# ---- pc_sequencer_flat ----
**pc_sequencer_flat: signal wires on met1**

Bar = 20 µm.
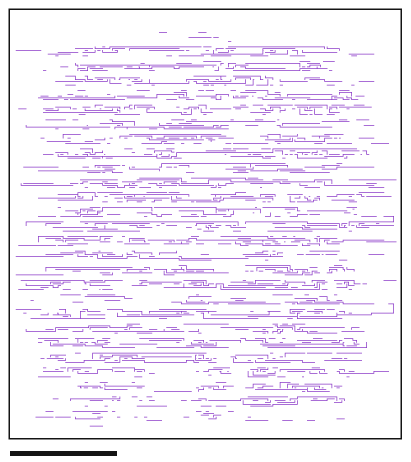

==> src/rtl/cpu_pkg.sv <==
// Shared CPU constants: opcodes, branch condition codes and sequencer FSM states.
package cpu_pkg;

   localparam logic [3:0] OP_ADD = 4'h0;
   localparam logic [3:0] OP_SUB = 4'h1;
   localparam logic [3:0] OP_XOR = 4'h3;
   localparam logic [3:0] OP_SLL = 4'h4;
   localparam logic [3:0] OP_SRA = 4'h5;
   localparam logic [3:0] OP_ROR = 4'h6;
   localparam logic [3:0] OP_B   = 4'hC;
   localparam logic [3:0] OP_BR  = 4'hD;
   localparam logic [3:0] OP_HLT = 4'hF;

   localparam logic [2:0] CC_NE = 3'b000;
   localparam logic [2:0] CC_EQ = 3'b001;
   localparam logic [2:0] CC_GT = 3'b010;
   localparam logic [2:0] CC_LT = 3'b011;
   localparam logic [2:0] CC_GE = 3'b100;
   localparam logic [2:0] CC_LE = 3'b101;
   localparam logic [2:0] CC_OV = 3'b110;
   localparam logic [2:0] CC_UN = 3'b111;

   typedef enum logic {
      ST_RUN    = 1'b0,
      ST_HALTED = 1'b1
   } state_e;

endpackage

==> src/rtl/pc_sequencer_if.sv <==
// Instruction/flag inputs and PC/status outputs of the PC sequencer.
interface pc_sequencer_if #(
   parameter int ADDR_W = 16
);
   logic [15:0]       instruction;
   logic [ADDR_W-1:0] branch_reg_val;
   logic [2:0]        flags;
   logic              stall;
   logic              squash;
   logic              resume;
   logic [ADDR_W-1:0] pc;
   logic [ADDR_W-1:0] pc_plus_two;
   logic              do_if_flush;
   logic              halted;
   logic [2:0]        flags_q;

   modport master (
      output instruction, branch_reg_val, flags, stall, squash, resume,
      input  pc, pc_plus_two, do_if_flush, halted, flags_q
   );

   modport slave (
      input  instruction, branch_reg_val, flags, stall, squash, resume,
      output pc, pc_plus_two, do_if_flush, halted, flags_q
   );
endinterface

==> src/rtl/branch_cond_unit.sv <==
// {N,Z,V} flag register and branch condition evaluation on the registered flags.
module branch_cond_unit
   import cpu_pkg::*;
(
   input  logic       clk,
   input  logic       rst_n,
   input  logic [3:0] opcode,
   input  logic [2:0] condition,
   input  logic [2:0] flags,
   input  logic       update_en,
   output logic [2:0] flags_q,
   output logic       condition_met
);
   logic [2:0] r_flags;
   logic [2:0] w_flags_d;
   logic       w_n, w_z, w_v;

   // Logic/shift ops only define Z; N and V keep the last arithmetic result.
   always_comb begin
      w_flags_d = r_flags;
      if (update_en) begin
         case (opcode)
            OP_ADD, OP_SUB:                 w_flags_d = flags;
            OP_XOR, OP_SLL, OP_SRA, OP_ROR: w_flags_d[1] = flags[1];
            default:                        w_flags_d = r_flags;
         endcase
      end
   end

   dff #(.W(3), .RST_VAL(3'b000)) u_flags_ff (
      .clk(clk), .rst(~rst_n), .d(w_flags_d), .q(r_flags)
   );

   assign {w_n, w_z, w_v} = r_flags;

   always_comb begin
      condition_met = 1'b0;
      case (condition)
         CC_NE: condition_met = ~w_z;
         CC_EQ: condition_met = w_z;
         CC_GT: condition_met = ~w_z & ~w_n;
         CC_LT: condition_met = w_n;
         CC_GE: condition_met = w_z | ~w_n;
         CC_LE: condition_met = w_n | w_z;
         CC_OV: condition_met = w_v;
         CC_UN: condition_met = 1'b1;
         default: condition_met = 1'b0;
      endcase
   end

   assign flags_q = r_flags;
endmodule

==> src/rtl/dff.sv <==
// Generic D flip-flop cell with asynchronous active-high reset to RST_VAL.
module dff #(
   parameter int           W       = 1,
   parameter logic [W-1:0] RST_VAL = '0
) (
   input  logic         clk,
   input  logic         rst,
   input  logic [W-1:0] d,
   output logic [W-1:0] q
);
   always_ff @(posedge clk or posedge rst) begin
      if (rst) q <= RST_VAL;
      else     q <= d;
   end
endmodule

==> src/rtl/pc_sequencer.sv <==
// PC sequencer: next-PC selection, branch resolution, flush and RUN/HALTED control.
module pc_sequencer
   import cpu_pkg::*;
#(
   parameter int                ADDR_W   = 16,
   parameter int                OFF_W    = 9,
   parameter logic [ADDR_W-1:0] RESET_PC = '0
) (
   input logic           clk,
   input logic           rst_n,
   pc_sequencer_if.slave bus
);
   logic [ADDR_W-1:0] r_pc;
   logic [0:0]        r_state;
   state_e            w_state;
   state_e            w_next_state;
   logic [ADDR_W-1:0] w_next_pc;
   logic [ADDR_W-1:0] w_pc_plus_two;
   logic [ADDR_W-1:0] w_off_sext;
   logic [ADDR_W-1:0] w_target;
   logic [3:0]        w_opcode;
   logic [2:0]        w_cond;
   logic              w_run;
   logic              w_update_en;
   logic              w_cond_met;
   logic              w_taken;
   logic [2:0]        w_flags_q;

   assign w_state  = state_e'(r_state);
   assign w_run    = (w_state == ST_RUN);
   assign w_opcode = bus.instruction[15:12];
   assign w_cond   = bus.instruction[11:9];

   assign w_update_en = w_run & ~bus.squash & ~bus.stall & (bus.instruction != 16'h0000);

   branch_cond_unit u_bcu (
      .clk          (clk),
      .rst_n        (rst_n),
      .opcode       (w_opcode),
      .condition    (w_cond),
      .flags        (bus.flags),
      .update_en    (w_update_en),
      .flags_q      (w_flags_q),
      .condition_met(w_cond_met)
   );

   assign w_pc_plus_two = r_pc + ADDR_W'(2);
   assign w_off_sext    = {{(ADDR_W-OFF_W){bus.instruction[OFF_W-1]}}, bus.instruction[OFF_W-1:0]};
   assign w_target      = (w_opcode == OP_BR) ? bus.branch_reg_val
                                              : w_pc_plus_two + (w_off_sext << 1);

   // Stall does not gate the branch: a resolved branch must redirect fetch anyway.
   assign w_taken = w_run & ~bus.squash & ((w_opcode == OP_B) | (w_opcode == OP_BR)) & w_cond_met;

   always_comb begin
      w_next_pc    = r_pc;
      w_next_state = w_state;
      if (w_state == ST_HALTED) begin
         if (bus.resume) begin
            w_next_pc    = w_pc_plus_two;
            w_next_state = ST_RUN;
         end
      end else if (w_taken) begin
         w_next_pc = w_target;
      end else if (bus.stall) begin
         w_next_pc = r_pc;
      end else if ((w_opcode == OP_HLT) && !bus.squash) begin
         w_next_state = ST_HALTED;
      end else begin
         w_next_pc = w_pc_plus_two;
      end
   end

   dff #(.W(ADDR_W), .RST_VAL(RESET_PC)) u_pc_ff (
      .clk(clk), .rst(~rst_n), .d(w_next_pc), .q(r_pc)
   );

   dff #(.W(1), .RST_VAL(1'b0)) u_state_ff (
      .clk(clk), .rst(~rst_n), .d(w_next_state), .q(r_state)
   );

   assign bus.pc          = r_pc;
   assign bus.pc_plus_two = w_pc_plus_two;
   assign bus.do_if_flush = w_taken;
   assign bus.halted      = (w_state == ST_HALTED);
   assign bus.flags_q     = w_flags_q;
endmodule

==> src/flat_wrapper.sv <==
// flat-port wrapper written by rule: the top's interface ports become plain ports
module pc_sequencer_flat import cpu_pkg::*;
#(
   parameter int                ADDR_W   = 16,
   parameter int                OFF_W    = 9,
   parameter logic [ADDR_W-1:0] RESET_PC = '0
)
  (clk, rst_n, bus_instruction, bus_branch_reg_val, bus_flags, bus_stall, bus_squash, bus_resume, bus_pc, bus_pc_plus_two, bus_do_if_flush, bus_halted, bus_flags_q);
  pc_sequencer_if #(.ADDR_W(ADDR_W)) bus_i ();
  input logic clk;
  input logic rst_n;
  input wire logic [$bits(bus_i.instruction)-1:0] bus_instruction;
  input wire logic [$bits(bus_i.branch_reg_val)-1:0] bus_branch_reg_val;
  input wire logic [$bits(bus_i.flags)-1:0] bus_flags;
  input wire logic [$bits(bus_i.stall)-1:0] bus_stall;
  input wire logic [$bits(bus_i.squash)-1:0] bus_squash;
  input wire logic [$bits(bus_i.resume)-1:0] bus_resume;
  output wire logic [$bits(bus_i.pc)-1:0] bus_pc;
  output wire logic [$bits(bus_i.pc_plus_two)-1:0] bus_pc_plus_two;
  output wire logic [$bits(bus_i.do_if_flush)-1:0] bus_do_if_flush;
  output wire logic [$bits(bus_i.halted)-1:0] bus_halted;
  output wire logic [$bits(bus_i.flags_q)-1:0] bus_flags_q;
  assign bus_i.instruction = bus_instruction;
  assign bus_i.branch_reg_val = bus_branch_reg_val;
  assign bus_i.flags = bus_flags;
  assign bus_i.stall = bus_stall;
  assign bus_i.squash = bus_squash;
  assign bus_i.resume = bus_resume;
  assign bus_pc = bus_i.pc;
  assign bus_pc_plus_two = bus_i.pc_plus_two;
  assign bus_do_if_flush = bus_i.do_if_flush;
  assign bus_halted = bus_i.halted;
  assign bus_flags_q = bus_i.flags_q;
  pc_sequencer #(.ADDR_W(ADDR_W), .OFF_W(OFF_W), .RESET_PC(RESET_PC)) u_core (.clk(clk), .rst_n(rst_n), .bus(bus_i));
endmodule
==> config.mk <==
export PLATFORM = sky130hd
export DESIGN_NAME = pc_sequencer_flat
export DESIGN_NICKNAME = d
export VERILOG_FILES = /design/src/rtl/cpu_pkg.sv /design/src/rtl/pc_sequencer_if.sv /design/src/rtl/branch_cond_unit.sv /design/src/rtl/dff.sv /design/src/rtl/pc_sequencer.sv /design/src/flat_wrapper.sv
export SDC_FILE = /design/constraint.sdc
export NUM_CORES = 1
export LEC_CHECK = 0
export ABC_AREA = 1
export ABC_CLOCK_PERIOD_IN_PS = 2800
export CAP_MARGIN = 5
export CORE_ASPECT_RATIO = 1.1
export CORE_MARGIN = 1.5
export CORE_UTILIZATION = 48
export DETAILED_ROUTE_END_ITERATION = 6
export PLACE_DENSITY_LB_ADDON = 0.1
export SYNTH_ARGS = -nofsm -noshare
export SYNTH_HDL_FRONTEND = slang
export SYNTH_SLANG_ARGS = --single-unit
==> constraint.sdc <==
create_clock -name clk -period 2.8 [get_ports clk]
set_input_delay 0.56 -clock clk [delete_from_list [all_inputs] [get_ports clk]]
set_output_delay 0.56 -clock clk [all_outputs]
set_load 0.005 [all_outputs]
# ---- ro_puf_array_ctrl ----
==> src/rtl/ro_puf_array_ctrl.sv <==
// Multi-channel ring-oscillator PUF controller: gates N_CH oscillators, counts synchronised edges,
// and derives one response bit per adjacent channel pair by window comparison or race-to-threshold.
module ro_puf_array_ctrl #(
    parameter int N_CH         = 8,
    parameter int CNT_BIT_SIZE = 16,
    parameter int WIN_BIT_SIZE = 16,
    parameter int SETTLE_CYC   = 4
) (
    input  logic                         clk,
    input  logic                         rst_n,
    input  logic                         i_start,
    input  logic                         i_mode,
    input  logic [WIN_BIT_SIZE-1:0]      i_win_len,
    input  logic [CNT_BIT_SIZE-1:0]      i_cnt_set,
    input  logic [N_CH-1:0]              i_ro,
    output logic [N_CH-1:0]              o_ro_en,
    output logic                         o_busy,
    output logic                         o_valid,
    output logic [N_CH/2-1:0]            o_response,
    output logic [N_CH/2-1:0]            o_tie,
    output logic                         o_timeout,
    output logic [N_CH*CNT_BIT_SIZE-1:0] o_count
);
    localparam int N_PAIR = N_CH / 2;
    localparam int SET_W  = $clog2(SETTLE_CYC + 1);

    typedef enum logic [1:0] {IDLE, SETTLE, COUNT, RESOLVE} state_t;

    state_t                    state_reg, state_next;
    logic                      rst_meta_reg, rst_n_sync;
    logic [N_CH-1:0]           sync1_reg, sync2_reg, prev_reg, edge_det;
    logic                      mode_reg;
    logic [WIN_BIT_SIZE-1:0]   win_reg, win_cnt_reg;
    logic [CNT_BIT_SIZE-1:0]   thr_reg;
    logic [SET_W-1:0]          settle_cnt_reg;
    logic [CNT_BIT_SIZE-1:0]   cnt_reg  [N_CH];
    logic [CNT_BIT_SIZE-1:0]   cnt_next [N_CH];
    logic [N_CH-1:0]           cnt_inc, reach;
    logic [N_PAIR-1:0]         decided_reg, race_resp_reg, race_tie_reg;
    logic [N_PAIR-1:0]         pair_hit, hit_resp, hit_tie, cmp_resp, cmp_tie;
    logic                      counting, all_decided, win_last;

    // Reset asserts asynchronously but releases on a clock edge
    always_ff @(posedge clk or negedge rst_n) begin
        if (!rst_n) begin
            rst_meta_reg <= 1'b0;
            rst_n_sync   <= 1'b0;
        end else begin
            rst_meta_reg <= 1'b1;
            rst_n_sync   <= rst_meta_reg;
        end
    end

    always_ff @(posedge clk or negedge rst_n_sync) begin
        if (!rst_n_sync) begin
            sync1_reg <= '0;
            sync2_reg <= '0;
            prev_reg  <= '0;
        end else begin
            sync1_reg <= i_ro;
            sync2_reg <= sync1_reg;
            prev_reg  <= sync2_reg;
        end
    end

    assign edge_det    = sync2_reg & ~prev_reg;
    assign counting    = (state_reg == COUNT);
    assign win_last    = (win_cnt_reg == win_reg - WIN_BIT_SIZE'(1));
    assign all_decided = &(decided_reg | pair_hit);

    genvar gi;
    generate
        for (gi = 0; gi < N_CH; gi++) begin : g_ch
            // In race mode a decided pair's counters stop moving
            assign cnt_inc[gi]  = counting && edge_det[gi] && !(mode_reg && decided_reg[gi/2])
                                  && (cnt_reg[gi] != '1);
            assign cnt_next[gi] = cnt_reg[gi] + CNT_BIT_SIZE'(cnt_inc[gi]);
            assign reach[gi]    = (cnt_next[gi] >= thr_reg);
            assign o_count[gi*CNT_BIT_SIZE +: CNT_BIT_SIZE] = cnt_reg[gi];
        end
        for (gi = 0; gi < N_PAIR; gi++) begin : g_pair
            assign pair_hit[gi] = counting && mode_reg && !decided_reg[gi]
                                  && (reach[2*gi] || reach[2*gi+1]);
            assign hit_resp[gi] = reach[2*gi] && !reach[2*gi+1];
            assign hit_tie[gi]  = reach[2*gi] && reach[2*gi+1];
            assign cmp_resp[gi] = (cnt_reg[2*gi] > cnt_reg[2*gi+1]);
            assign cmp_tie[gi]  = (cnt_reg[2*gi] == cnt_reg[2*gi+1]);
        end
    endgenerate

    always_ff @(posedge clk or negedge rst_n_sync) begin
        if (!rst_n_sync) state_reg <= IDLE;
        else             state_reg <= state_next;
    end

    always_comb begin
        state_next = state_reg;
        case (state_reg)
            IDLE:    if (i_start) state_next = SETTLE;
            SETTLE:  if (settle_cnt_reg == SET_W'(SETTLE_CYC - 1)) state_next = COUNT;
            COUNT:   if ((mode_reg && all_decided) || win_last) state_next = RESOLVE;
            RESOLVE: state_next = IDLE;
            default: state_next = IDLE;
        endcase
    end

    always_ff @(posedge clk or negedge rst_n_sync) begin
        if (!rst_n_sync) begin
            mode_reg       <= 1'b0;
            win_reg        <= '0;
            thr_reg        <= '0;
            win_cnt_reg    <= '0;
            settle_cnt_reg <= '0;
            decided_reg    <= '0;
            race_resp_reg  <= '0;
            race_tie_reg   <= '0;
            o_valid        <= 1'b0;
            o_response     <= '0;
            o_tie          <= '0;
            o_timeout      <= 1'b0;
            for (int c = 0; c < N_CH; c++) cnt_reg[c] <= '0;
        end else begin
            o_valid <= 1'b0;
            case (state_reg)
                IDLE: if (i_start) begin
                    mode_reg       <= i_mode;
                    win_reg        <= (i_win_len == '0) ? WIN_BIT_SIZE'(1) : i_win_len;
                    thr_reg        <= (i_cnt_set == '0) ? CNT_BIT_SIZE'(1) : i_cnt_set;
                    settle_cnt_reg <= '0;
                    decided_reg    <= '0;
                    race_resp_reg  <= '0;
                    race_tie_reg   <= '0;
                    for (int c = 0; c < N_CH; c++) cnt_reg[c] <= '0;
                end
                SETTLE: begin
                    settle_cnt_reg <= settle_cnt_reg + SET_W'(1);
                    win_cnt_reg    <= '0;
                end
                COUNT: begin
                    win_cnt_reg   <= win_cnt_reg + WIN_BIT_SIZE'(1);
                    decided_reg   <= decided_reg | pair_hit;
                    race_resp_reg <= race_resp_reg | (pair_hit & hit_resp);
                    race_tie_reg  <= race_tie_reg | (pair_hit & hit_tie);
                    for (int c = 0; c < N_CH; c++) cnt_reg[c] <= cnt_next[c];
                end
                RESOLVE: begin
                    // Pairs not settled by the race fall back to a count comparison
                    o_response <= (decided_reg & race_resp_reg) | (~decided_reg & cmp_resp);
                    o_tie      <= (decided_reg & race_tie_reg) | (~decided_reg & cmp_tie);
                    o_timeout  <= mode_reg && !(&decided_reg);
                    o_valid    <= 1'b1;
                end
                default: ;
            endcase
        end
    end

    assign o_ro_en = {N_CH{(state_reg == SETTLE) || (state_reg == COUNT)}};
    assign o_busy  = (state_reg != IDLE);

endmodule

==> config.mk <==
export PLATFORM = sky130hd
export DESIGN_NAME = ro_puf_array_ctrl
export DESIGN_NICKNAME = d
export VERILOG_FILES = /design/src/rtl/ro_puf_array_ctrl.sv
export SDC_FILE = /design/constraint.sdc
export NUM_CORES = 1
export LEC_CHECK = 0
export ABC_AREA = 0
export CORE_AREA = 4 4 180 270
export DETAILED_ROUTE_END_ITERATION = 12
export DIE_AREA = 0 0 184 274
export GPL_ROUTABILITY_DRIVEN = 0
export PLACE_DENSITY_LB_ADDON = 0.1
export SKIP_LAST_GASP = 1
export SLEW_MARGIN = 20
export SYNTH_ARGS = -nofsm -noshare
export SYNTH_HDL_FRONTEND = slang
export SYNTH_SLANG_ARGS = --single-unit
==> constraint.sdc <==
create_clock -name clk -period 7.7 [get_ports clk]
set_input_delay 1.155 -clock clk [delete_from_list [all_inputs] [get_ports clk]]
set_output_delay 1.155 -clock clk [all_outputs]
set_load 0.05 [all_outputs]
**ro_puf_array_ctrl: met3 routing**

Bar = 50 µm.
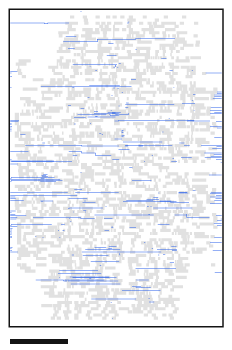
share of all routed wire: 5.0%
longest straight run: 78.2 µm
main direction: horizontal
nets with wire on the layer: 169
wire length on this layer: 2810 µm
drt total wl: 56100 µm
via count: 13800
met3 usage: 3.52%

==> job_summary.md, ro_puf_array_ctrl <==
### Yosys + OpenROAD results

| Metric | Value |
|---|---|
| Status | `complete, no violations` |
| Crit-path max FO | `5` |
| Cts repair resizes | `0` |
| Setup bufs post-CTS | `0` |
| I/O Pins | `around 190` |
| CP Data Arrival Time | `5.77 ns` |
| Layout Utilization | `a little over two fifths` |
| DRC errors left | `0` |
| Hpwl dp | `41300 µm` |
| Design area | `19500 µm²` |
| Top-area cell share | `35.8%` |
| Post-synth ARST share | `100%` |
| Worst IR Drop VDD | `between 400 and 500 µV` |
| Commonest flop | `dfrtp_1` |
| Syn Inst Count | `1707` |
| Fin. max-slew vios | `0` |
| Critical path startpoint category | `flop` |
| Setup CP Type | `flop to flop` |
| Final setup viols | `0` |
| Seq share, synth | `between 30% and 40%` |
| Post-Syn Area | `between 15000 and 20000 µm²` |
| Crit end category | `flop` |
| Row count | `a little under 100` |
| Comb gates | `around 1300` |
| Starting DRT DRC Count | `746` |
| Hold Crit Class | `flop to flop` |
| Placed Cells | `2436` |
| Sw Pwr | `2440 µW` |
| Top routing layer in use | `met4` |
| Hold_ws | `0.349 ns` |
| Hold Crit Endpoint | `sync2_reg[5]` |
| # Cells Yosys | `1707` |
| First-pass GRT wire length | `85300 µm` |
| Max FFs per register | `128` |
| Root buffer cell | `clkbuf_16` |
| Layout fillers | `roughly 4700` |
| Synth cell types | `about 67` |
| Setup crit start | `state_reg[0]` |
| Int Power | `between 2000 and 3000 µW` |
| Met2 Wirelength | `roughly 29000 µm` |
| Final Hold Vio Count | `0` |
| CTS Buf Count | `27` |
| Wirelength per Cell | `22.6 µm` |
| N_diodes | `0` |
| Total GRT Usage | `21.9%` |
| Final Skew | `0.0195 ns` |
| Yosys warning total | `0` |
| GRT overflow | `0` |
| Register area | `5760 µm²` |
| EDFF count, synth | `0` |
| Core area | `46400 µm²` |
| Tmin final | `5.32 ns` |
| Clock net power | `1430 µW` |
| I/O Buffers | `190` |
| Initial antenna violation count | `0` |
| Simple share | `between 10% and 20%` |
| CTS tree | `built` |
| Placed Area | `18500 µm²` |
| Die Ht | `274 µm` |
| Total Neg Setup Slack | `0 ns` |
| Hold wc startpoint | `sync1_reg[5]` |
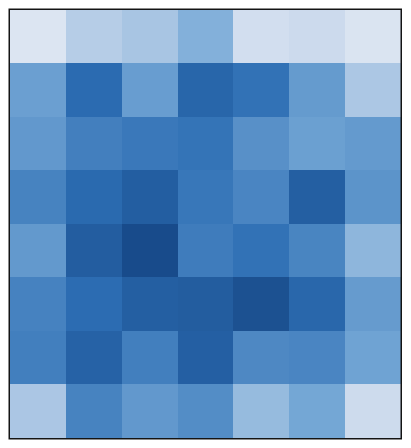
**Above:** pc_sequencer_flat (cell area per tile).
7 x 8 tiles, from white (low) to dark blue (high), 0 to 100% covered.
emptiest ninth of the die: top right
tiles over 75% full: 25%
mean over tiles: 60%
fullest tile: 89%
FP Core Util: 50.5%
core area: 5100 µm²
Layout Utilization: 70.4%

About 'signal wires on met1' of pc_sequencer_flat:
share of all routed wire: 44%
wire length on this layer: 3470 µm
main direction: horizontal

==> job_summary.md, pc_sequencer_flat <==
### Yosys + OpenROAD results

| Metric | Value |
|---|---|
| Largest net degree at the start of global routing | `21` |
| Critical Path Sink | `bus_do_if_flush` |
| Max H-tree Level | `1` |
| Cell type with the largest total area after synthesis | `nand2_1` |
| Final #Nets | `584` |
| I/O Pins | `77` |
| Int Power | `1410 µW` |
| Final Skew | `0.00183 ns` |
| Met1 wire length | `3470 µm` |
| Rel. slew slack | `69.5%` |
| Most Crowded Layer GR | `met2` |
| Worst setup margin | `about 0.13 ns` |
| Fin. max-slew vios | `0` |
| Yosys warning total | `0` |
| Hold Crit Class | `flop to flop` |
| Status | `complete, no violations` |
| Initial antenna violation count | `0` |
| Grt met1 use | `35.0%` |
| Yosys aoi share | `around 11%` |

==> layout pictures side by side <==
M2 wires.
(a)
Bar = 50 µm.
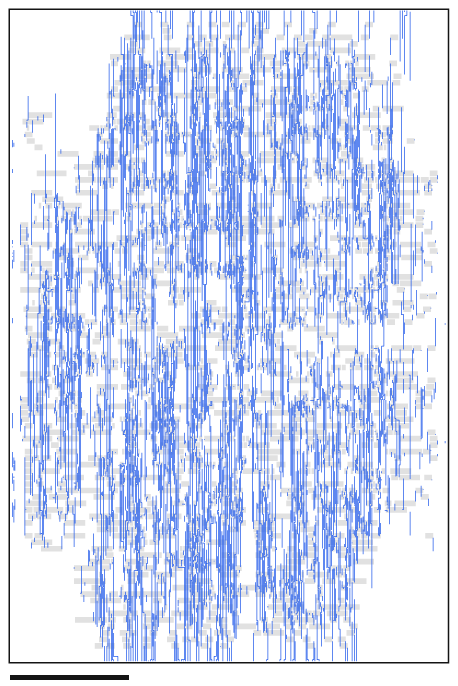
(b)
Bar = 20 µm.
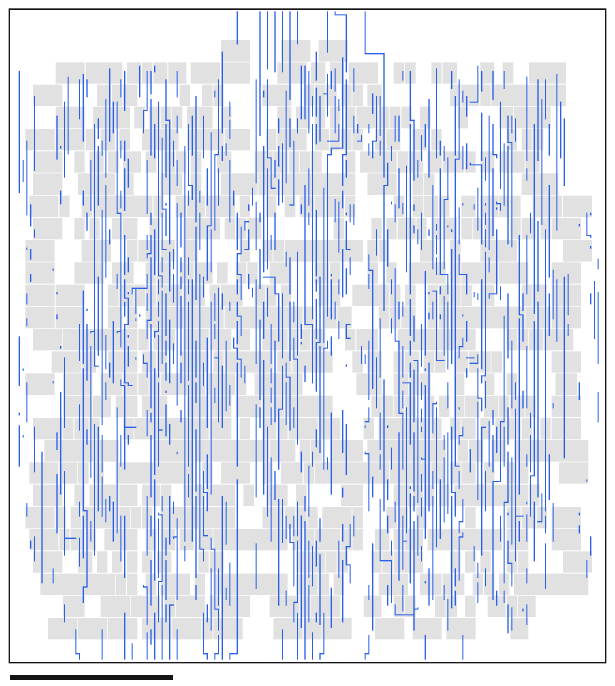
(b): pc_sequencer_flat
(a): ro_puf_array_ctrl


# ---- cordic_tone_scheduler_flat ----
**cordic_tone_scheduler_flat: signal wires on met1**

Bar = 50 µm.
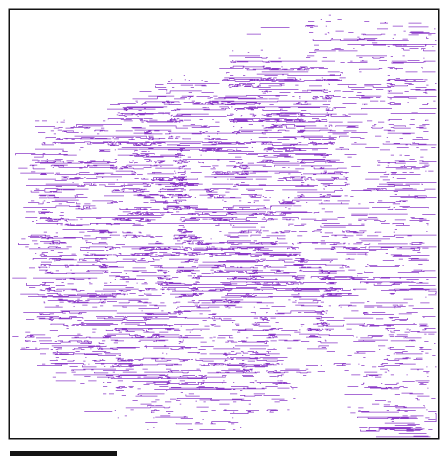

$ cat src/rtl/cordic_tone_scheduler_if.sv
// cordic_tone_scheduler_if
// Bundles every non-clock/reset signal of the tone scheduler:
//   config bus    : cfg_we, cfg_ch, cfg_step, cfg_en
//   round control : sample_tick, busy, overrun, round_done
//   CORDIC side   : cordic_issue, cordic_angle, cordic_sine, cordic_cosine
//   mixer side    : result_valid, result_ch, result_sine, result_cosine
// Modport slave is the scheduler; master is the surrounding system.
interface cordic_tone_scheduler_if #(
    parameter int NCH   = 4,
    parameter int STEPW = 16,
    parameter int ANGW  = 10,
    parameter int DATAW = 32
);
    localparam int CHW = $clog2(NCH);

    logic             cfg_we;
    logic [CHW-1:0]   cfg_ch;
    logic [STEPW-1:0] cfg_step;
    logic [NCH-1:0]   cfg_en;
    logic             sample_tick;
    logic             busy;
    logic             overrun;
    logic             cordic_issue;
    logic [ANGW-1:0]  cordic_angle;
    logic [DATAW-1:0] cordic_sine;
    logic [DATAW-1:0] cordic_cosine;
    logic             result_valid;
    logic [CHW-1:0]   result_ch;
    logic [DATAW-1:0] result_sine;
    logic [DATAW-1:0] result_cosine;
    logic             round_done;

    modport slave (
        input  cfg_we, cfg_ch, cfg_step, cfg_en, sample_tick, cordic_sine, cordic_cosine,
        output busy, overrun, cordic_issue, cordic_angle,
               result_valid, result_ch, result_sine, result_cosine, round_done
    );

    modport master (
        output cfg_we, cfg_ch, cfg_step, cfg_en, sample_tick, cordic_sine, cordic_cosine,
        input  busy, overrun, cordic_issue, cordic_angle,
               result_valid, result_ch, result_sine, result_cosine, round_done
    );
endinterface

$ cat src/rtl/cordic_tone_scheduler.sv
// cordic_tone_scheduler
// Shares one pipelined CORDIC (fixed latency LAT) among NCH tone channels.
// Each sample_tick starts a round: one slot per channel, in channel order,
// issuing the top ANGW bits of that channel's phase and advancing the phase
// by the channel's step. Issues are tagged with their channel and the tags
// are delayed LAT cycles so returning results can be labelled.
// Ports: clk, reset (async, active high), bus (cordic_tone_scheduler_if.slave).
module cordic_tone_scheduler #(
    parameter int NCH    = 4,
    parameter int STEPW  = 16,
    parameter int PHASEW = 26,
    parameter int ANGW   = 10,
    parameter int DATAW  = 32,
    parameter int LAT    = 16
) (
    input  logic                    clk,
    input  logic                    reset,
    cordic_tone_scheduler_if.slave  bus
);
    localparam int CHW = $clog2(NCH);
    localparam int DW  = $clog2(LAT + 1);
    localparam logic [CHW-1:0] LAST_SLOT  = CHW'(NCH - 1);
    localparam logic [DW-1:0]  DRAIN_LAST = DW'(LAT);

    typedef enum logic [1:0] {
        IDLE  = 2'd0,
        ISSUE = 2'd1,
        DRAIN = 2'd2,
        DONE  = 2'd3
    } state_t;

    state_t            state_r, state_s;
    logic [CHW-1:0]    slot_r;
    logic [DW-1:0]     drain_r;
    logic [PHASEW-1:0] phase_r       [NCH];
    logic [STEPW-1:0]  step_r        [NCH];
    logic [STEPW-1:0]  shadow_step_r [NCH];
    logic [NCH-1:0]    shadow_en_r;
    logic [CHW:0]      tag_r         [LAT];   // {issued, channel}

    logic              issue_r, busy_r, overrun_r, done_r;
    logic [ANGW-1:0]   angle_r;
    logic              rvalid_r;
    logic [CHW-1:0]    rch_r;
    logic [DATAW-1:0]  rsine_r, rcos_r;

    logic              slot_go_s;
    logic [CHW-1:0]    sel_s;
    logic              sel_en_s;
    logic [STEPW-1:0]  sel_step_s;

    // Selects the slot whose issue registers load at this edge. Slot 0 is
    // launched straight from the tick, so it reads the live enables/steps,
    // which are exactly what the snapshot captures at the same edge.
    always_comb begin
        slot_go_s  = 1'b0;
        sel_s      = '0;
        sel_en_s   = 1'b0;
        sel_step_s = '0;
        if (state_r == IDLE && bus.sample_tick) begin
            slot_go_s  = 1'b1;
            sel_en_s   = bus.cfg_en[0];
            sel_step_s = step_r[0];
        end else if (state_r == ISSUE && slot_r != LAST_SLOT) begin
            slot_go_s  = 1'b1;
            sel_s      = slot_r + CHW'(1);
            sel_en_s   = shadow_en_r[sel_s];
            sel_step_s = shadow_step_r[sel_s];
        end else begin
            slot_go_s  = 1'b0;
        end
    end

    // Round sequencing: ISSUE spans NCH slots, DRAIN lasts LAT+1 cycles so the
    // last tag has produced its result before DONE.
    always_comb begin
        state_s = state_r;
        case (state_r)
            IDLE:    state_s = bus.sample_tick ? ISSUE : IDLE;
            ISSUE:   state_s = (slot_r == LAST_SLOT) ? DRAIN : ISSUE;
            DRAIN:   state_s = (drain_r == DRAIN_LAST) ? DONE : DRAIN;
            DONE:    state_s = IDLE;
            default: state_s = IDLE;
        endcase
    end

    // Control state, status flags, snapshot and registered CORDIC issue.
    always_ff @(posedge clk or posedge reset) begin
        if (reset) begin
            state_r     <= IDLE;
            slot_r      <= '0;
            drain_r     <= '0;
            busy_r      <= 1'b0;
            done_r      <= 1'b0;
            overrun_r   <= 1'b0;
            issue_r     <= 1'b0;
            angle_r     <= '0;
            shadow_en_r <= '0;
            for (int i = 0; i < NCH; i++) shadow_step_r[i] <= '0;
        end else begin
            state_r <= state_s;
            drain_r <= (state_r == DRAIN) ? drain_r + DW'(1) : '0;
            busy_r  <= (state_s != IDLE);
            done_r  <= (state_s == DONE);
            if (bus.sample_tick && busy_r) overrun_r <= 1'b1;
            if (slot_go_s) slot_r <= sel_s;
            if (state_r == IDLE && bus.sample_tick) begin
                shadow_en_r <= bus.cfg_en;
                for (int i = 0; i < NCH; i++) shadow_step_r[i] <= step_r[i];
            end
            issue_r <= slot_go_s & sel_en_s;
            angle_r <= (slot_go_s & sel_en_s) ? phase_r[sel_s][PHASEW-1 -: ANGW] : '0;
        end
    end

    // Step working copy (writable any time) and phase accumulators.
    always_ff @(posedge clk or posedge reset) begin
        if (reset) begin
            for (int i = 0; i < NCH; i++) begin
                step_r[i]  <= '0;
                phase_r[i] <= '0;
            end
        end else begin
            if (bus.cfg_we) step_r[bus.cfg_ch] <= bus.cfg_step;
            if (slot_go_s && sel_en_s)
                phase_r[sel_s] <= phase_r[sel_s] + PHASEW'(sel_step_s);
        end
    end

    // Tag delay line: tag_r[LAT-1] lines up with the CORDIC result cycle.
    always_ff @(posedge clk or posedge reset) begin
        if (reset) begin
            for (int i = 0; i < LAT; i++) tag_r[i] <= '0;
        end else begin
            tag_r[0] <= {issue_r, slot_r};
            for (int i = 1; i < LAT; i++) tag_r[i] <= tag_r[i-1];
        end
    end

    // Result capture; data holds between strobes.
    always_ff @(posedge clk or posedge reset) begin
        if (reset) begin
            rvalid_r <= 1'b0;
            rch_r    <= '0;
            rsine_r  <= '0;
            rcos_r   <= '0;
        end else begin
            rvalid_r <= tag_r[LAT-1][CHW];
            if (tag_r[LAT-1][CHW]) begin
                rch_r   <= tag_r[LAT-1][CHW-1:0];
                rsine_r <= bus.cordic_sine;
                rcos_r  <= bus.cordic_cosine;
            end
        end
    end

    assign bus.busy          = busy_r;
    assign bus.overrun       = overrun_r;
    assign bus.round_done    = done_r;
    assign bus.cordic_issue  = issue_r;
    assign bus.cordic_angle  = angle_r;
    assign bus.result_valid  = rvalid_r;
    assign bus.result_ch     = rch_r;
    assign bus.result_sine   = rsine_r;
    assign bus.result_cosine = rcos_r;
endmodule

$ cat src/flat_wrapper.sv
// flat-port wrapper written by rule: the top's interface ports become plain ports
module cordic_tone_scheduler_flat 
#(
    parameter int NCH    = 4,
    parameter int STEPW  = 16,
    parameter int PHASEW = 26,
    parameter int ANGW   = 10,
    parameter int DATAW  = 32,
    parameter int LAT    = 16
)
  (clk, reset, bus_cfg_we, bus_cfg_ch, bus_cfg_step, bus_cfg_en, bus_sample_tick, bus_cordic_sine, bus_cordic_cosine, bus_busy, bus_overrun, bus_cordic_issue, bus_cordic_angle, bus_result_valid, bus_result_ch, bus_result_sine, bus_result_cosine, bus_round_done);
  cordic_tone_scheduler_if #(.NCH(NCH), .STEPW(STEPW), .ANGW(ANGW), .DATAW(DATAW)) bus_i ();
  input  logic clk;
  input  logic reset;
  input wire logic [$bits(bus_i.cfg_we)-1:0] bus_cfg_we;
  input wire logic [$bits(bus_i.cfg_ch)-1:0] bus_cfg_ch;
  input wire logic [$bits(bus_i.cfg_step)-1:0] bus_cfg_step;
  input wire logic [$bits(bus_i.cfg_en)-1:0] bus_cfg_en;
  input wire logic [$bits(bus_i.sample_tick)-1:0] bus_sample_tick;
  input wire logic [$bits(bus_i.cordic_sine)-1:0] bus_cordic_sine;
  input wire logic [$bits(bus_i.cordic_cosine)-1:0] bus_cordic_cosine;
  output wire logic [$bits(bus_i.busy)-1:0] bus_busy;
  output wire logic [$bits(bus_i.overrun)-1:0] bus_overrun;
  output wire logic [$bits(bus_i.cordic_issue)-1:0] bus_cordic_issue;
  output wire logic [$bits(bus_i.cordic_angle)-1:0] bus_cordic_angle;
  output wire logic [$bits(bus_i.result_valid)-1:0] bus_result_valid;
  output wire logic [$bits(bus_i.result_ch)-1:0] bus_result_ch;
  output wire logic [$bits(bus_i.result_sine)-1:0] bus_result_sine;
  output wire logic [$bits(bus_i.result_cosine)-1:0] bus_result_cosine;
  output wire logic [$bits(bus_i.round_done)-1:0] bus_round_done;
  assign bus_i.cfg_we = bus_cfg_we;
  assign bus_i.cfg_ch = bus_cfg_ch;
  assign bus_i.cfg_step = bus_cfg_step;
  assign bus_i.cfg_en = bus_cfg_en;
  assign bus_i.sample_tick = bus_sample_tick;
  assign bus_i.cordic_sine = bus_cordic_sine;
  assign bus_i.cordic_cosine = bus_cordic_cosine;
  assign bus_busy = bus_i.busy;
  assign bus_overrun = bus_i.overrun;
  assign bus_cordic_issue = bus_i.cordic_issue;
  assign bus_cordic_angle = bus_i.cordic_angle;
  assign bus_result_valid = bus_i.result_valid;
  assign bus_result_ch = bus_i.result_ch;
  assign bus_result_sine = bus_i.result_sine;
  assign bus_result_cosine = bus_i.result_cosine;
  assign bus_round_done = bus_i.round_done;
  cordic_tone_scheduler #(.NCH(NCH), .STEPW(STEPW), .PHASEW(PHASEW), .ANGW(ANGW), .DATAW(DATAW), .LAT(LAT)) u_core (.clk(clk), .reset(reset), .bus(bus_i));
endmodule
$ cat config.mk
export PLATFORM = sky130hd
export DESIGN_NAME = cordic_tone_scheduler_flat
export DESIGN_NICKNAME = d
export VERILOG_FILES = /design/src/rtl/cordic_tone_scheduler_if.sv /design/src/rtl/cordic_tone_scheduler.sv /design/src/flat_wrapper.sv
export SDC_FILE = /design/constraint.sdc
export NUM_CORES = 1
export LEC_CHECK = 0
export CORE_UTILIZATION = 40
export DETAILED_ROUTE_END_ITERATION = 16
export MAX_ROUTING_LAYER = met4
export SYNTH_ARGS = -nofsm -noshare
export SYNTH_HDL_FRONTEND = slang
export SYNTH_SLANG_ARGS = --single-unit
$ cat constraint.sdc
create_clock -name clk -period 16.2 [get_ports clk]
set_clock_uncertainty 0.1 [all_clocks]
set_input_delay 4.86 -clock clk [delete_from_list [all_inputs] [get_ports clk]]
set_output_delay 4.86 -clock clk [all_outputs]
set_load 0.01 [all_outputs]
# ---- shared_reg_arbiter ----
[config.mk]
export PLATFORM = sky130hd
export DESIGN_NAME = shared_reg_arbiter
export DESIGN_NICKNAME = d
export VERILOG_FILES = /design/src/rtl/shared_reg_arbiter.sv
export SDC_FILE = /design/constraint.sdc
export NUM_CORES = 1
export LEC_CHECK = 0
export ABC_AREA = 1
export CORE_UTILIZATION = 39
export CTS_BUF_LIST = sky130_fd_sc_hd__clkbuf_4
export DETAILED_ROUTE_END_ITERATION = 10
export PLACE_DENSITY = 0.77
export SYNTH_ARGS = -nofsm -noshare
export SYNTH_HDL_FRONTEND = slang
export SYNTH_SLANG_ARGS = --single-unit
[constraint.sdc]
create_clock -name clk -period 2.2 [get_ports clk]
set_clock_uncertainty 0.15 [all_clocks]
set_input_delay 0.44 -clock clk [delete_from_list [all_inputs] [get_ports clk]]
set_output_delay 0.44 -clock clk [all_outputs]
set_load 0.01 [all_outputs]
[src/rtl/shared_reg_arbiter.sv]
// shared_reg_arbiter
//   Round-robin write arbiter in front of one shared WIDTH-bit register.
//   Each requester holds req[i] with its word on wdata[i*WIDTH +: WIDTH].
//   The winner's word is loaded into q on the granting edge, and gnt pulses
//   for one cycle. An ACK turnaround cycle follows every unlocked grant.
//
//   Optional feature macro: SHARED_REG_ARBITER_LOCK_EN
//     When defined, a granted requester that also holds lock[i] keeps
//     ownership and writes every cycle, for up to LOCK_MAX writes.
//     When undefined, the lock port is present but ignored.
//
// Ports
//   clk        rising-edge clock
//   reset      synchronous, active-high reset
//   req        per-requester write request, held until granted
//   wdata      packed requester words
//   lock       per-requester burst lock (LOCK_EN builds only)
//   q          shared register contents
//   gnt        one-hot grant (registered)
//   owner      index of the last granted requester
//   wr_strobe  high for one cycle after each edge that loaded q
//   busy       high whenever the arbiter is not IDLE
module shared_reg_arbiter #(
    parameter int WIDTH    = 8,
    parameter int NREQ     = 4,
    parameter int LOCK_MAX = 16
) (
    input  logic                  clk,
    input  logic                  reset,
    input  logic [NREQ-1:0]       req,
    input  logic [NREQ*WIDTH-1:0] wdata,
    input  logic [NREQ-1:0]       lock,
    output logic [WIDTH-1:0]      q,
    output logic [NREQ-1:0]       gnt,
    output logic [2:0]            owner,
    output logic                  wr_strobe,
    output logic                  busy
);

    localparam int PW = $clog2(NREQ);

`ifdef SHARED_REG_ARBITER_LOCK_EN
    typedef enum logic [1:0] {IDLE, ACK, LOCKED} state_t;
    localparam int CW = $clog2(LOCK_MAX + 1);
    logic [CW-1:0]    count;
    logic [WIDTH-1:0] own_data;
    logic             own_hold;
`else
    typedef enum logic {IDLE, ACK} state_t;
    logic unused_lock;
    assign unused_lock = ^lock;
`endif

    state_t           state;
    logic [2:0]       ptr;
    logic             found;
    logic [2:0]       win;
    logic [2:0]       ptr_next;
    logic [WIDTH-1:0] win_data;
    int unsigned      idx;

    // Search upward from ptr, wrapping modulo NREQ; the first set bit wins.
    always_comb begin
        found = 1'b0;
        win   = '0;
        idx   = 0;
        for (int unsigned k = 0; k < NREQ; k++) begin
            idx = 32'(ptr) + k;
            if (idx >= 32'(NREQ)) begin
                idx = idx - 32'(NREQ);
            end
            if (!found && req[idx[PW-1:0]]) begin
                found = 1'b1;
                win   = 3'(idx);
            end
        end
    end

    always_comb begin
        win_data = wdata[32'(win)*WIDTH +: WIDTH];
        ptr_next = (win == 3'(NREQ - 1)) ? 3'd0 : win + 3'd1;
    end

`ifdef SHARED_REG_ARBITER_LOCK_EN
    always_comb begin
        own_data = wdata[32'(owner)*WIDTH +: WIDTH];
        own_hold = req[owner[PW-1:0]] && lock[owner[PW-1:0]];
    end
`endif

    always_ff @(posedge clk) begin
        if (reset) begin
            state     <= IDLE;
            q         <= '0;
            gnt       <= '0;
            owner     <= '0;
            wr_strobe <= 1'b0;
            busy      <= 1'b0;
            ptr       <= '0;
`ifdef SHARED_REG_ARBITER_LOCK_EN
            count     <= '0;
`endif
        end else begin
            case (state)
                IDLE: begin
                    if (found) begin
                        q         <= win_data;
                        gnt       <= NREQ'(1) << win;
                        owner     <= win;
                        wr_strobe <= 1'b1;
                        busy      <= 1'b1;
                        ptr       <= ptr_next;
`ifdef SHARED_REG_ARBITER_LOCK_EN
                        if (lock[win[PW-1:0]]) begin
                            state <= LOCKED;
                            count <= CW'(1);
                        end else begin
                            state <= ACK;
                        end
`else
                        state     <= ACK;
`endif
                    end else begin
                        gnt       <= '0;
                        wr_strobe <= 1'b0;
                        busy      <= 1'b0;
                    end
                end
                ACK: begin
                    gnt       <= '0;
                    wr_strobe <= 1'b0;
                    busy      <= 1'b0;
                    state     <= IDLE;
                end
`ifdef SHARED_REG_ARBITER_LOCK_EN
                LOCKED: begin
                    if (own_hold && (count < CW'(LOCK_MAX))) begin
                        q         <= own_data;
                        wr_strobe <= 1'b1;
                        count     <= count + CW'(1);
                    end else begin
                        // Exit edge: ownership released, q keeps the last word.
                        gnt       <= '0;
                        wr_strobe <= 1'b0;
                        busy      <= 1'b0;
                        count     <= '0;
                        state     <= IDLE;
                    end
                end
`endif
                default: begin
                    state <= IDLE;
                end
            endcase
        end
    end

endmodule

# ---- mby_msh_wr_req_rcvr ----
--- src/rtl/mby_msh_pkg.sv ---
// Mesh write-path types and constants shared by senders, receivers
// and the transmitter-side credit counters.
package mby_msh_pkg;

  localparam int MSH_WR_REQ_W   = 64;
  localparam int MSH_WR_DATA_W  = 512;
  localparam int MSH_CRDT_DEPTH = 8;

  typedef struct packed {
    logic [7:0]  tag;
    logic [7:0]  len;
    logic [47:0] addr;
  } msh_wr_req_t;

  function automatic int msh_cnt_w(input int depth);
    return $clog2(depth) + 1;
  endfunction

endpackage

--- src/rtl/mby_msh_crdt_fifo.sv ---
// Show-ahead credit FIFO with wrap-bit pointers; shared by the
// wr_req, rd_req and rd_rsp receivers.
module mby_msh_crdt_fifo
  import mby_msh_pkg::*;
#(
  parameter int DEPTH = MSH_CRDT_DEPTH,
  parameter int W     = 8
) (
  input  logic                          clk_i,
  input  logic                          rst_ni,
  input  logic                          push_i,
  input  logic [W-1:0]                  push_data_i,
  input  logic                          pop_i,
  output logic [W-1:0]                  head_o,
  output logic                          empty_o,
  output logic                          full_o,
  output logic [msh_cnt_w(DEPTH)-1:0]   count_o
);

  localparam int AW = $clog2(DEPTH);

  logic [AW:0]  wr_ptr_q, wr_ptr_d;
  logic [AW:0]  rd_ptr_q, rd_ptr_d;
  logic [W-1:0] mem_q [DEPTH];
  logic         do_push, do_pop;

  assign empty_o = wr_ptr_q == rd_ptr_q;
  assign full_o  = (wr_ptr_q[AW] != rd_ptr_q[AW]) &&
                   (wr_ptr_q[AW-1:0] == rd_ptr_q[AW-1:0]);
  assign count_o = wr_ptr_q - rd_ptr_q;

  // A pop frees the head slot, so a full FIFO can still take a push.
  assign do_pop  = pop_i & ~empty_o;
  assign do_push = push_i & (~full_o | do_pop);

  assign head_o   = mem_q[rd_ptr_q[AW-1:0]];
  assign wr_ptr_d = wr_ptr_q + {{AW{1'b0}}, do_push};
  assign rd_ptr_d = rd_ptr_q + {{AW{1'b0}}, do_pop};

  always_ff @(posedge clk_i or negedge rst_ni) begin
    if (!rst_ni) begin
      wr_ptr_q <= '0;
      rd_ptr_q <= '0;
    end else begin
      wr_ptr_q <= wr_ptr_d;
      rd_ptr_q <= rd_ptr_d;
    end
  end

  always_ff @(posedge clk_i) begin
    if (do_push) mem_q[wr_ptr_q[AW-1:0]] <= push_data_i;
  end

endmodule

--- src/rtl/mby_msh_wr_req_rcvr.sv ---
// Mesh write-request receiver: aligns request with lagging data bus,
// buffers the pair and returns one credit per dequeued entry.
module mby_msh_wr_req_rcvr
  import mby_msh_pkg::*;
#(
  parameter int DEPTH    = MSH_CRDT_DEPTH,
  parameter int REQ_W    = MSH_WR_REQ_W,
  parameter int DATA_W   = MSH_WR_DATA_W,
  parameter int DBUS_LAT = 1
) (
  input  logic                     mclk,
  input  logic                     mhreset_n,
  input  logic                     i_wr_req_vld,
  input  logic [REQ_W-1:0]         i_wr_req,
  input  logic [DATA_W-1:0]        i_wr_dbus,
  output logic                     o_req_vld,
  output logic [REQ_W-1:0]         o_req,
  output logic [DATA_W-1:0]        o_dbus,
  input  logic                     i_req_rdy,
  output logic                     o_crdt_rtn,
  output logic [$clog2(DEPTH):0]   o_occupancy,
  output logic                     o_overflow_err
);

  localparam int CW = $clog2(DEPTH) + 1;

  logic [CW-1:0]    occ_q, occ_d;
  logic             crdt_q, ovf_q;
  logic             pop, accept, drop;
  logic             wr_vld;
  logic [REQ_W-1:0] wr_req;
  logic             fifo_empty, fifo_full;
  logic [CW-1:0]    fifo_cnt;
  logic             unused_fifo;

  assign pop    = o_req_vld & i_req_rdy;
  assign accept = i_wr_req_vld & ((occ_q != CW'(DEPTH)) | pop);
  assign drop   = i_wr_req_vld & ~accept;
  assign occ_d  = occ_q + CW'(accept) - CW'(pop);

  // Requests ride the pipe until their data shows up on the bus.
  if (DBUS_LAT == 0) begin : g_nopipe
    assign wr_vld = accept;
    assign wr_req = i_wr_req;
  end else begin : g_pipe
    logic [DBUS_LAT-1:0] vld_q;
    logic [REQ_W-1:0]    req_q [DBUS_LAT];

    always_ff @(posedge mclk or negedge mhreset_n) begin
      if (!mhreset_n) begin
        vld_q <= '0;
        for (int i = 0; i < DBUS_LAT; i++) req_q[i] <= '0;
      end else begin
        vld_q[0] <= accept;
        req_q[0] <= i_wr_req;
        for (int i = 1; i < DBUS_LAT; i++) begin
          vld_q[i] <= vld_q[i-1];
          req_q[i] <= req_q[i-1];
        end
      end
    end

    assign wr_vld = vld_q[DBUS_LAT-1];
    assign wr_req = req_q[DBUS_LAT-1];
  end

  mby_msh_crdt_fifo #(
    .DEPTH (DEPTH),
    .W     (REQ_W + DATA_W)
  ) u_fifo (
    .clk_i       (mclk),
    .rst_ni      (mhreset_n),
    .push_i      (wr_vld),
    .push_data_i ({wr_req, i_wr_dbus}),
    .pop_i       (pop),
    .head_o      ({o_req, o_dbus}),
    .empty_o     (fifo_empty),
    .full_o      (fifo_full),
    .count_o     (fifo_cnt)
  );

  assign unused_fifo = fifo_full ^ (^fifo_cnt);

  always_ff @(posedge mclk or negedge mhreset_n) begin
    if (!mhreset_n) begin
      occ_q  <= '0;
      crdt_q <= 1'b0;
      ovf_q  <= 1'b0;
    end else begin
      occ_q  <= occ_d;
      crdt_q <= pop;
      ovf_q  <= ovf_q | drop;
    end
  end

  assign o_req_vld      = ~fifo_empty;
  assign o_crdt_rtn     = crdt_q;
  assign o_occupancy    = occ_q;
  assign o_overflow_err = ovf_q;

endmodule

--- config.mk ---
export PLATFORM = sky130hd
export DESIGN_NAME = mby_msh_wr_req_rcvr
export DESIGN_NICKNAME = d
export VERILOG_FILES = /design/src/rtl/mby_msh_pkg.sv /design/src/rtl/mby_msh_crdt_fifo.sv /design/src/rtl/mby_msh_wr_req_rcvr.sv
export SDC_FILE = /design/constraint.sdc
export NUM_CORES = 2
export LEC_CHECK = 0
export ABC_AREA = 1
export CAP_MARGIN = 40
export CELL_PAD_IN_SITES_DETAIL_PLACEMENT = 0
export CELL_PAD_IN_SITES_GLOBAL_PLACEMENT = 2
export CORE_UTILIZATION = 38
export DETAILED_ROUTE_END_ITERATION = 8
export HOLD_SLACK_MARGIN = 0.02
export PLACE_DENSITY_LB_ADDON = 0.1
export SLEW_MARGIN = 10
export SYNTH_ARGS = -nofsm -noshare
export SYNTH_HDL_FRONTEND = slang
export SYNTH_MEMORY_MAX_BITS = 65536
export SYNTH_SLANG_ARGS = --single-unit
--- constraint.sdc ---
create_clock -name mclk -period 28 [get_ports mclk]
set_input_delay 5.6 -clock mclk [delete_from_list [all_inputs] [get_ports mclk]]
set_output_delay 5.6 -clock mclk [all_outputs]
set_load 0.005 [all_outputs]
# ---- morse_msg_sched ----
**config.mk**
```make
export PLATFORM = sky130hd
export DESIGN_NAME = morse_msg_sched
export DESIGN_NICKNAME = d
export VERILOG_FILES = /design/src/rtl/morse_pkg.sv /design/src/rtl/morse_char_fifo.sv /design/src/rtl/morse_msg_sched.sv
export SDC_FILE = /design/constraint.sdc
export NUM_CORES = 1
export LEC_CHECK = 0
export CAP_MARGIN = 20
export CORE_MARGIN = 3
export CORE_UTILIZATION = 40
export DETAILED_ROUTE_END_ITERATION = 16
export HOLD_SLACK_MARGIN = 0.02
export PLACE_DENSITY_LB_ADDON = 0.3
export SYNTH_ARGS = -nofsm -noshare
export SYNTH_HDL_FRONTEND = slang
export SYNTH_SLANG_ARGS = --single-unit
```
**constraint.sdc**
```tcl
create_clock -name clock -period 8.4 [get_ports clock]
set_input_delay 1.68 -clock clock [delete_from_list [all_inputs] [get_ports clock]]
set_output_delay 1.68 -clock clock [all_outputs]
set_load 0.01 [all_outputs]
```
**src/rtl/morse_pkg.sv**
```systemverilog
// Shared constants for the Morse message scheduler: FSM encodings and
// ASCII-to-Morse ROM entry layout.
package morse_pkg;

  // Scheduler states
  localparam logic [2:0] S_IDLE  = 3'd0;
  localparam logic [2:0] S_FETCH = 3'd1;
  localparam logic [2:0] S_LOAD  = 3'd2;
  localparam logic [2:0] S_SEND  = 3'd3;
  localparam logic [2:0] S_WAIT  = 3'd4;

  // Longest character the encoder can shift out
  localparam logic [3:0] MORSE_MAXLEN = 4'd8;

  // ROM entry layout: code[11:4], len[3:0]
  localparam int CODE_MSB = 11;
  localparam int CODE_LSB = 4;
  localparam int LEN_MSB  = 3;

  // An entry longer than the encoder shift register is unusable
  function automatic logic len_bad(input logic [3:0] len);
    return len > MORSE_MAXLEN;
  endfunction

endpackage

```
**src/rtl/morse_char_fifo.sv**
```systemverilog
// Character FIFO between the host and the scheduler. Width 8, DEPTH entries
// (power of 2), pointers wrap naturally on their AW-bit width.
module morse_char_fifo #(
  parameter int DEPTH = 16,
  localparam int AW = $clog2(DEPTH),
  localparam int CW = AW + 1
) (
  input  logic          clock,
  input  logic          reset,
  input  logic          push_i,
  input  logic          pop_i,
  input  logic [7:0]    din_i,
  output logic [7:0]    dout_o,
  output logic [CW-1:0] count_o,
  output logic          full_o,
  output logic          empty_o
);

  logic [7:0]    mem_q [DEPTH];
  logic [AW-1:0] wr_ptr_q, rd_ptr_q;
  logic [CW-1:0] count_q, count_d;
  logic          do_push, do_pop;

  assign full_o  = (count_q == CW'(DEPTH));
  assign empty_o = (count_q == '0);
  assign do_push = push_i && !full_o;
  assign do_pop  = pop_i && !empty_o;
  assign dout_o  = mem_q[rd_ptr_q];
  assign count_o = count_q;

  // Occupancy: simultaneous push and pop leaves the count unchanged
  always_comb begin
    count_d = count_q;
    case ({do_push, do_pop})
      2'b10:   count_d = count_q + CW'(1);
      2'b01:   count_d = count_q - CW'(1);
      default: count_d = count_q;
    endcase
  end

  // Pointers and count; reset empties the FIFO
  always_ff @(posedge clock) begin
    if (reset) begin
      wr_ptr_q <= '0;
      rd_ptr_q <= '0;
      count_q  <= '0;
    end else begin
      if (do_push) wr_ptr_q <= wr_ptr_q + AW'(1);
      if (do_pop)  rd_ptr_q <= rd_ptr_q + AW'(1);
      count_q <= count_d;
    end
  end

  // Storage is not reset; the count guards validity
  always_ff @(posedge clock) begin
    if (do_push) mem_q[wr_ptr_q] <= din_i;
  end

endmodule

```
**src/rtl/morse_msg_sched.sv**
```systemverilog
// Morse message scheduler: buffers host characters, looks each one up in a
// synchronous ASCII-to-Morse ROM and hands it to the LED encoder with a
// one-cycle char_vald, then waits for the encoder's char_next rising edge.
module morse_msg_sched
  import morse_pkg::*;
#(
  parameter int DEPTH   = 16,
  parameter int TIMEOUT = 1023,
  parameter int CNTW    = 16
) (
  input  logic                    clock,
  input  logic                    reset,
  input  logic                    in_valid,
  input  logic [7:0]              in_char,
  output logic                    in_ready,
  output logic [7:0]              rom_addr,
  input  logic [11:0]             rom_data,
  output logic                    char_vald,
  output logic [7:0]              charcode_data,
  output logic [3:0]              charlen_data,
  input  logic                    char_next,
  output logic                    busy,
  output logic [$clog2(DEPTH):0]  fifo_count,
  output logic                    err_timeout,
  output logic                    err_len,
  output logic [CNTW-1:0]         chars_sent
);

  localparam int TW = $clog2(TIMEOUT + 1);
  // Counter value at which the wait is abandoned on the next edge
  localparam logic [TW-1:0] TMO_LAST = TW'(TIMEOUT - 1);

  logic [2:0]      state_q, state_d;
  logic [7:0]      code_q, code_d;
  logic [3:0]      len_q, len_d;
  logic            err_len_q, err_len_d;
  logic            err_to_q, err_to_d;
  logic [CNTW-1:0] sent_q, sent_d;
  logic [TW-1:0]   tmo_q, tmo_d;
  logic            char_next_q, rise_q;
  logic            fifo_full, fifo_empty, pop;

  assign pop = (state_q == S_LOAD);

  morse_char_fifo #(.DEPTH(DEPTH)) u_fifo (
    .clock   (clock),
    .reset   (reset),
    .push_i  (in_valid),
    .pop_i   (pop),
    .din_i   (in_char),
    .dout_o  (rom_addr),
    .count_o (fifo_count),
    .full_o  (fifo_full),
    .empty_o (fifo_empty)
  );

  assign in_ready      = !fifo_full;
  assign char_vald     = (state_q == S_SEND);
  assign busy          = (state_q != S_IDLE) || !fifo_empty;
  assign charcode_data = code_q;
  assign charlen_data  = len_q;
  assign err_timeout   = err_to_q;
  assign err_len       = err_len_q;
  assign chars_sent    = sent_q;

  // Next-state and datapath decode for the Moore sequencer
  always_comb begin
    state_d   = state_q;
    code_d    = code_q;
    len_d     = len_q;
    err_len_d = 1'b0;
    err_to_d  = 1'b0;
    sent_d    = sent_q;
    tmo_d     = tmo_q;
    case (state_q)
      S_IDLE:  if (!fifo_empty) state_d = S_FETCH;
      S_FETCH: state_d = S_LOAD;
      S_LOAD: begin
        // A bad entry is dropped; the encoder keeps seeing the last character
        if (len_bad(rom_data[LEN_MSB:0])) begin
          err_len_d = 1'b1;
          state_d   = S_IDLE;
        end else begin
          code_d  = rom_data[CODE_MSB:CODE_LSB];
          len_d   = rom_data[LEN_MSB:0];
          state_d = S_SEND;
        end
      end
      S_SEND: begin
        tmo_d   = '0;
        state_d = S_WAIT;
      end
      S_WAIT: begin
        // Completion wins over a timeout landing on the same cycle
        if (rise_q) begin
          sent_d  = sent_q + CNTW'(1);
          state_d = fifo_empty ? S_IDLE : S_FETCH;
        end else if (tmo_q == TMO_LAST) begin
          err_to_d = 1'b1;
          state_d  = S_IDLE;
        end else begin
          tmo_d = tmo_q + TW'(1);
        end
      end
      default: state_d = S_IDLE;
    endcase
  end

  // Sequencer state and output registers
  always_ff @(posedge clock) begin
    if (reset) begin
      state_q   <= S_IDLE;
      code_q    <= '0;
      len_q     <= '0;
      err_len_q <= 1'b0;
      err_to_q  <= 1'b0;
      sent_q    <= '0;
      tmo_q     <= '0;
    end else begin
      state_q   <= state_d;
      code_q    <= code_d;
      len_q     <= len_d;
      err_len_q <= err_len_d;
      err_to_q  <= err_to_d;
      sent_q    <= sent_d;
      tmo_q     <= tmo_d;
    end
  end

  // char_next edge detect, only armed while waiting so a level that was
  // already high when WAIT is entered never counts as completion
  always_ff @(posedge clock) begin
    if (reset) begin
      char_next_q <= 1'b0;
      rise_q      <= 1'b0;
    end else begin
      char_next_q <= char_next;
      rise_q      <= char_next && !char_next_q && (state_q == S_WAIT);
    end
  end

endmodule

```
**cordic_tone_scheduler_flat: track usage over the die**

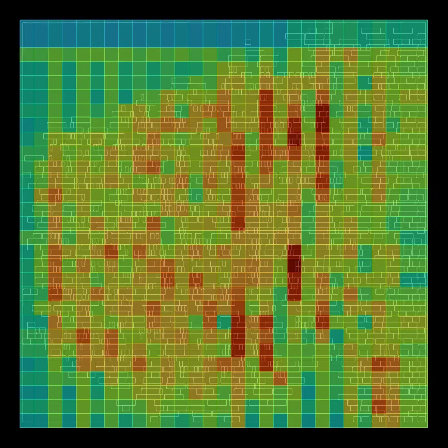
Wirelength per Cell: 16.7 µm
GR Util met2: 29.8%
Layout Utilization: 49.4%
grt met1 use: 23.3%
Most Crowded Layer GR: met2

About 'signal wires on met1' of cordic_tone_scheduler_flat:
longest straight run: 58.9 µm
share of all routed wire: 46%
wire length on this layer: 15800 µm
nets with wire on the layer: 1439

==> job_summary.md, cordic_tone_scheduler_flat <==
### Yosys + OpenROAD results

| Metric | Value |
|---|---|
| Status | `complete, no violations` |
| # Cells Yosys | `~1400` |
| Cell type with the largest total area after synthesis | `dfrtp_1` |
| Drt via density | `approximately 5` |
| Register area | `9360 µm²` |
| P_seq | `1450 µW` |
| GRT overflow | `0` |
| Seq share, synth | `59.8%` |
| RSZ-0062 raised after global routing | `false` |
| Ys flops | `374` |
| Worst setup margin | `approximately 7.5 ns` |
| Worst IR Drop VDD | `116 µV` |
| Clock Power Share | `21.1%` |
| # Taps | `a little over 500` |
| Share of layout cells above drive strength 1 | `16.8%` |
| Syn nets | `1481` |
| Logic inverters | `29` |
| DRC errors left | `0` |
| Adder Area Share | `1.65%` |
| Largest net degree at the start of global routing | `142` |
| # clock sinks | `374` |
| I/O Pins | `171` |
| Area grow syn2layout | `22.1%` |
| Top logic family | `multiplexers` |
| Comb gates | `889` |
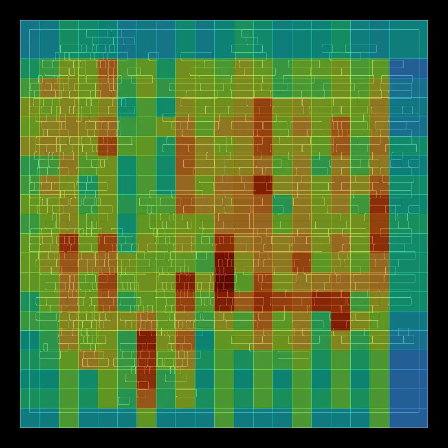
**Above:** morse_msg_sched (track usage over the die).
Layout Utilization: 48.8%
grt met1 use: 19.7%
Most Crowded Layer GR: met2
GR Util met2: 26.8%
Total GRT Usage: 16.0%

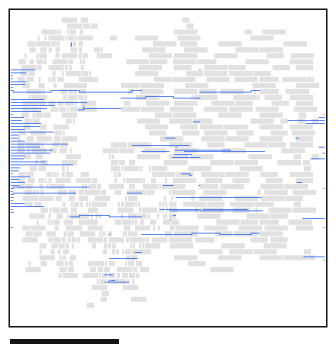
**Above:** morse_msg_sched (met3 routing).
Bar = 50 µm.
main direction: horizontal
share of all routed wire: 6.7%
drt total wl: 15900 µm
met3 usage: 5.36%
via count: 4411

==> job_summary.md, morse_msg_sched <==
### Yosys + OpenROAD results

| Metric | Value |
|---|---|
| Sw Ratio | `23.9%` |
| Final Hold Vio Count | `0` |
| First-pass GRT wire length | `25000 µm` |
| Hold Crit Class | `flop to flop` |
| Rel. slew slack | `roughly a quarter` |
| Commonest flop | `edfxtp_1` |
| Dpl ws | `4.06 ns` |
| GRT overflow | `0` |
| Simple share | `approximately 10%` |
| Final #Nets | `610` |
| Post-synth ARST share | `0%` |
| Core area | `18800 µm²` |
| Tmin final | `4.57 ns` |
| Hold Path Depth | `1` |
| Met1 wire length | `between 6000 and 7000 µm` |
| Chip footprint | `around 21000 µm²` |
| Die X-Extent | `145 µm` |
| Row count | `approximately 50` |
| Status | `complete, no violations` |
| Setup CP Type | `flop to primary output` |
| Hpwl dp | `about 10000 µm` |
| Reg2Reg Depth | `9` |
| Final setup viols | `0` |
| Placed Area | `8620 µm²` |
| Tool warnings | `30` |
| Worst reg2reg path endpoint | `u_fifo.count_o[4]` |
| Worst Tran Pin Value | `1.10 ns` |
| Drt pass-1 iters | `5` |
| Power per standard cell area | `roughly 220 nW/µm²` |
| Final clock-cell share | `5.94%` |
| Seq share, synth | `66.1%` |
| Sequential cell fraction of total power | `51.6%` |
| Clock net power | `between 700 and 800 µW` |
| WP depth | `4` |
| Worst path top cell family by delay | `multiplexers` |
| Design area | `9190 µm²` |
| Post-Syn Area | `7700 µm²` |
| P_seq | `1050 µW` |
| Design Power | `2040 µW` |
| Share of layout cells above drive strength 1 | `15.1%` |
| Initial antenna violation count | `0` |
| Comb pwr share | `a little under an eighth` |
| Buf+Inv Stages, Crit Path | `2` |
| CTS tree | `built` |
| Root buffer cell | `clkbuf_16` |
| CP peak stage delay | `a little over 0.6 ns` |
| Yosys top cell by instances | `edfxtp_1` |
| Register area | `5090 µm²` |
| Logic power comb | `232 µW` |
| Critical path cell sequence | `buf_4, mux4_2, mux4_2, clkdlybuf4s50_1` |
| FP Core Util | `about two fifths` |
| I/O Buffers | `just under 70` |
| XORs/XNORs by Area | `2.96%` |
| RSZ-0062 raised after global routing | `false` |
| CTS Buf Count | `17` |
| Most frequent cells after synthesis | `edfxtp_1, nor2_1, dfxtp_1` |
| Biggest area cells | `edfxtp_1, dfxtp_1, mux4_2` |
| Adder Area Share | `1.63%` |
| Cts repair resizes | `0` |
| Top-area cell share | `between 40 and 50%` |
| Flip-flops | `190` |
| Starting DRT DRC Count | `roughly 240` |
| Clkbuf count | `18` |
| Routability cong. | `around 0.77` |
| # clock sinks | `190` |
| Clock slew at reported path FFs | `about 0.060 ns` |
| Clock Power Share | `37.0%` |
| Reg-to-reg slack, setup | `~5.2 ns` |
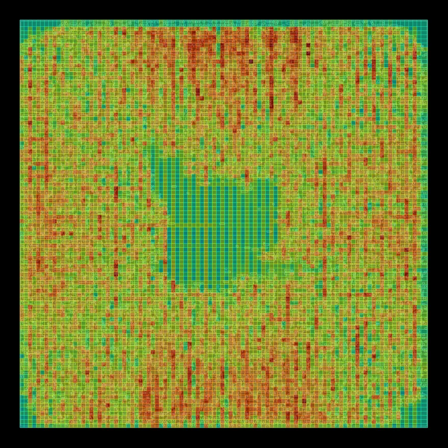
**Above:** mby_msh_wr_req_rcvr (track usage over the die).
Layout Utilization: 46.0%
Most Crowded Layer GR: met2
Total GRT Usage: 22.4%
Wirelength per Cell: 26.2 µm

==> job_summary.md, mby_msh_wr_req_rcvr <==
### Yosys + OpenROAD results

| Metric | Value |
|---|---|
| Clock slew at reported path FFs | `0.06 ns` |
| Top Layout Cells | `edfxtp_1, nor2_1, o21ai_0` |
| Setup CP Type | `flop to primary output` |
| Largest net degree at the start of global routing | `242` |
| Syn nets | `13700` |
| # clock sinks | `4687` |
| Seq area share | `65.3%` |
| DRC errors left | `0` |
| CP max stage cell | `dfrtp_4` |
| Simple share | `8.58%` |
| Clock Power Share | `between 20% and 30%` |
| Hold-fix buffers, CTS | `0` |
| Drt via density | `5.36` |
| Max H-tree Level | `6` |
| Top logic family | `AND-OR/OR-AND gates` |
| Hold Crit Endpoint | `o_overflow_err` |
| Critical path cell sequence | `inv_16, buf_12, buf_4, buf_12, buf_4, buf_4, buf_16, o21ai_0, o22ai_1, nand2_1, nand2_1, clkdlybuf4s50_1` |
| Routability cong. | `0.770` |
| CP peak stage delay | `0.67 ns` |
| Worst reg2reg path endpoint | `u_fifo.mem_q[6][229]` |
| NonClk Buf Share | `7.16%` |
| Critical Path Sink | `o_dbus[160]` |
| CTS tree | `built` |
| Core area | `468000 µm²` |
| Avg Cell Area, Syn | `13.6 µm²` |
| Status | `complete, no violations` |
| Clock latency at the later pin of the worst-skew pair | `roughly 1.0 ns` |
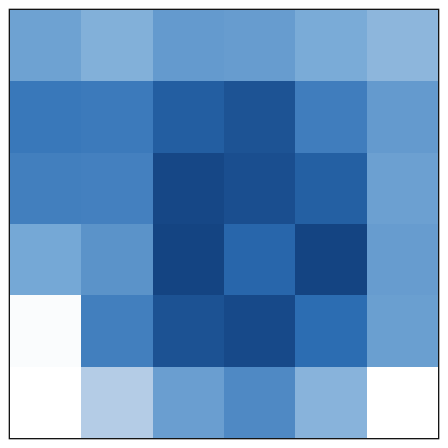
**Above:** shared_reg_arbiter (cell area per tile).
6 x 6 tiles, from white (low) to dark blue (high), 0 to 100% covered.
densest ninth of the die: middle
nearly empty tiles: 5.6%
mean over tiles: 61%

==> job_summary.md, shared_reg_arbiter <==
### Yosys + OpenROAD results

| Metric | Value |
|---|---|
| Setup CP Type | `input port to flop` |
| Worst IR Drop VDD | `939 µV` |
| Design Power | `around 3500 µW` |
| Gate Area | `900 µm²` |
| Non-Filler Instances | `~320` |
| Hold Crit Endpoint | `q[5]` |
| Row count | `20` |
| Hold Crit Class | `flop to flop` |
| Met1 wire length | `1740 µm` |
| Top Registers | `q: 8 flops, gnt: 4 flops` |
| Clock Power Share | `5.2%` |
| Root buffer cell | `clkbuf_4` |
| Hold wc startpoint | `q[5]` |
| Crit-path max FO | `4` |
| CTS Buf Count | `3` |
| Rel. slew slack | `between 80% and 90%` |
| Setup bufs post-CTS | `0` |
| Max Freq | `0.470 GHz` |
| Simple share | `50.2%` |
| Most frequent cells after synthesis | `nand2_1, nand3_1, dfxtp_1` |
| # clock sinks | `19` |
| Worst path required time | `2.26 ns` |
| Tool warnings | `31` |
| Area grow syn2layout | `70.9%` |
| P_seq | `525 µW` |
| Top logic family | `simple AND/OR/NAND/NOR gates` |
| Fin. max-slew vios | `0` |
| Cts repair resizes | `0` |
| Hold_ws | `0.323 ns` |
| Final clock-cell share | `1.23%` |
| Post-Syn Area | `1310 µm²` |
| Placed Cells | `313` |
| Max FFs per register | `8` |
| Most frequent CP cell | `nand2_1` |
| Met2 Wirelength | `2040 µm` |
| Placed Area | `2070 µm²` |
| Yosys warning total | `0` |
| Most flop-heavy register | `q` |
| Yosys aoi share | `9.25%` |
| Reg-to-reg slack, setup | `0.09 ns` |
| Final setup viols | `0` |
| CTS tree | `built` |
| EDFF count, synth | `0` |
| Sw Pwr | `1630 µW` |
| Via count | `1635` |
| Biggest area cells | `dfxtp_1, nand3_1, nand2_1` |
| Drt pass-1 iters | `4` |
| Clock latency at the later pin of the worst-skew pair | `0.31 ns` |
| Comb pwr share | `79.9%` |
| Total Neg Setup Slack | `0 ns` |
| Cell type with the largest total area after synthesis | `dfxtp_1` |
| Maxcap violations | `0` |
| Logic power comb | `about 2800 µW` |
| Top-area cell share | `29.0%` |
| Worst path top cell family by delay | `simple AND/OR/NAND/NOR gates` |
| Area fraction in mux cells | `0%` |
| Layout Utilization | `71.7%` |
| Top routing layer in use | `met4` |
| Ys flops | `19` |
| Leak | `0.000997 µW` |
| Met3 wire len | `169 µm` |
| Register area | `between 300 and 400 µm²` |
| Status | `complete, no violations` |
| WP depth | `15` |
| Adder Area Share | `1.91%` |
| Syn Inst Count | `200` |
| Bufs on Longest Clock Path | `2` |
| I/O Buffers | `54` |
| Commonest flop | `dfxtp_1` |

## Gallery

M2 wires.
panel A
Bar = 200 µm.
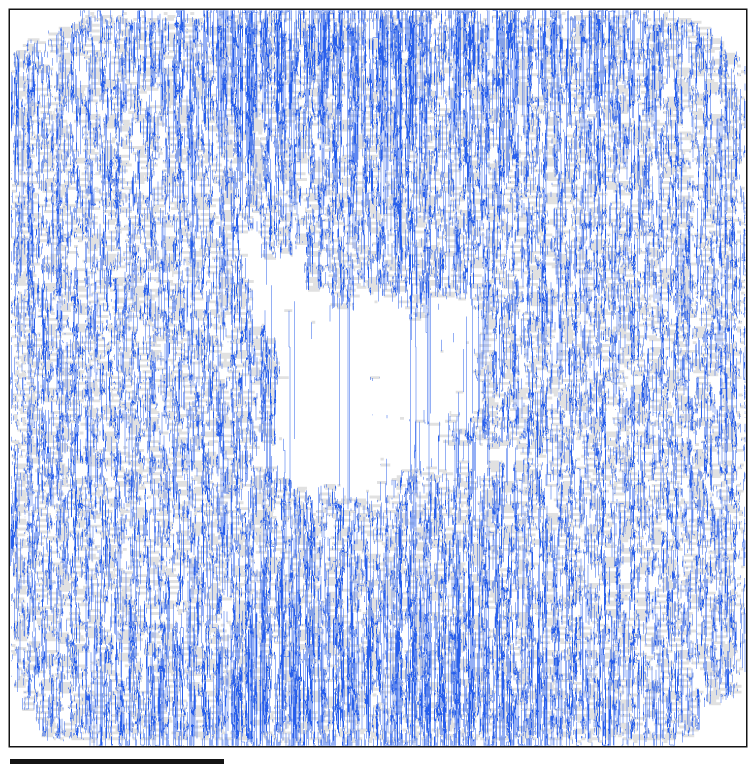
panel B
Bar = 50 µm.
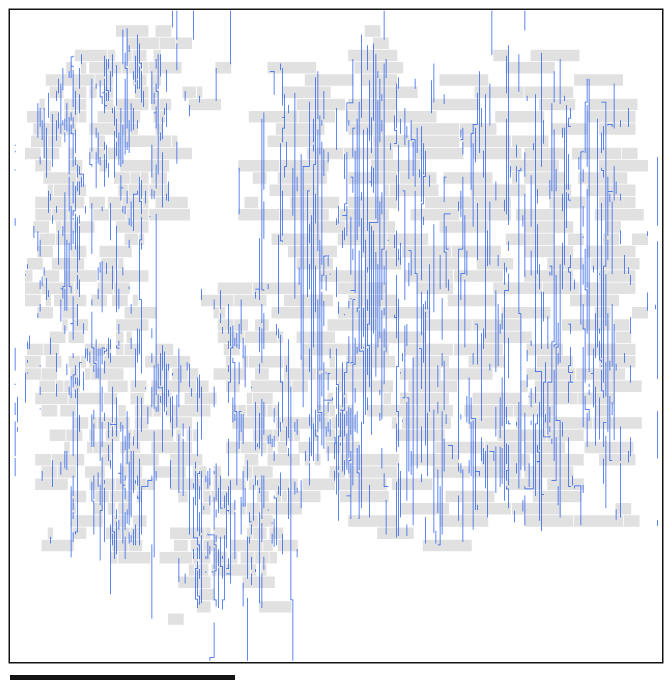
panel C
Bar = 20 µm.
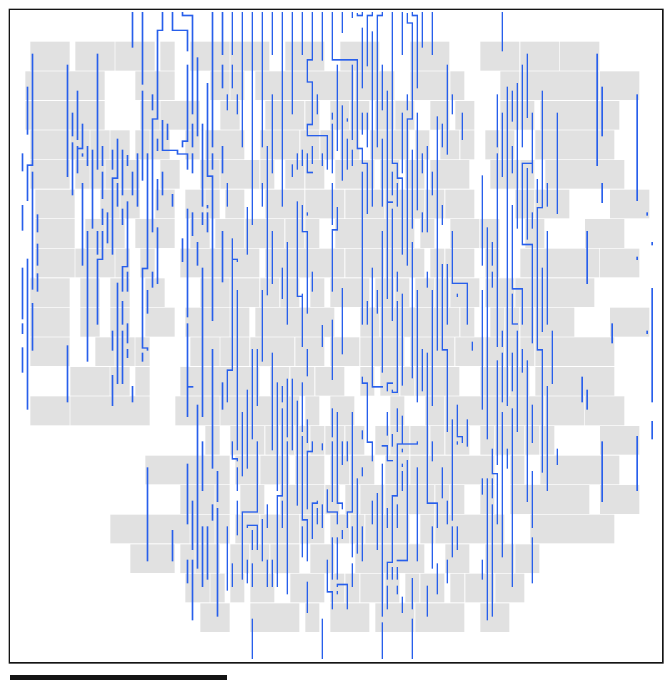
panel D
Bar = 50 µm.
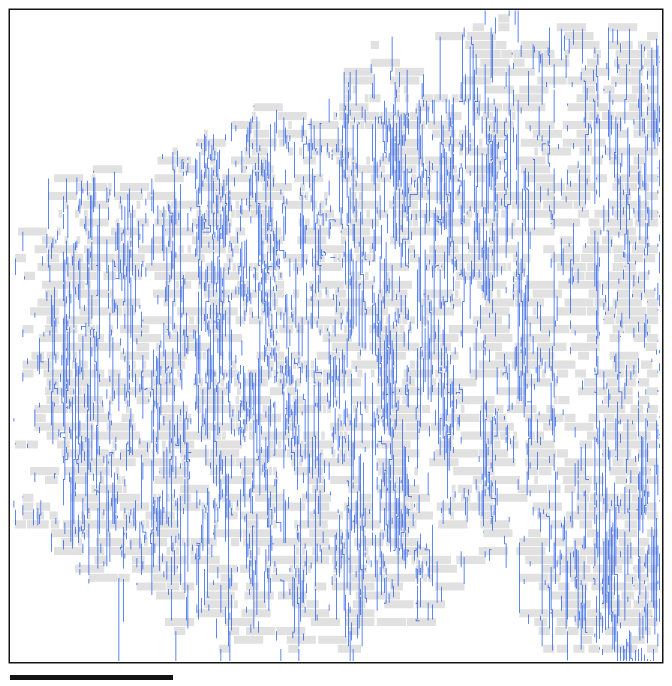
shared_reg_arbiter: panel C
morse_msg_sched: panel B
cordic_tone_scheduler_flat: panel D
mby_msh_wr_req_rcvr: panel A
Of these, smallest die: panel C
Of these, largest die: panel A

Key to panel C:
longest straight run: 29.2 µm
wire length on this layer: 2040 µm
main direction: vertical
nets with wire on the layer: 268



## Gallery

Signal wires on met1.
shot_01.png
Bar = 20 µm.
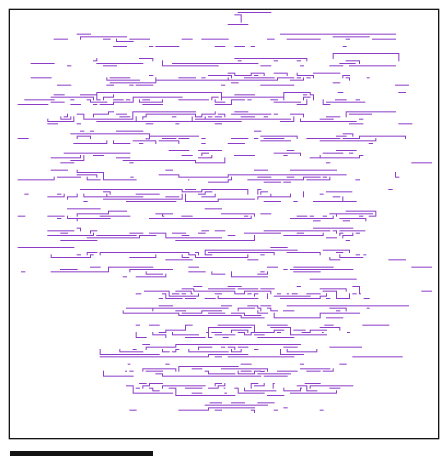
shot_02.png
Bar = 50 µm.
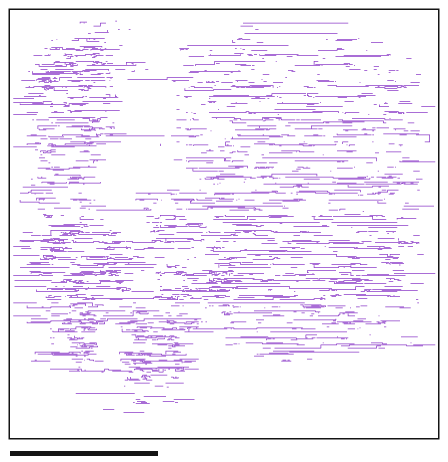
shot_03.png
Bar = 50 µm.
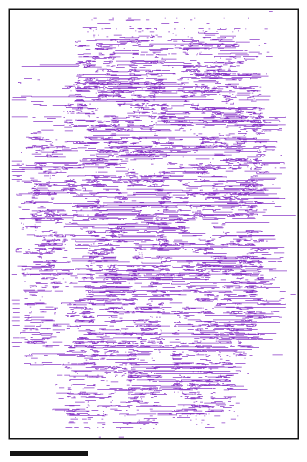
shot_04.png
Bar = 200 µm.
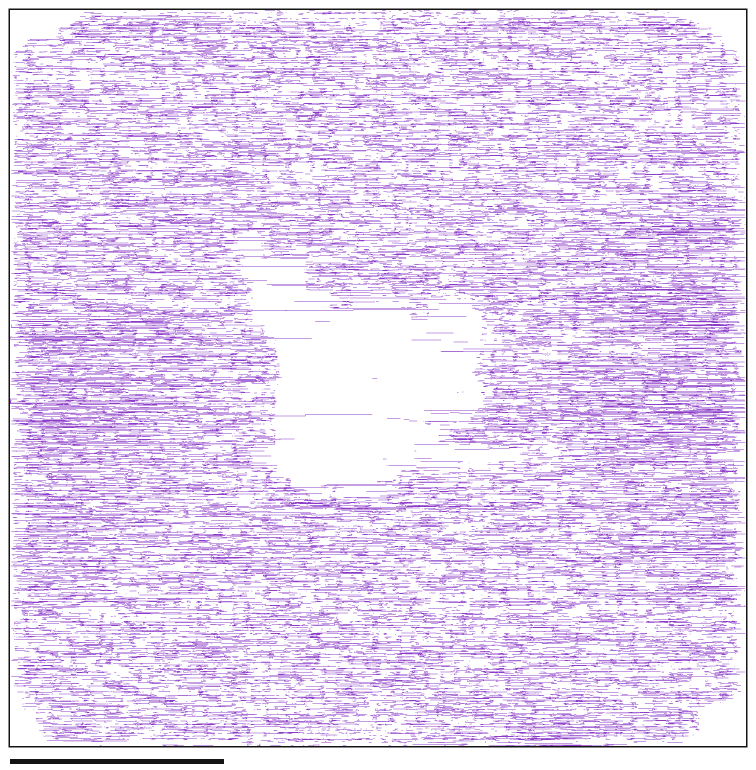
Of these, largest die: shot_04.png
Of these, smallest die: shot_01.png
shot_01.png is shared_reg_arbiter.
shot_02.png is morse_msg_sched.
shot_03.png is ro_puf_array_ctrl.
shot_04.png is mby_msh_wr_req_rcvr.


==> screenshots <==
Track usage over the die.
picture 1
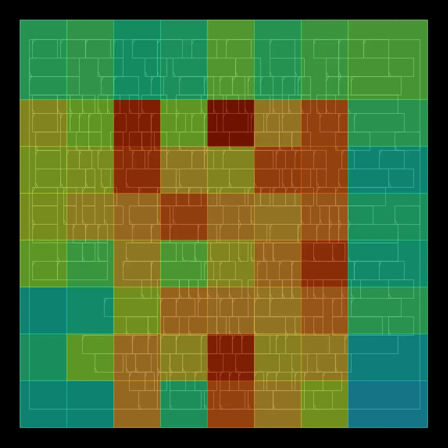
picture 2
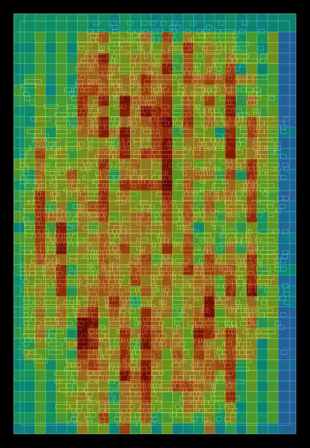
picture 3
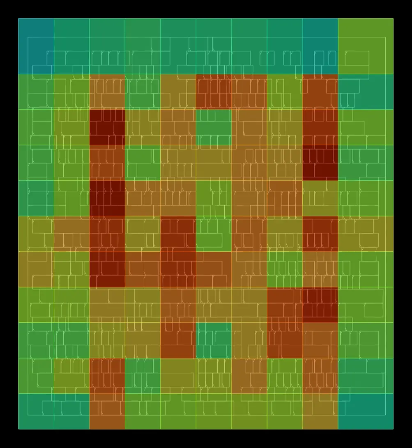
- picture 1 = shared_reg_arbiter
- picture 2 = ro_puf_array_ctrl
- picture 3 = pc_sequencer_flat

Power and IR drop assume default switching activity.
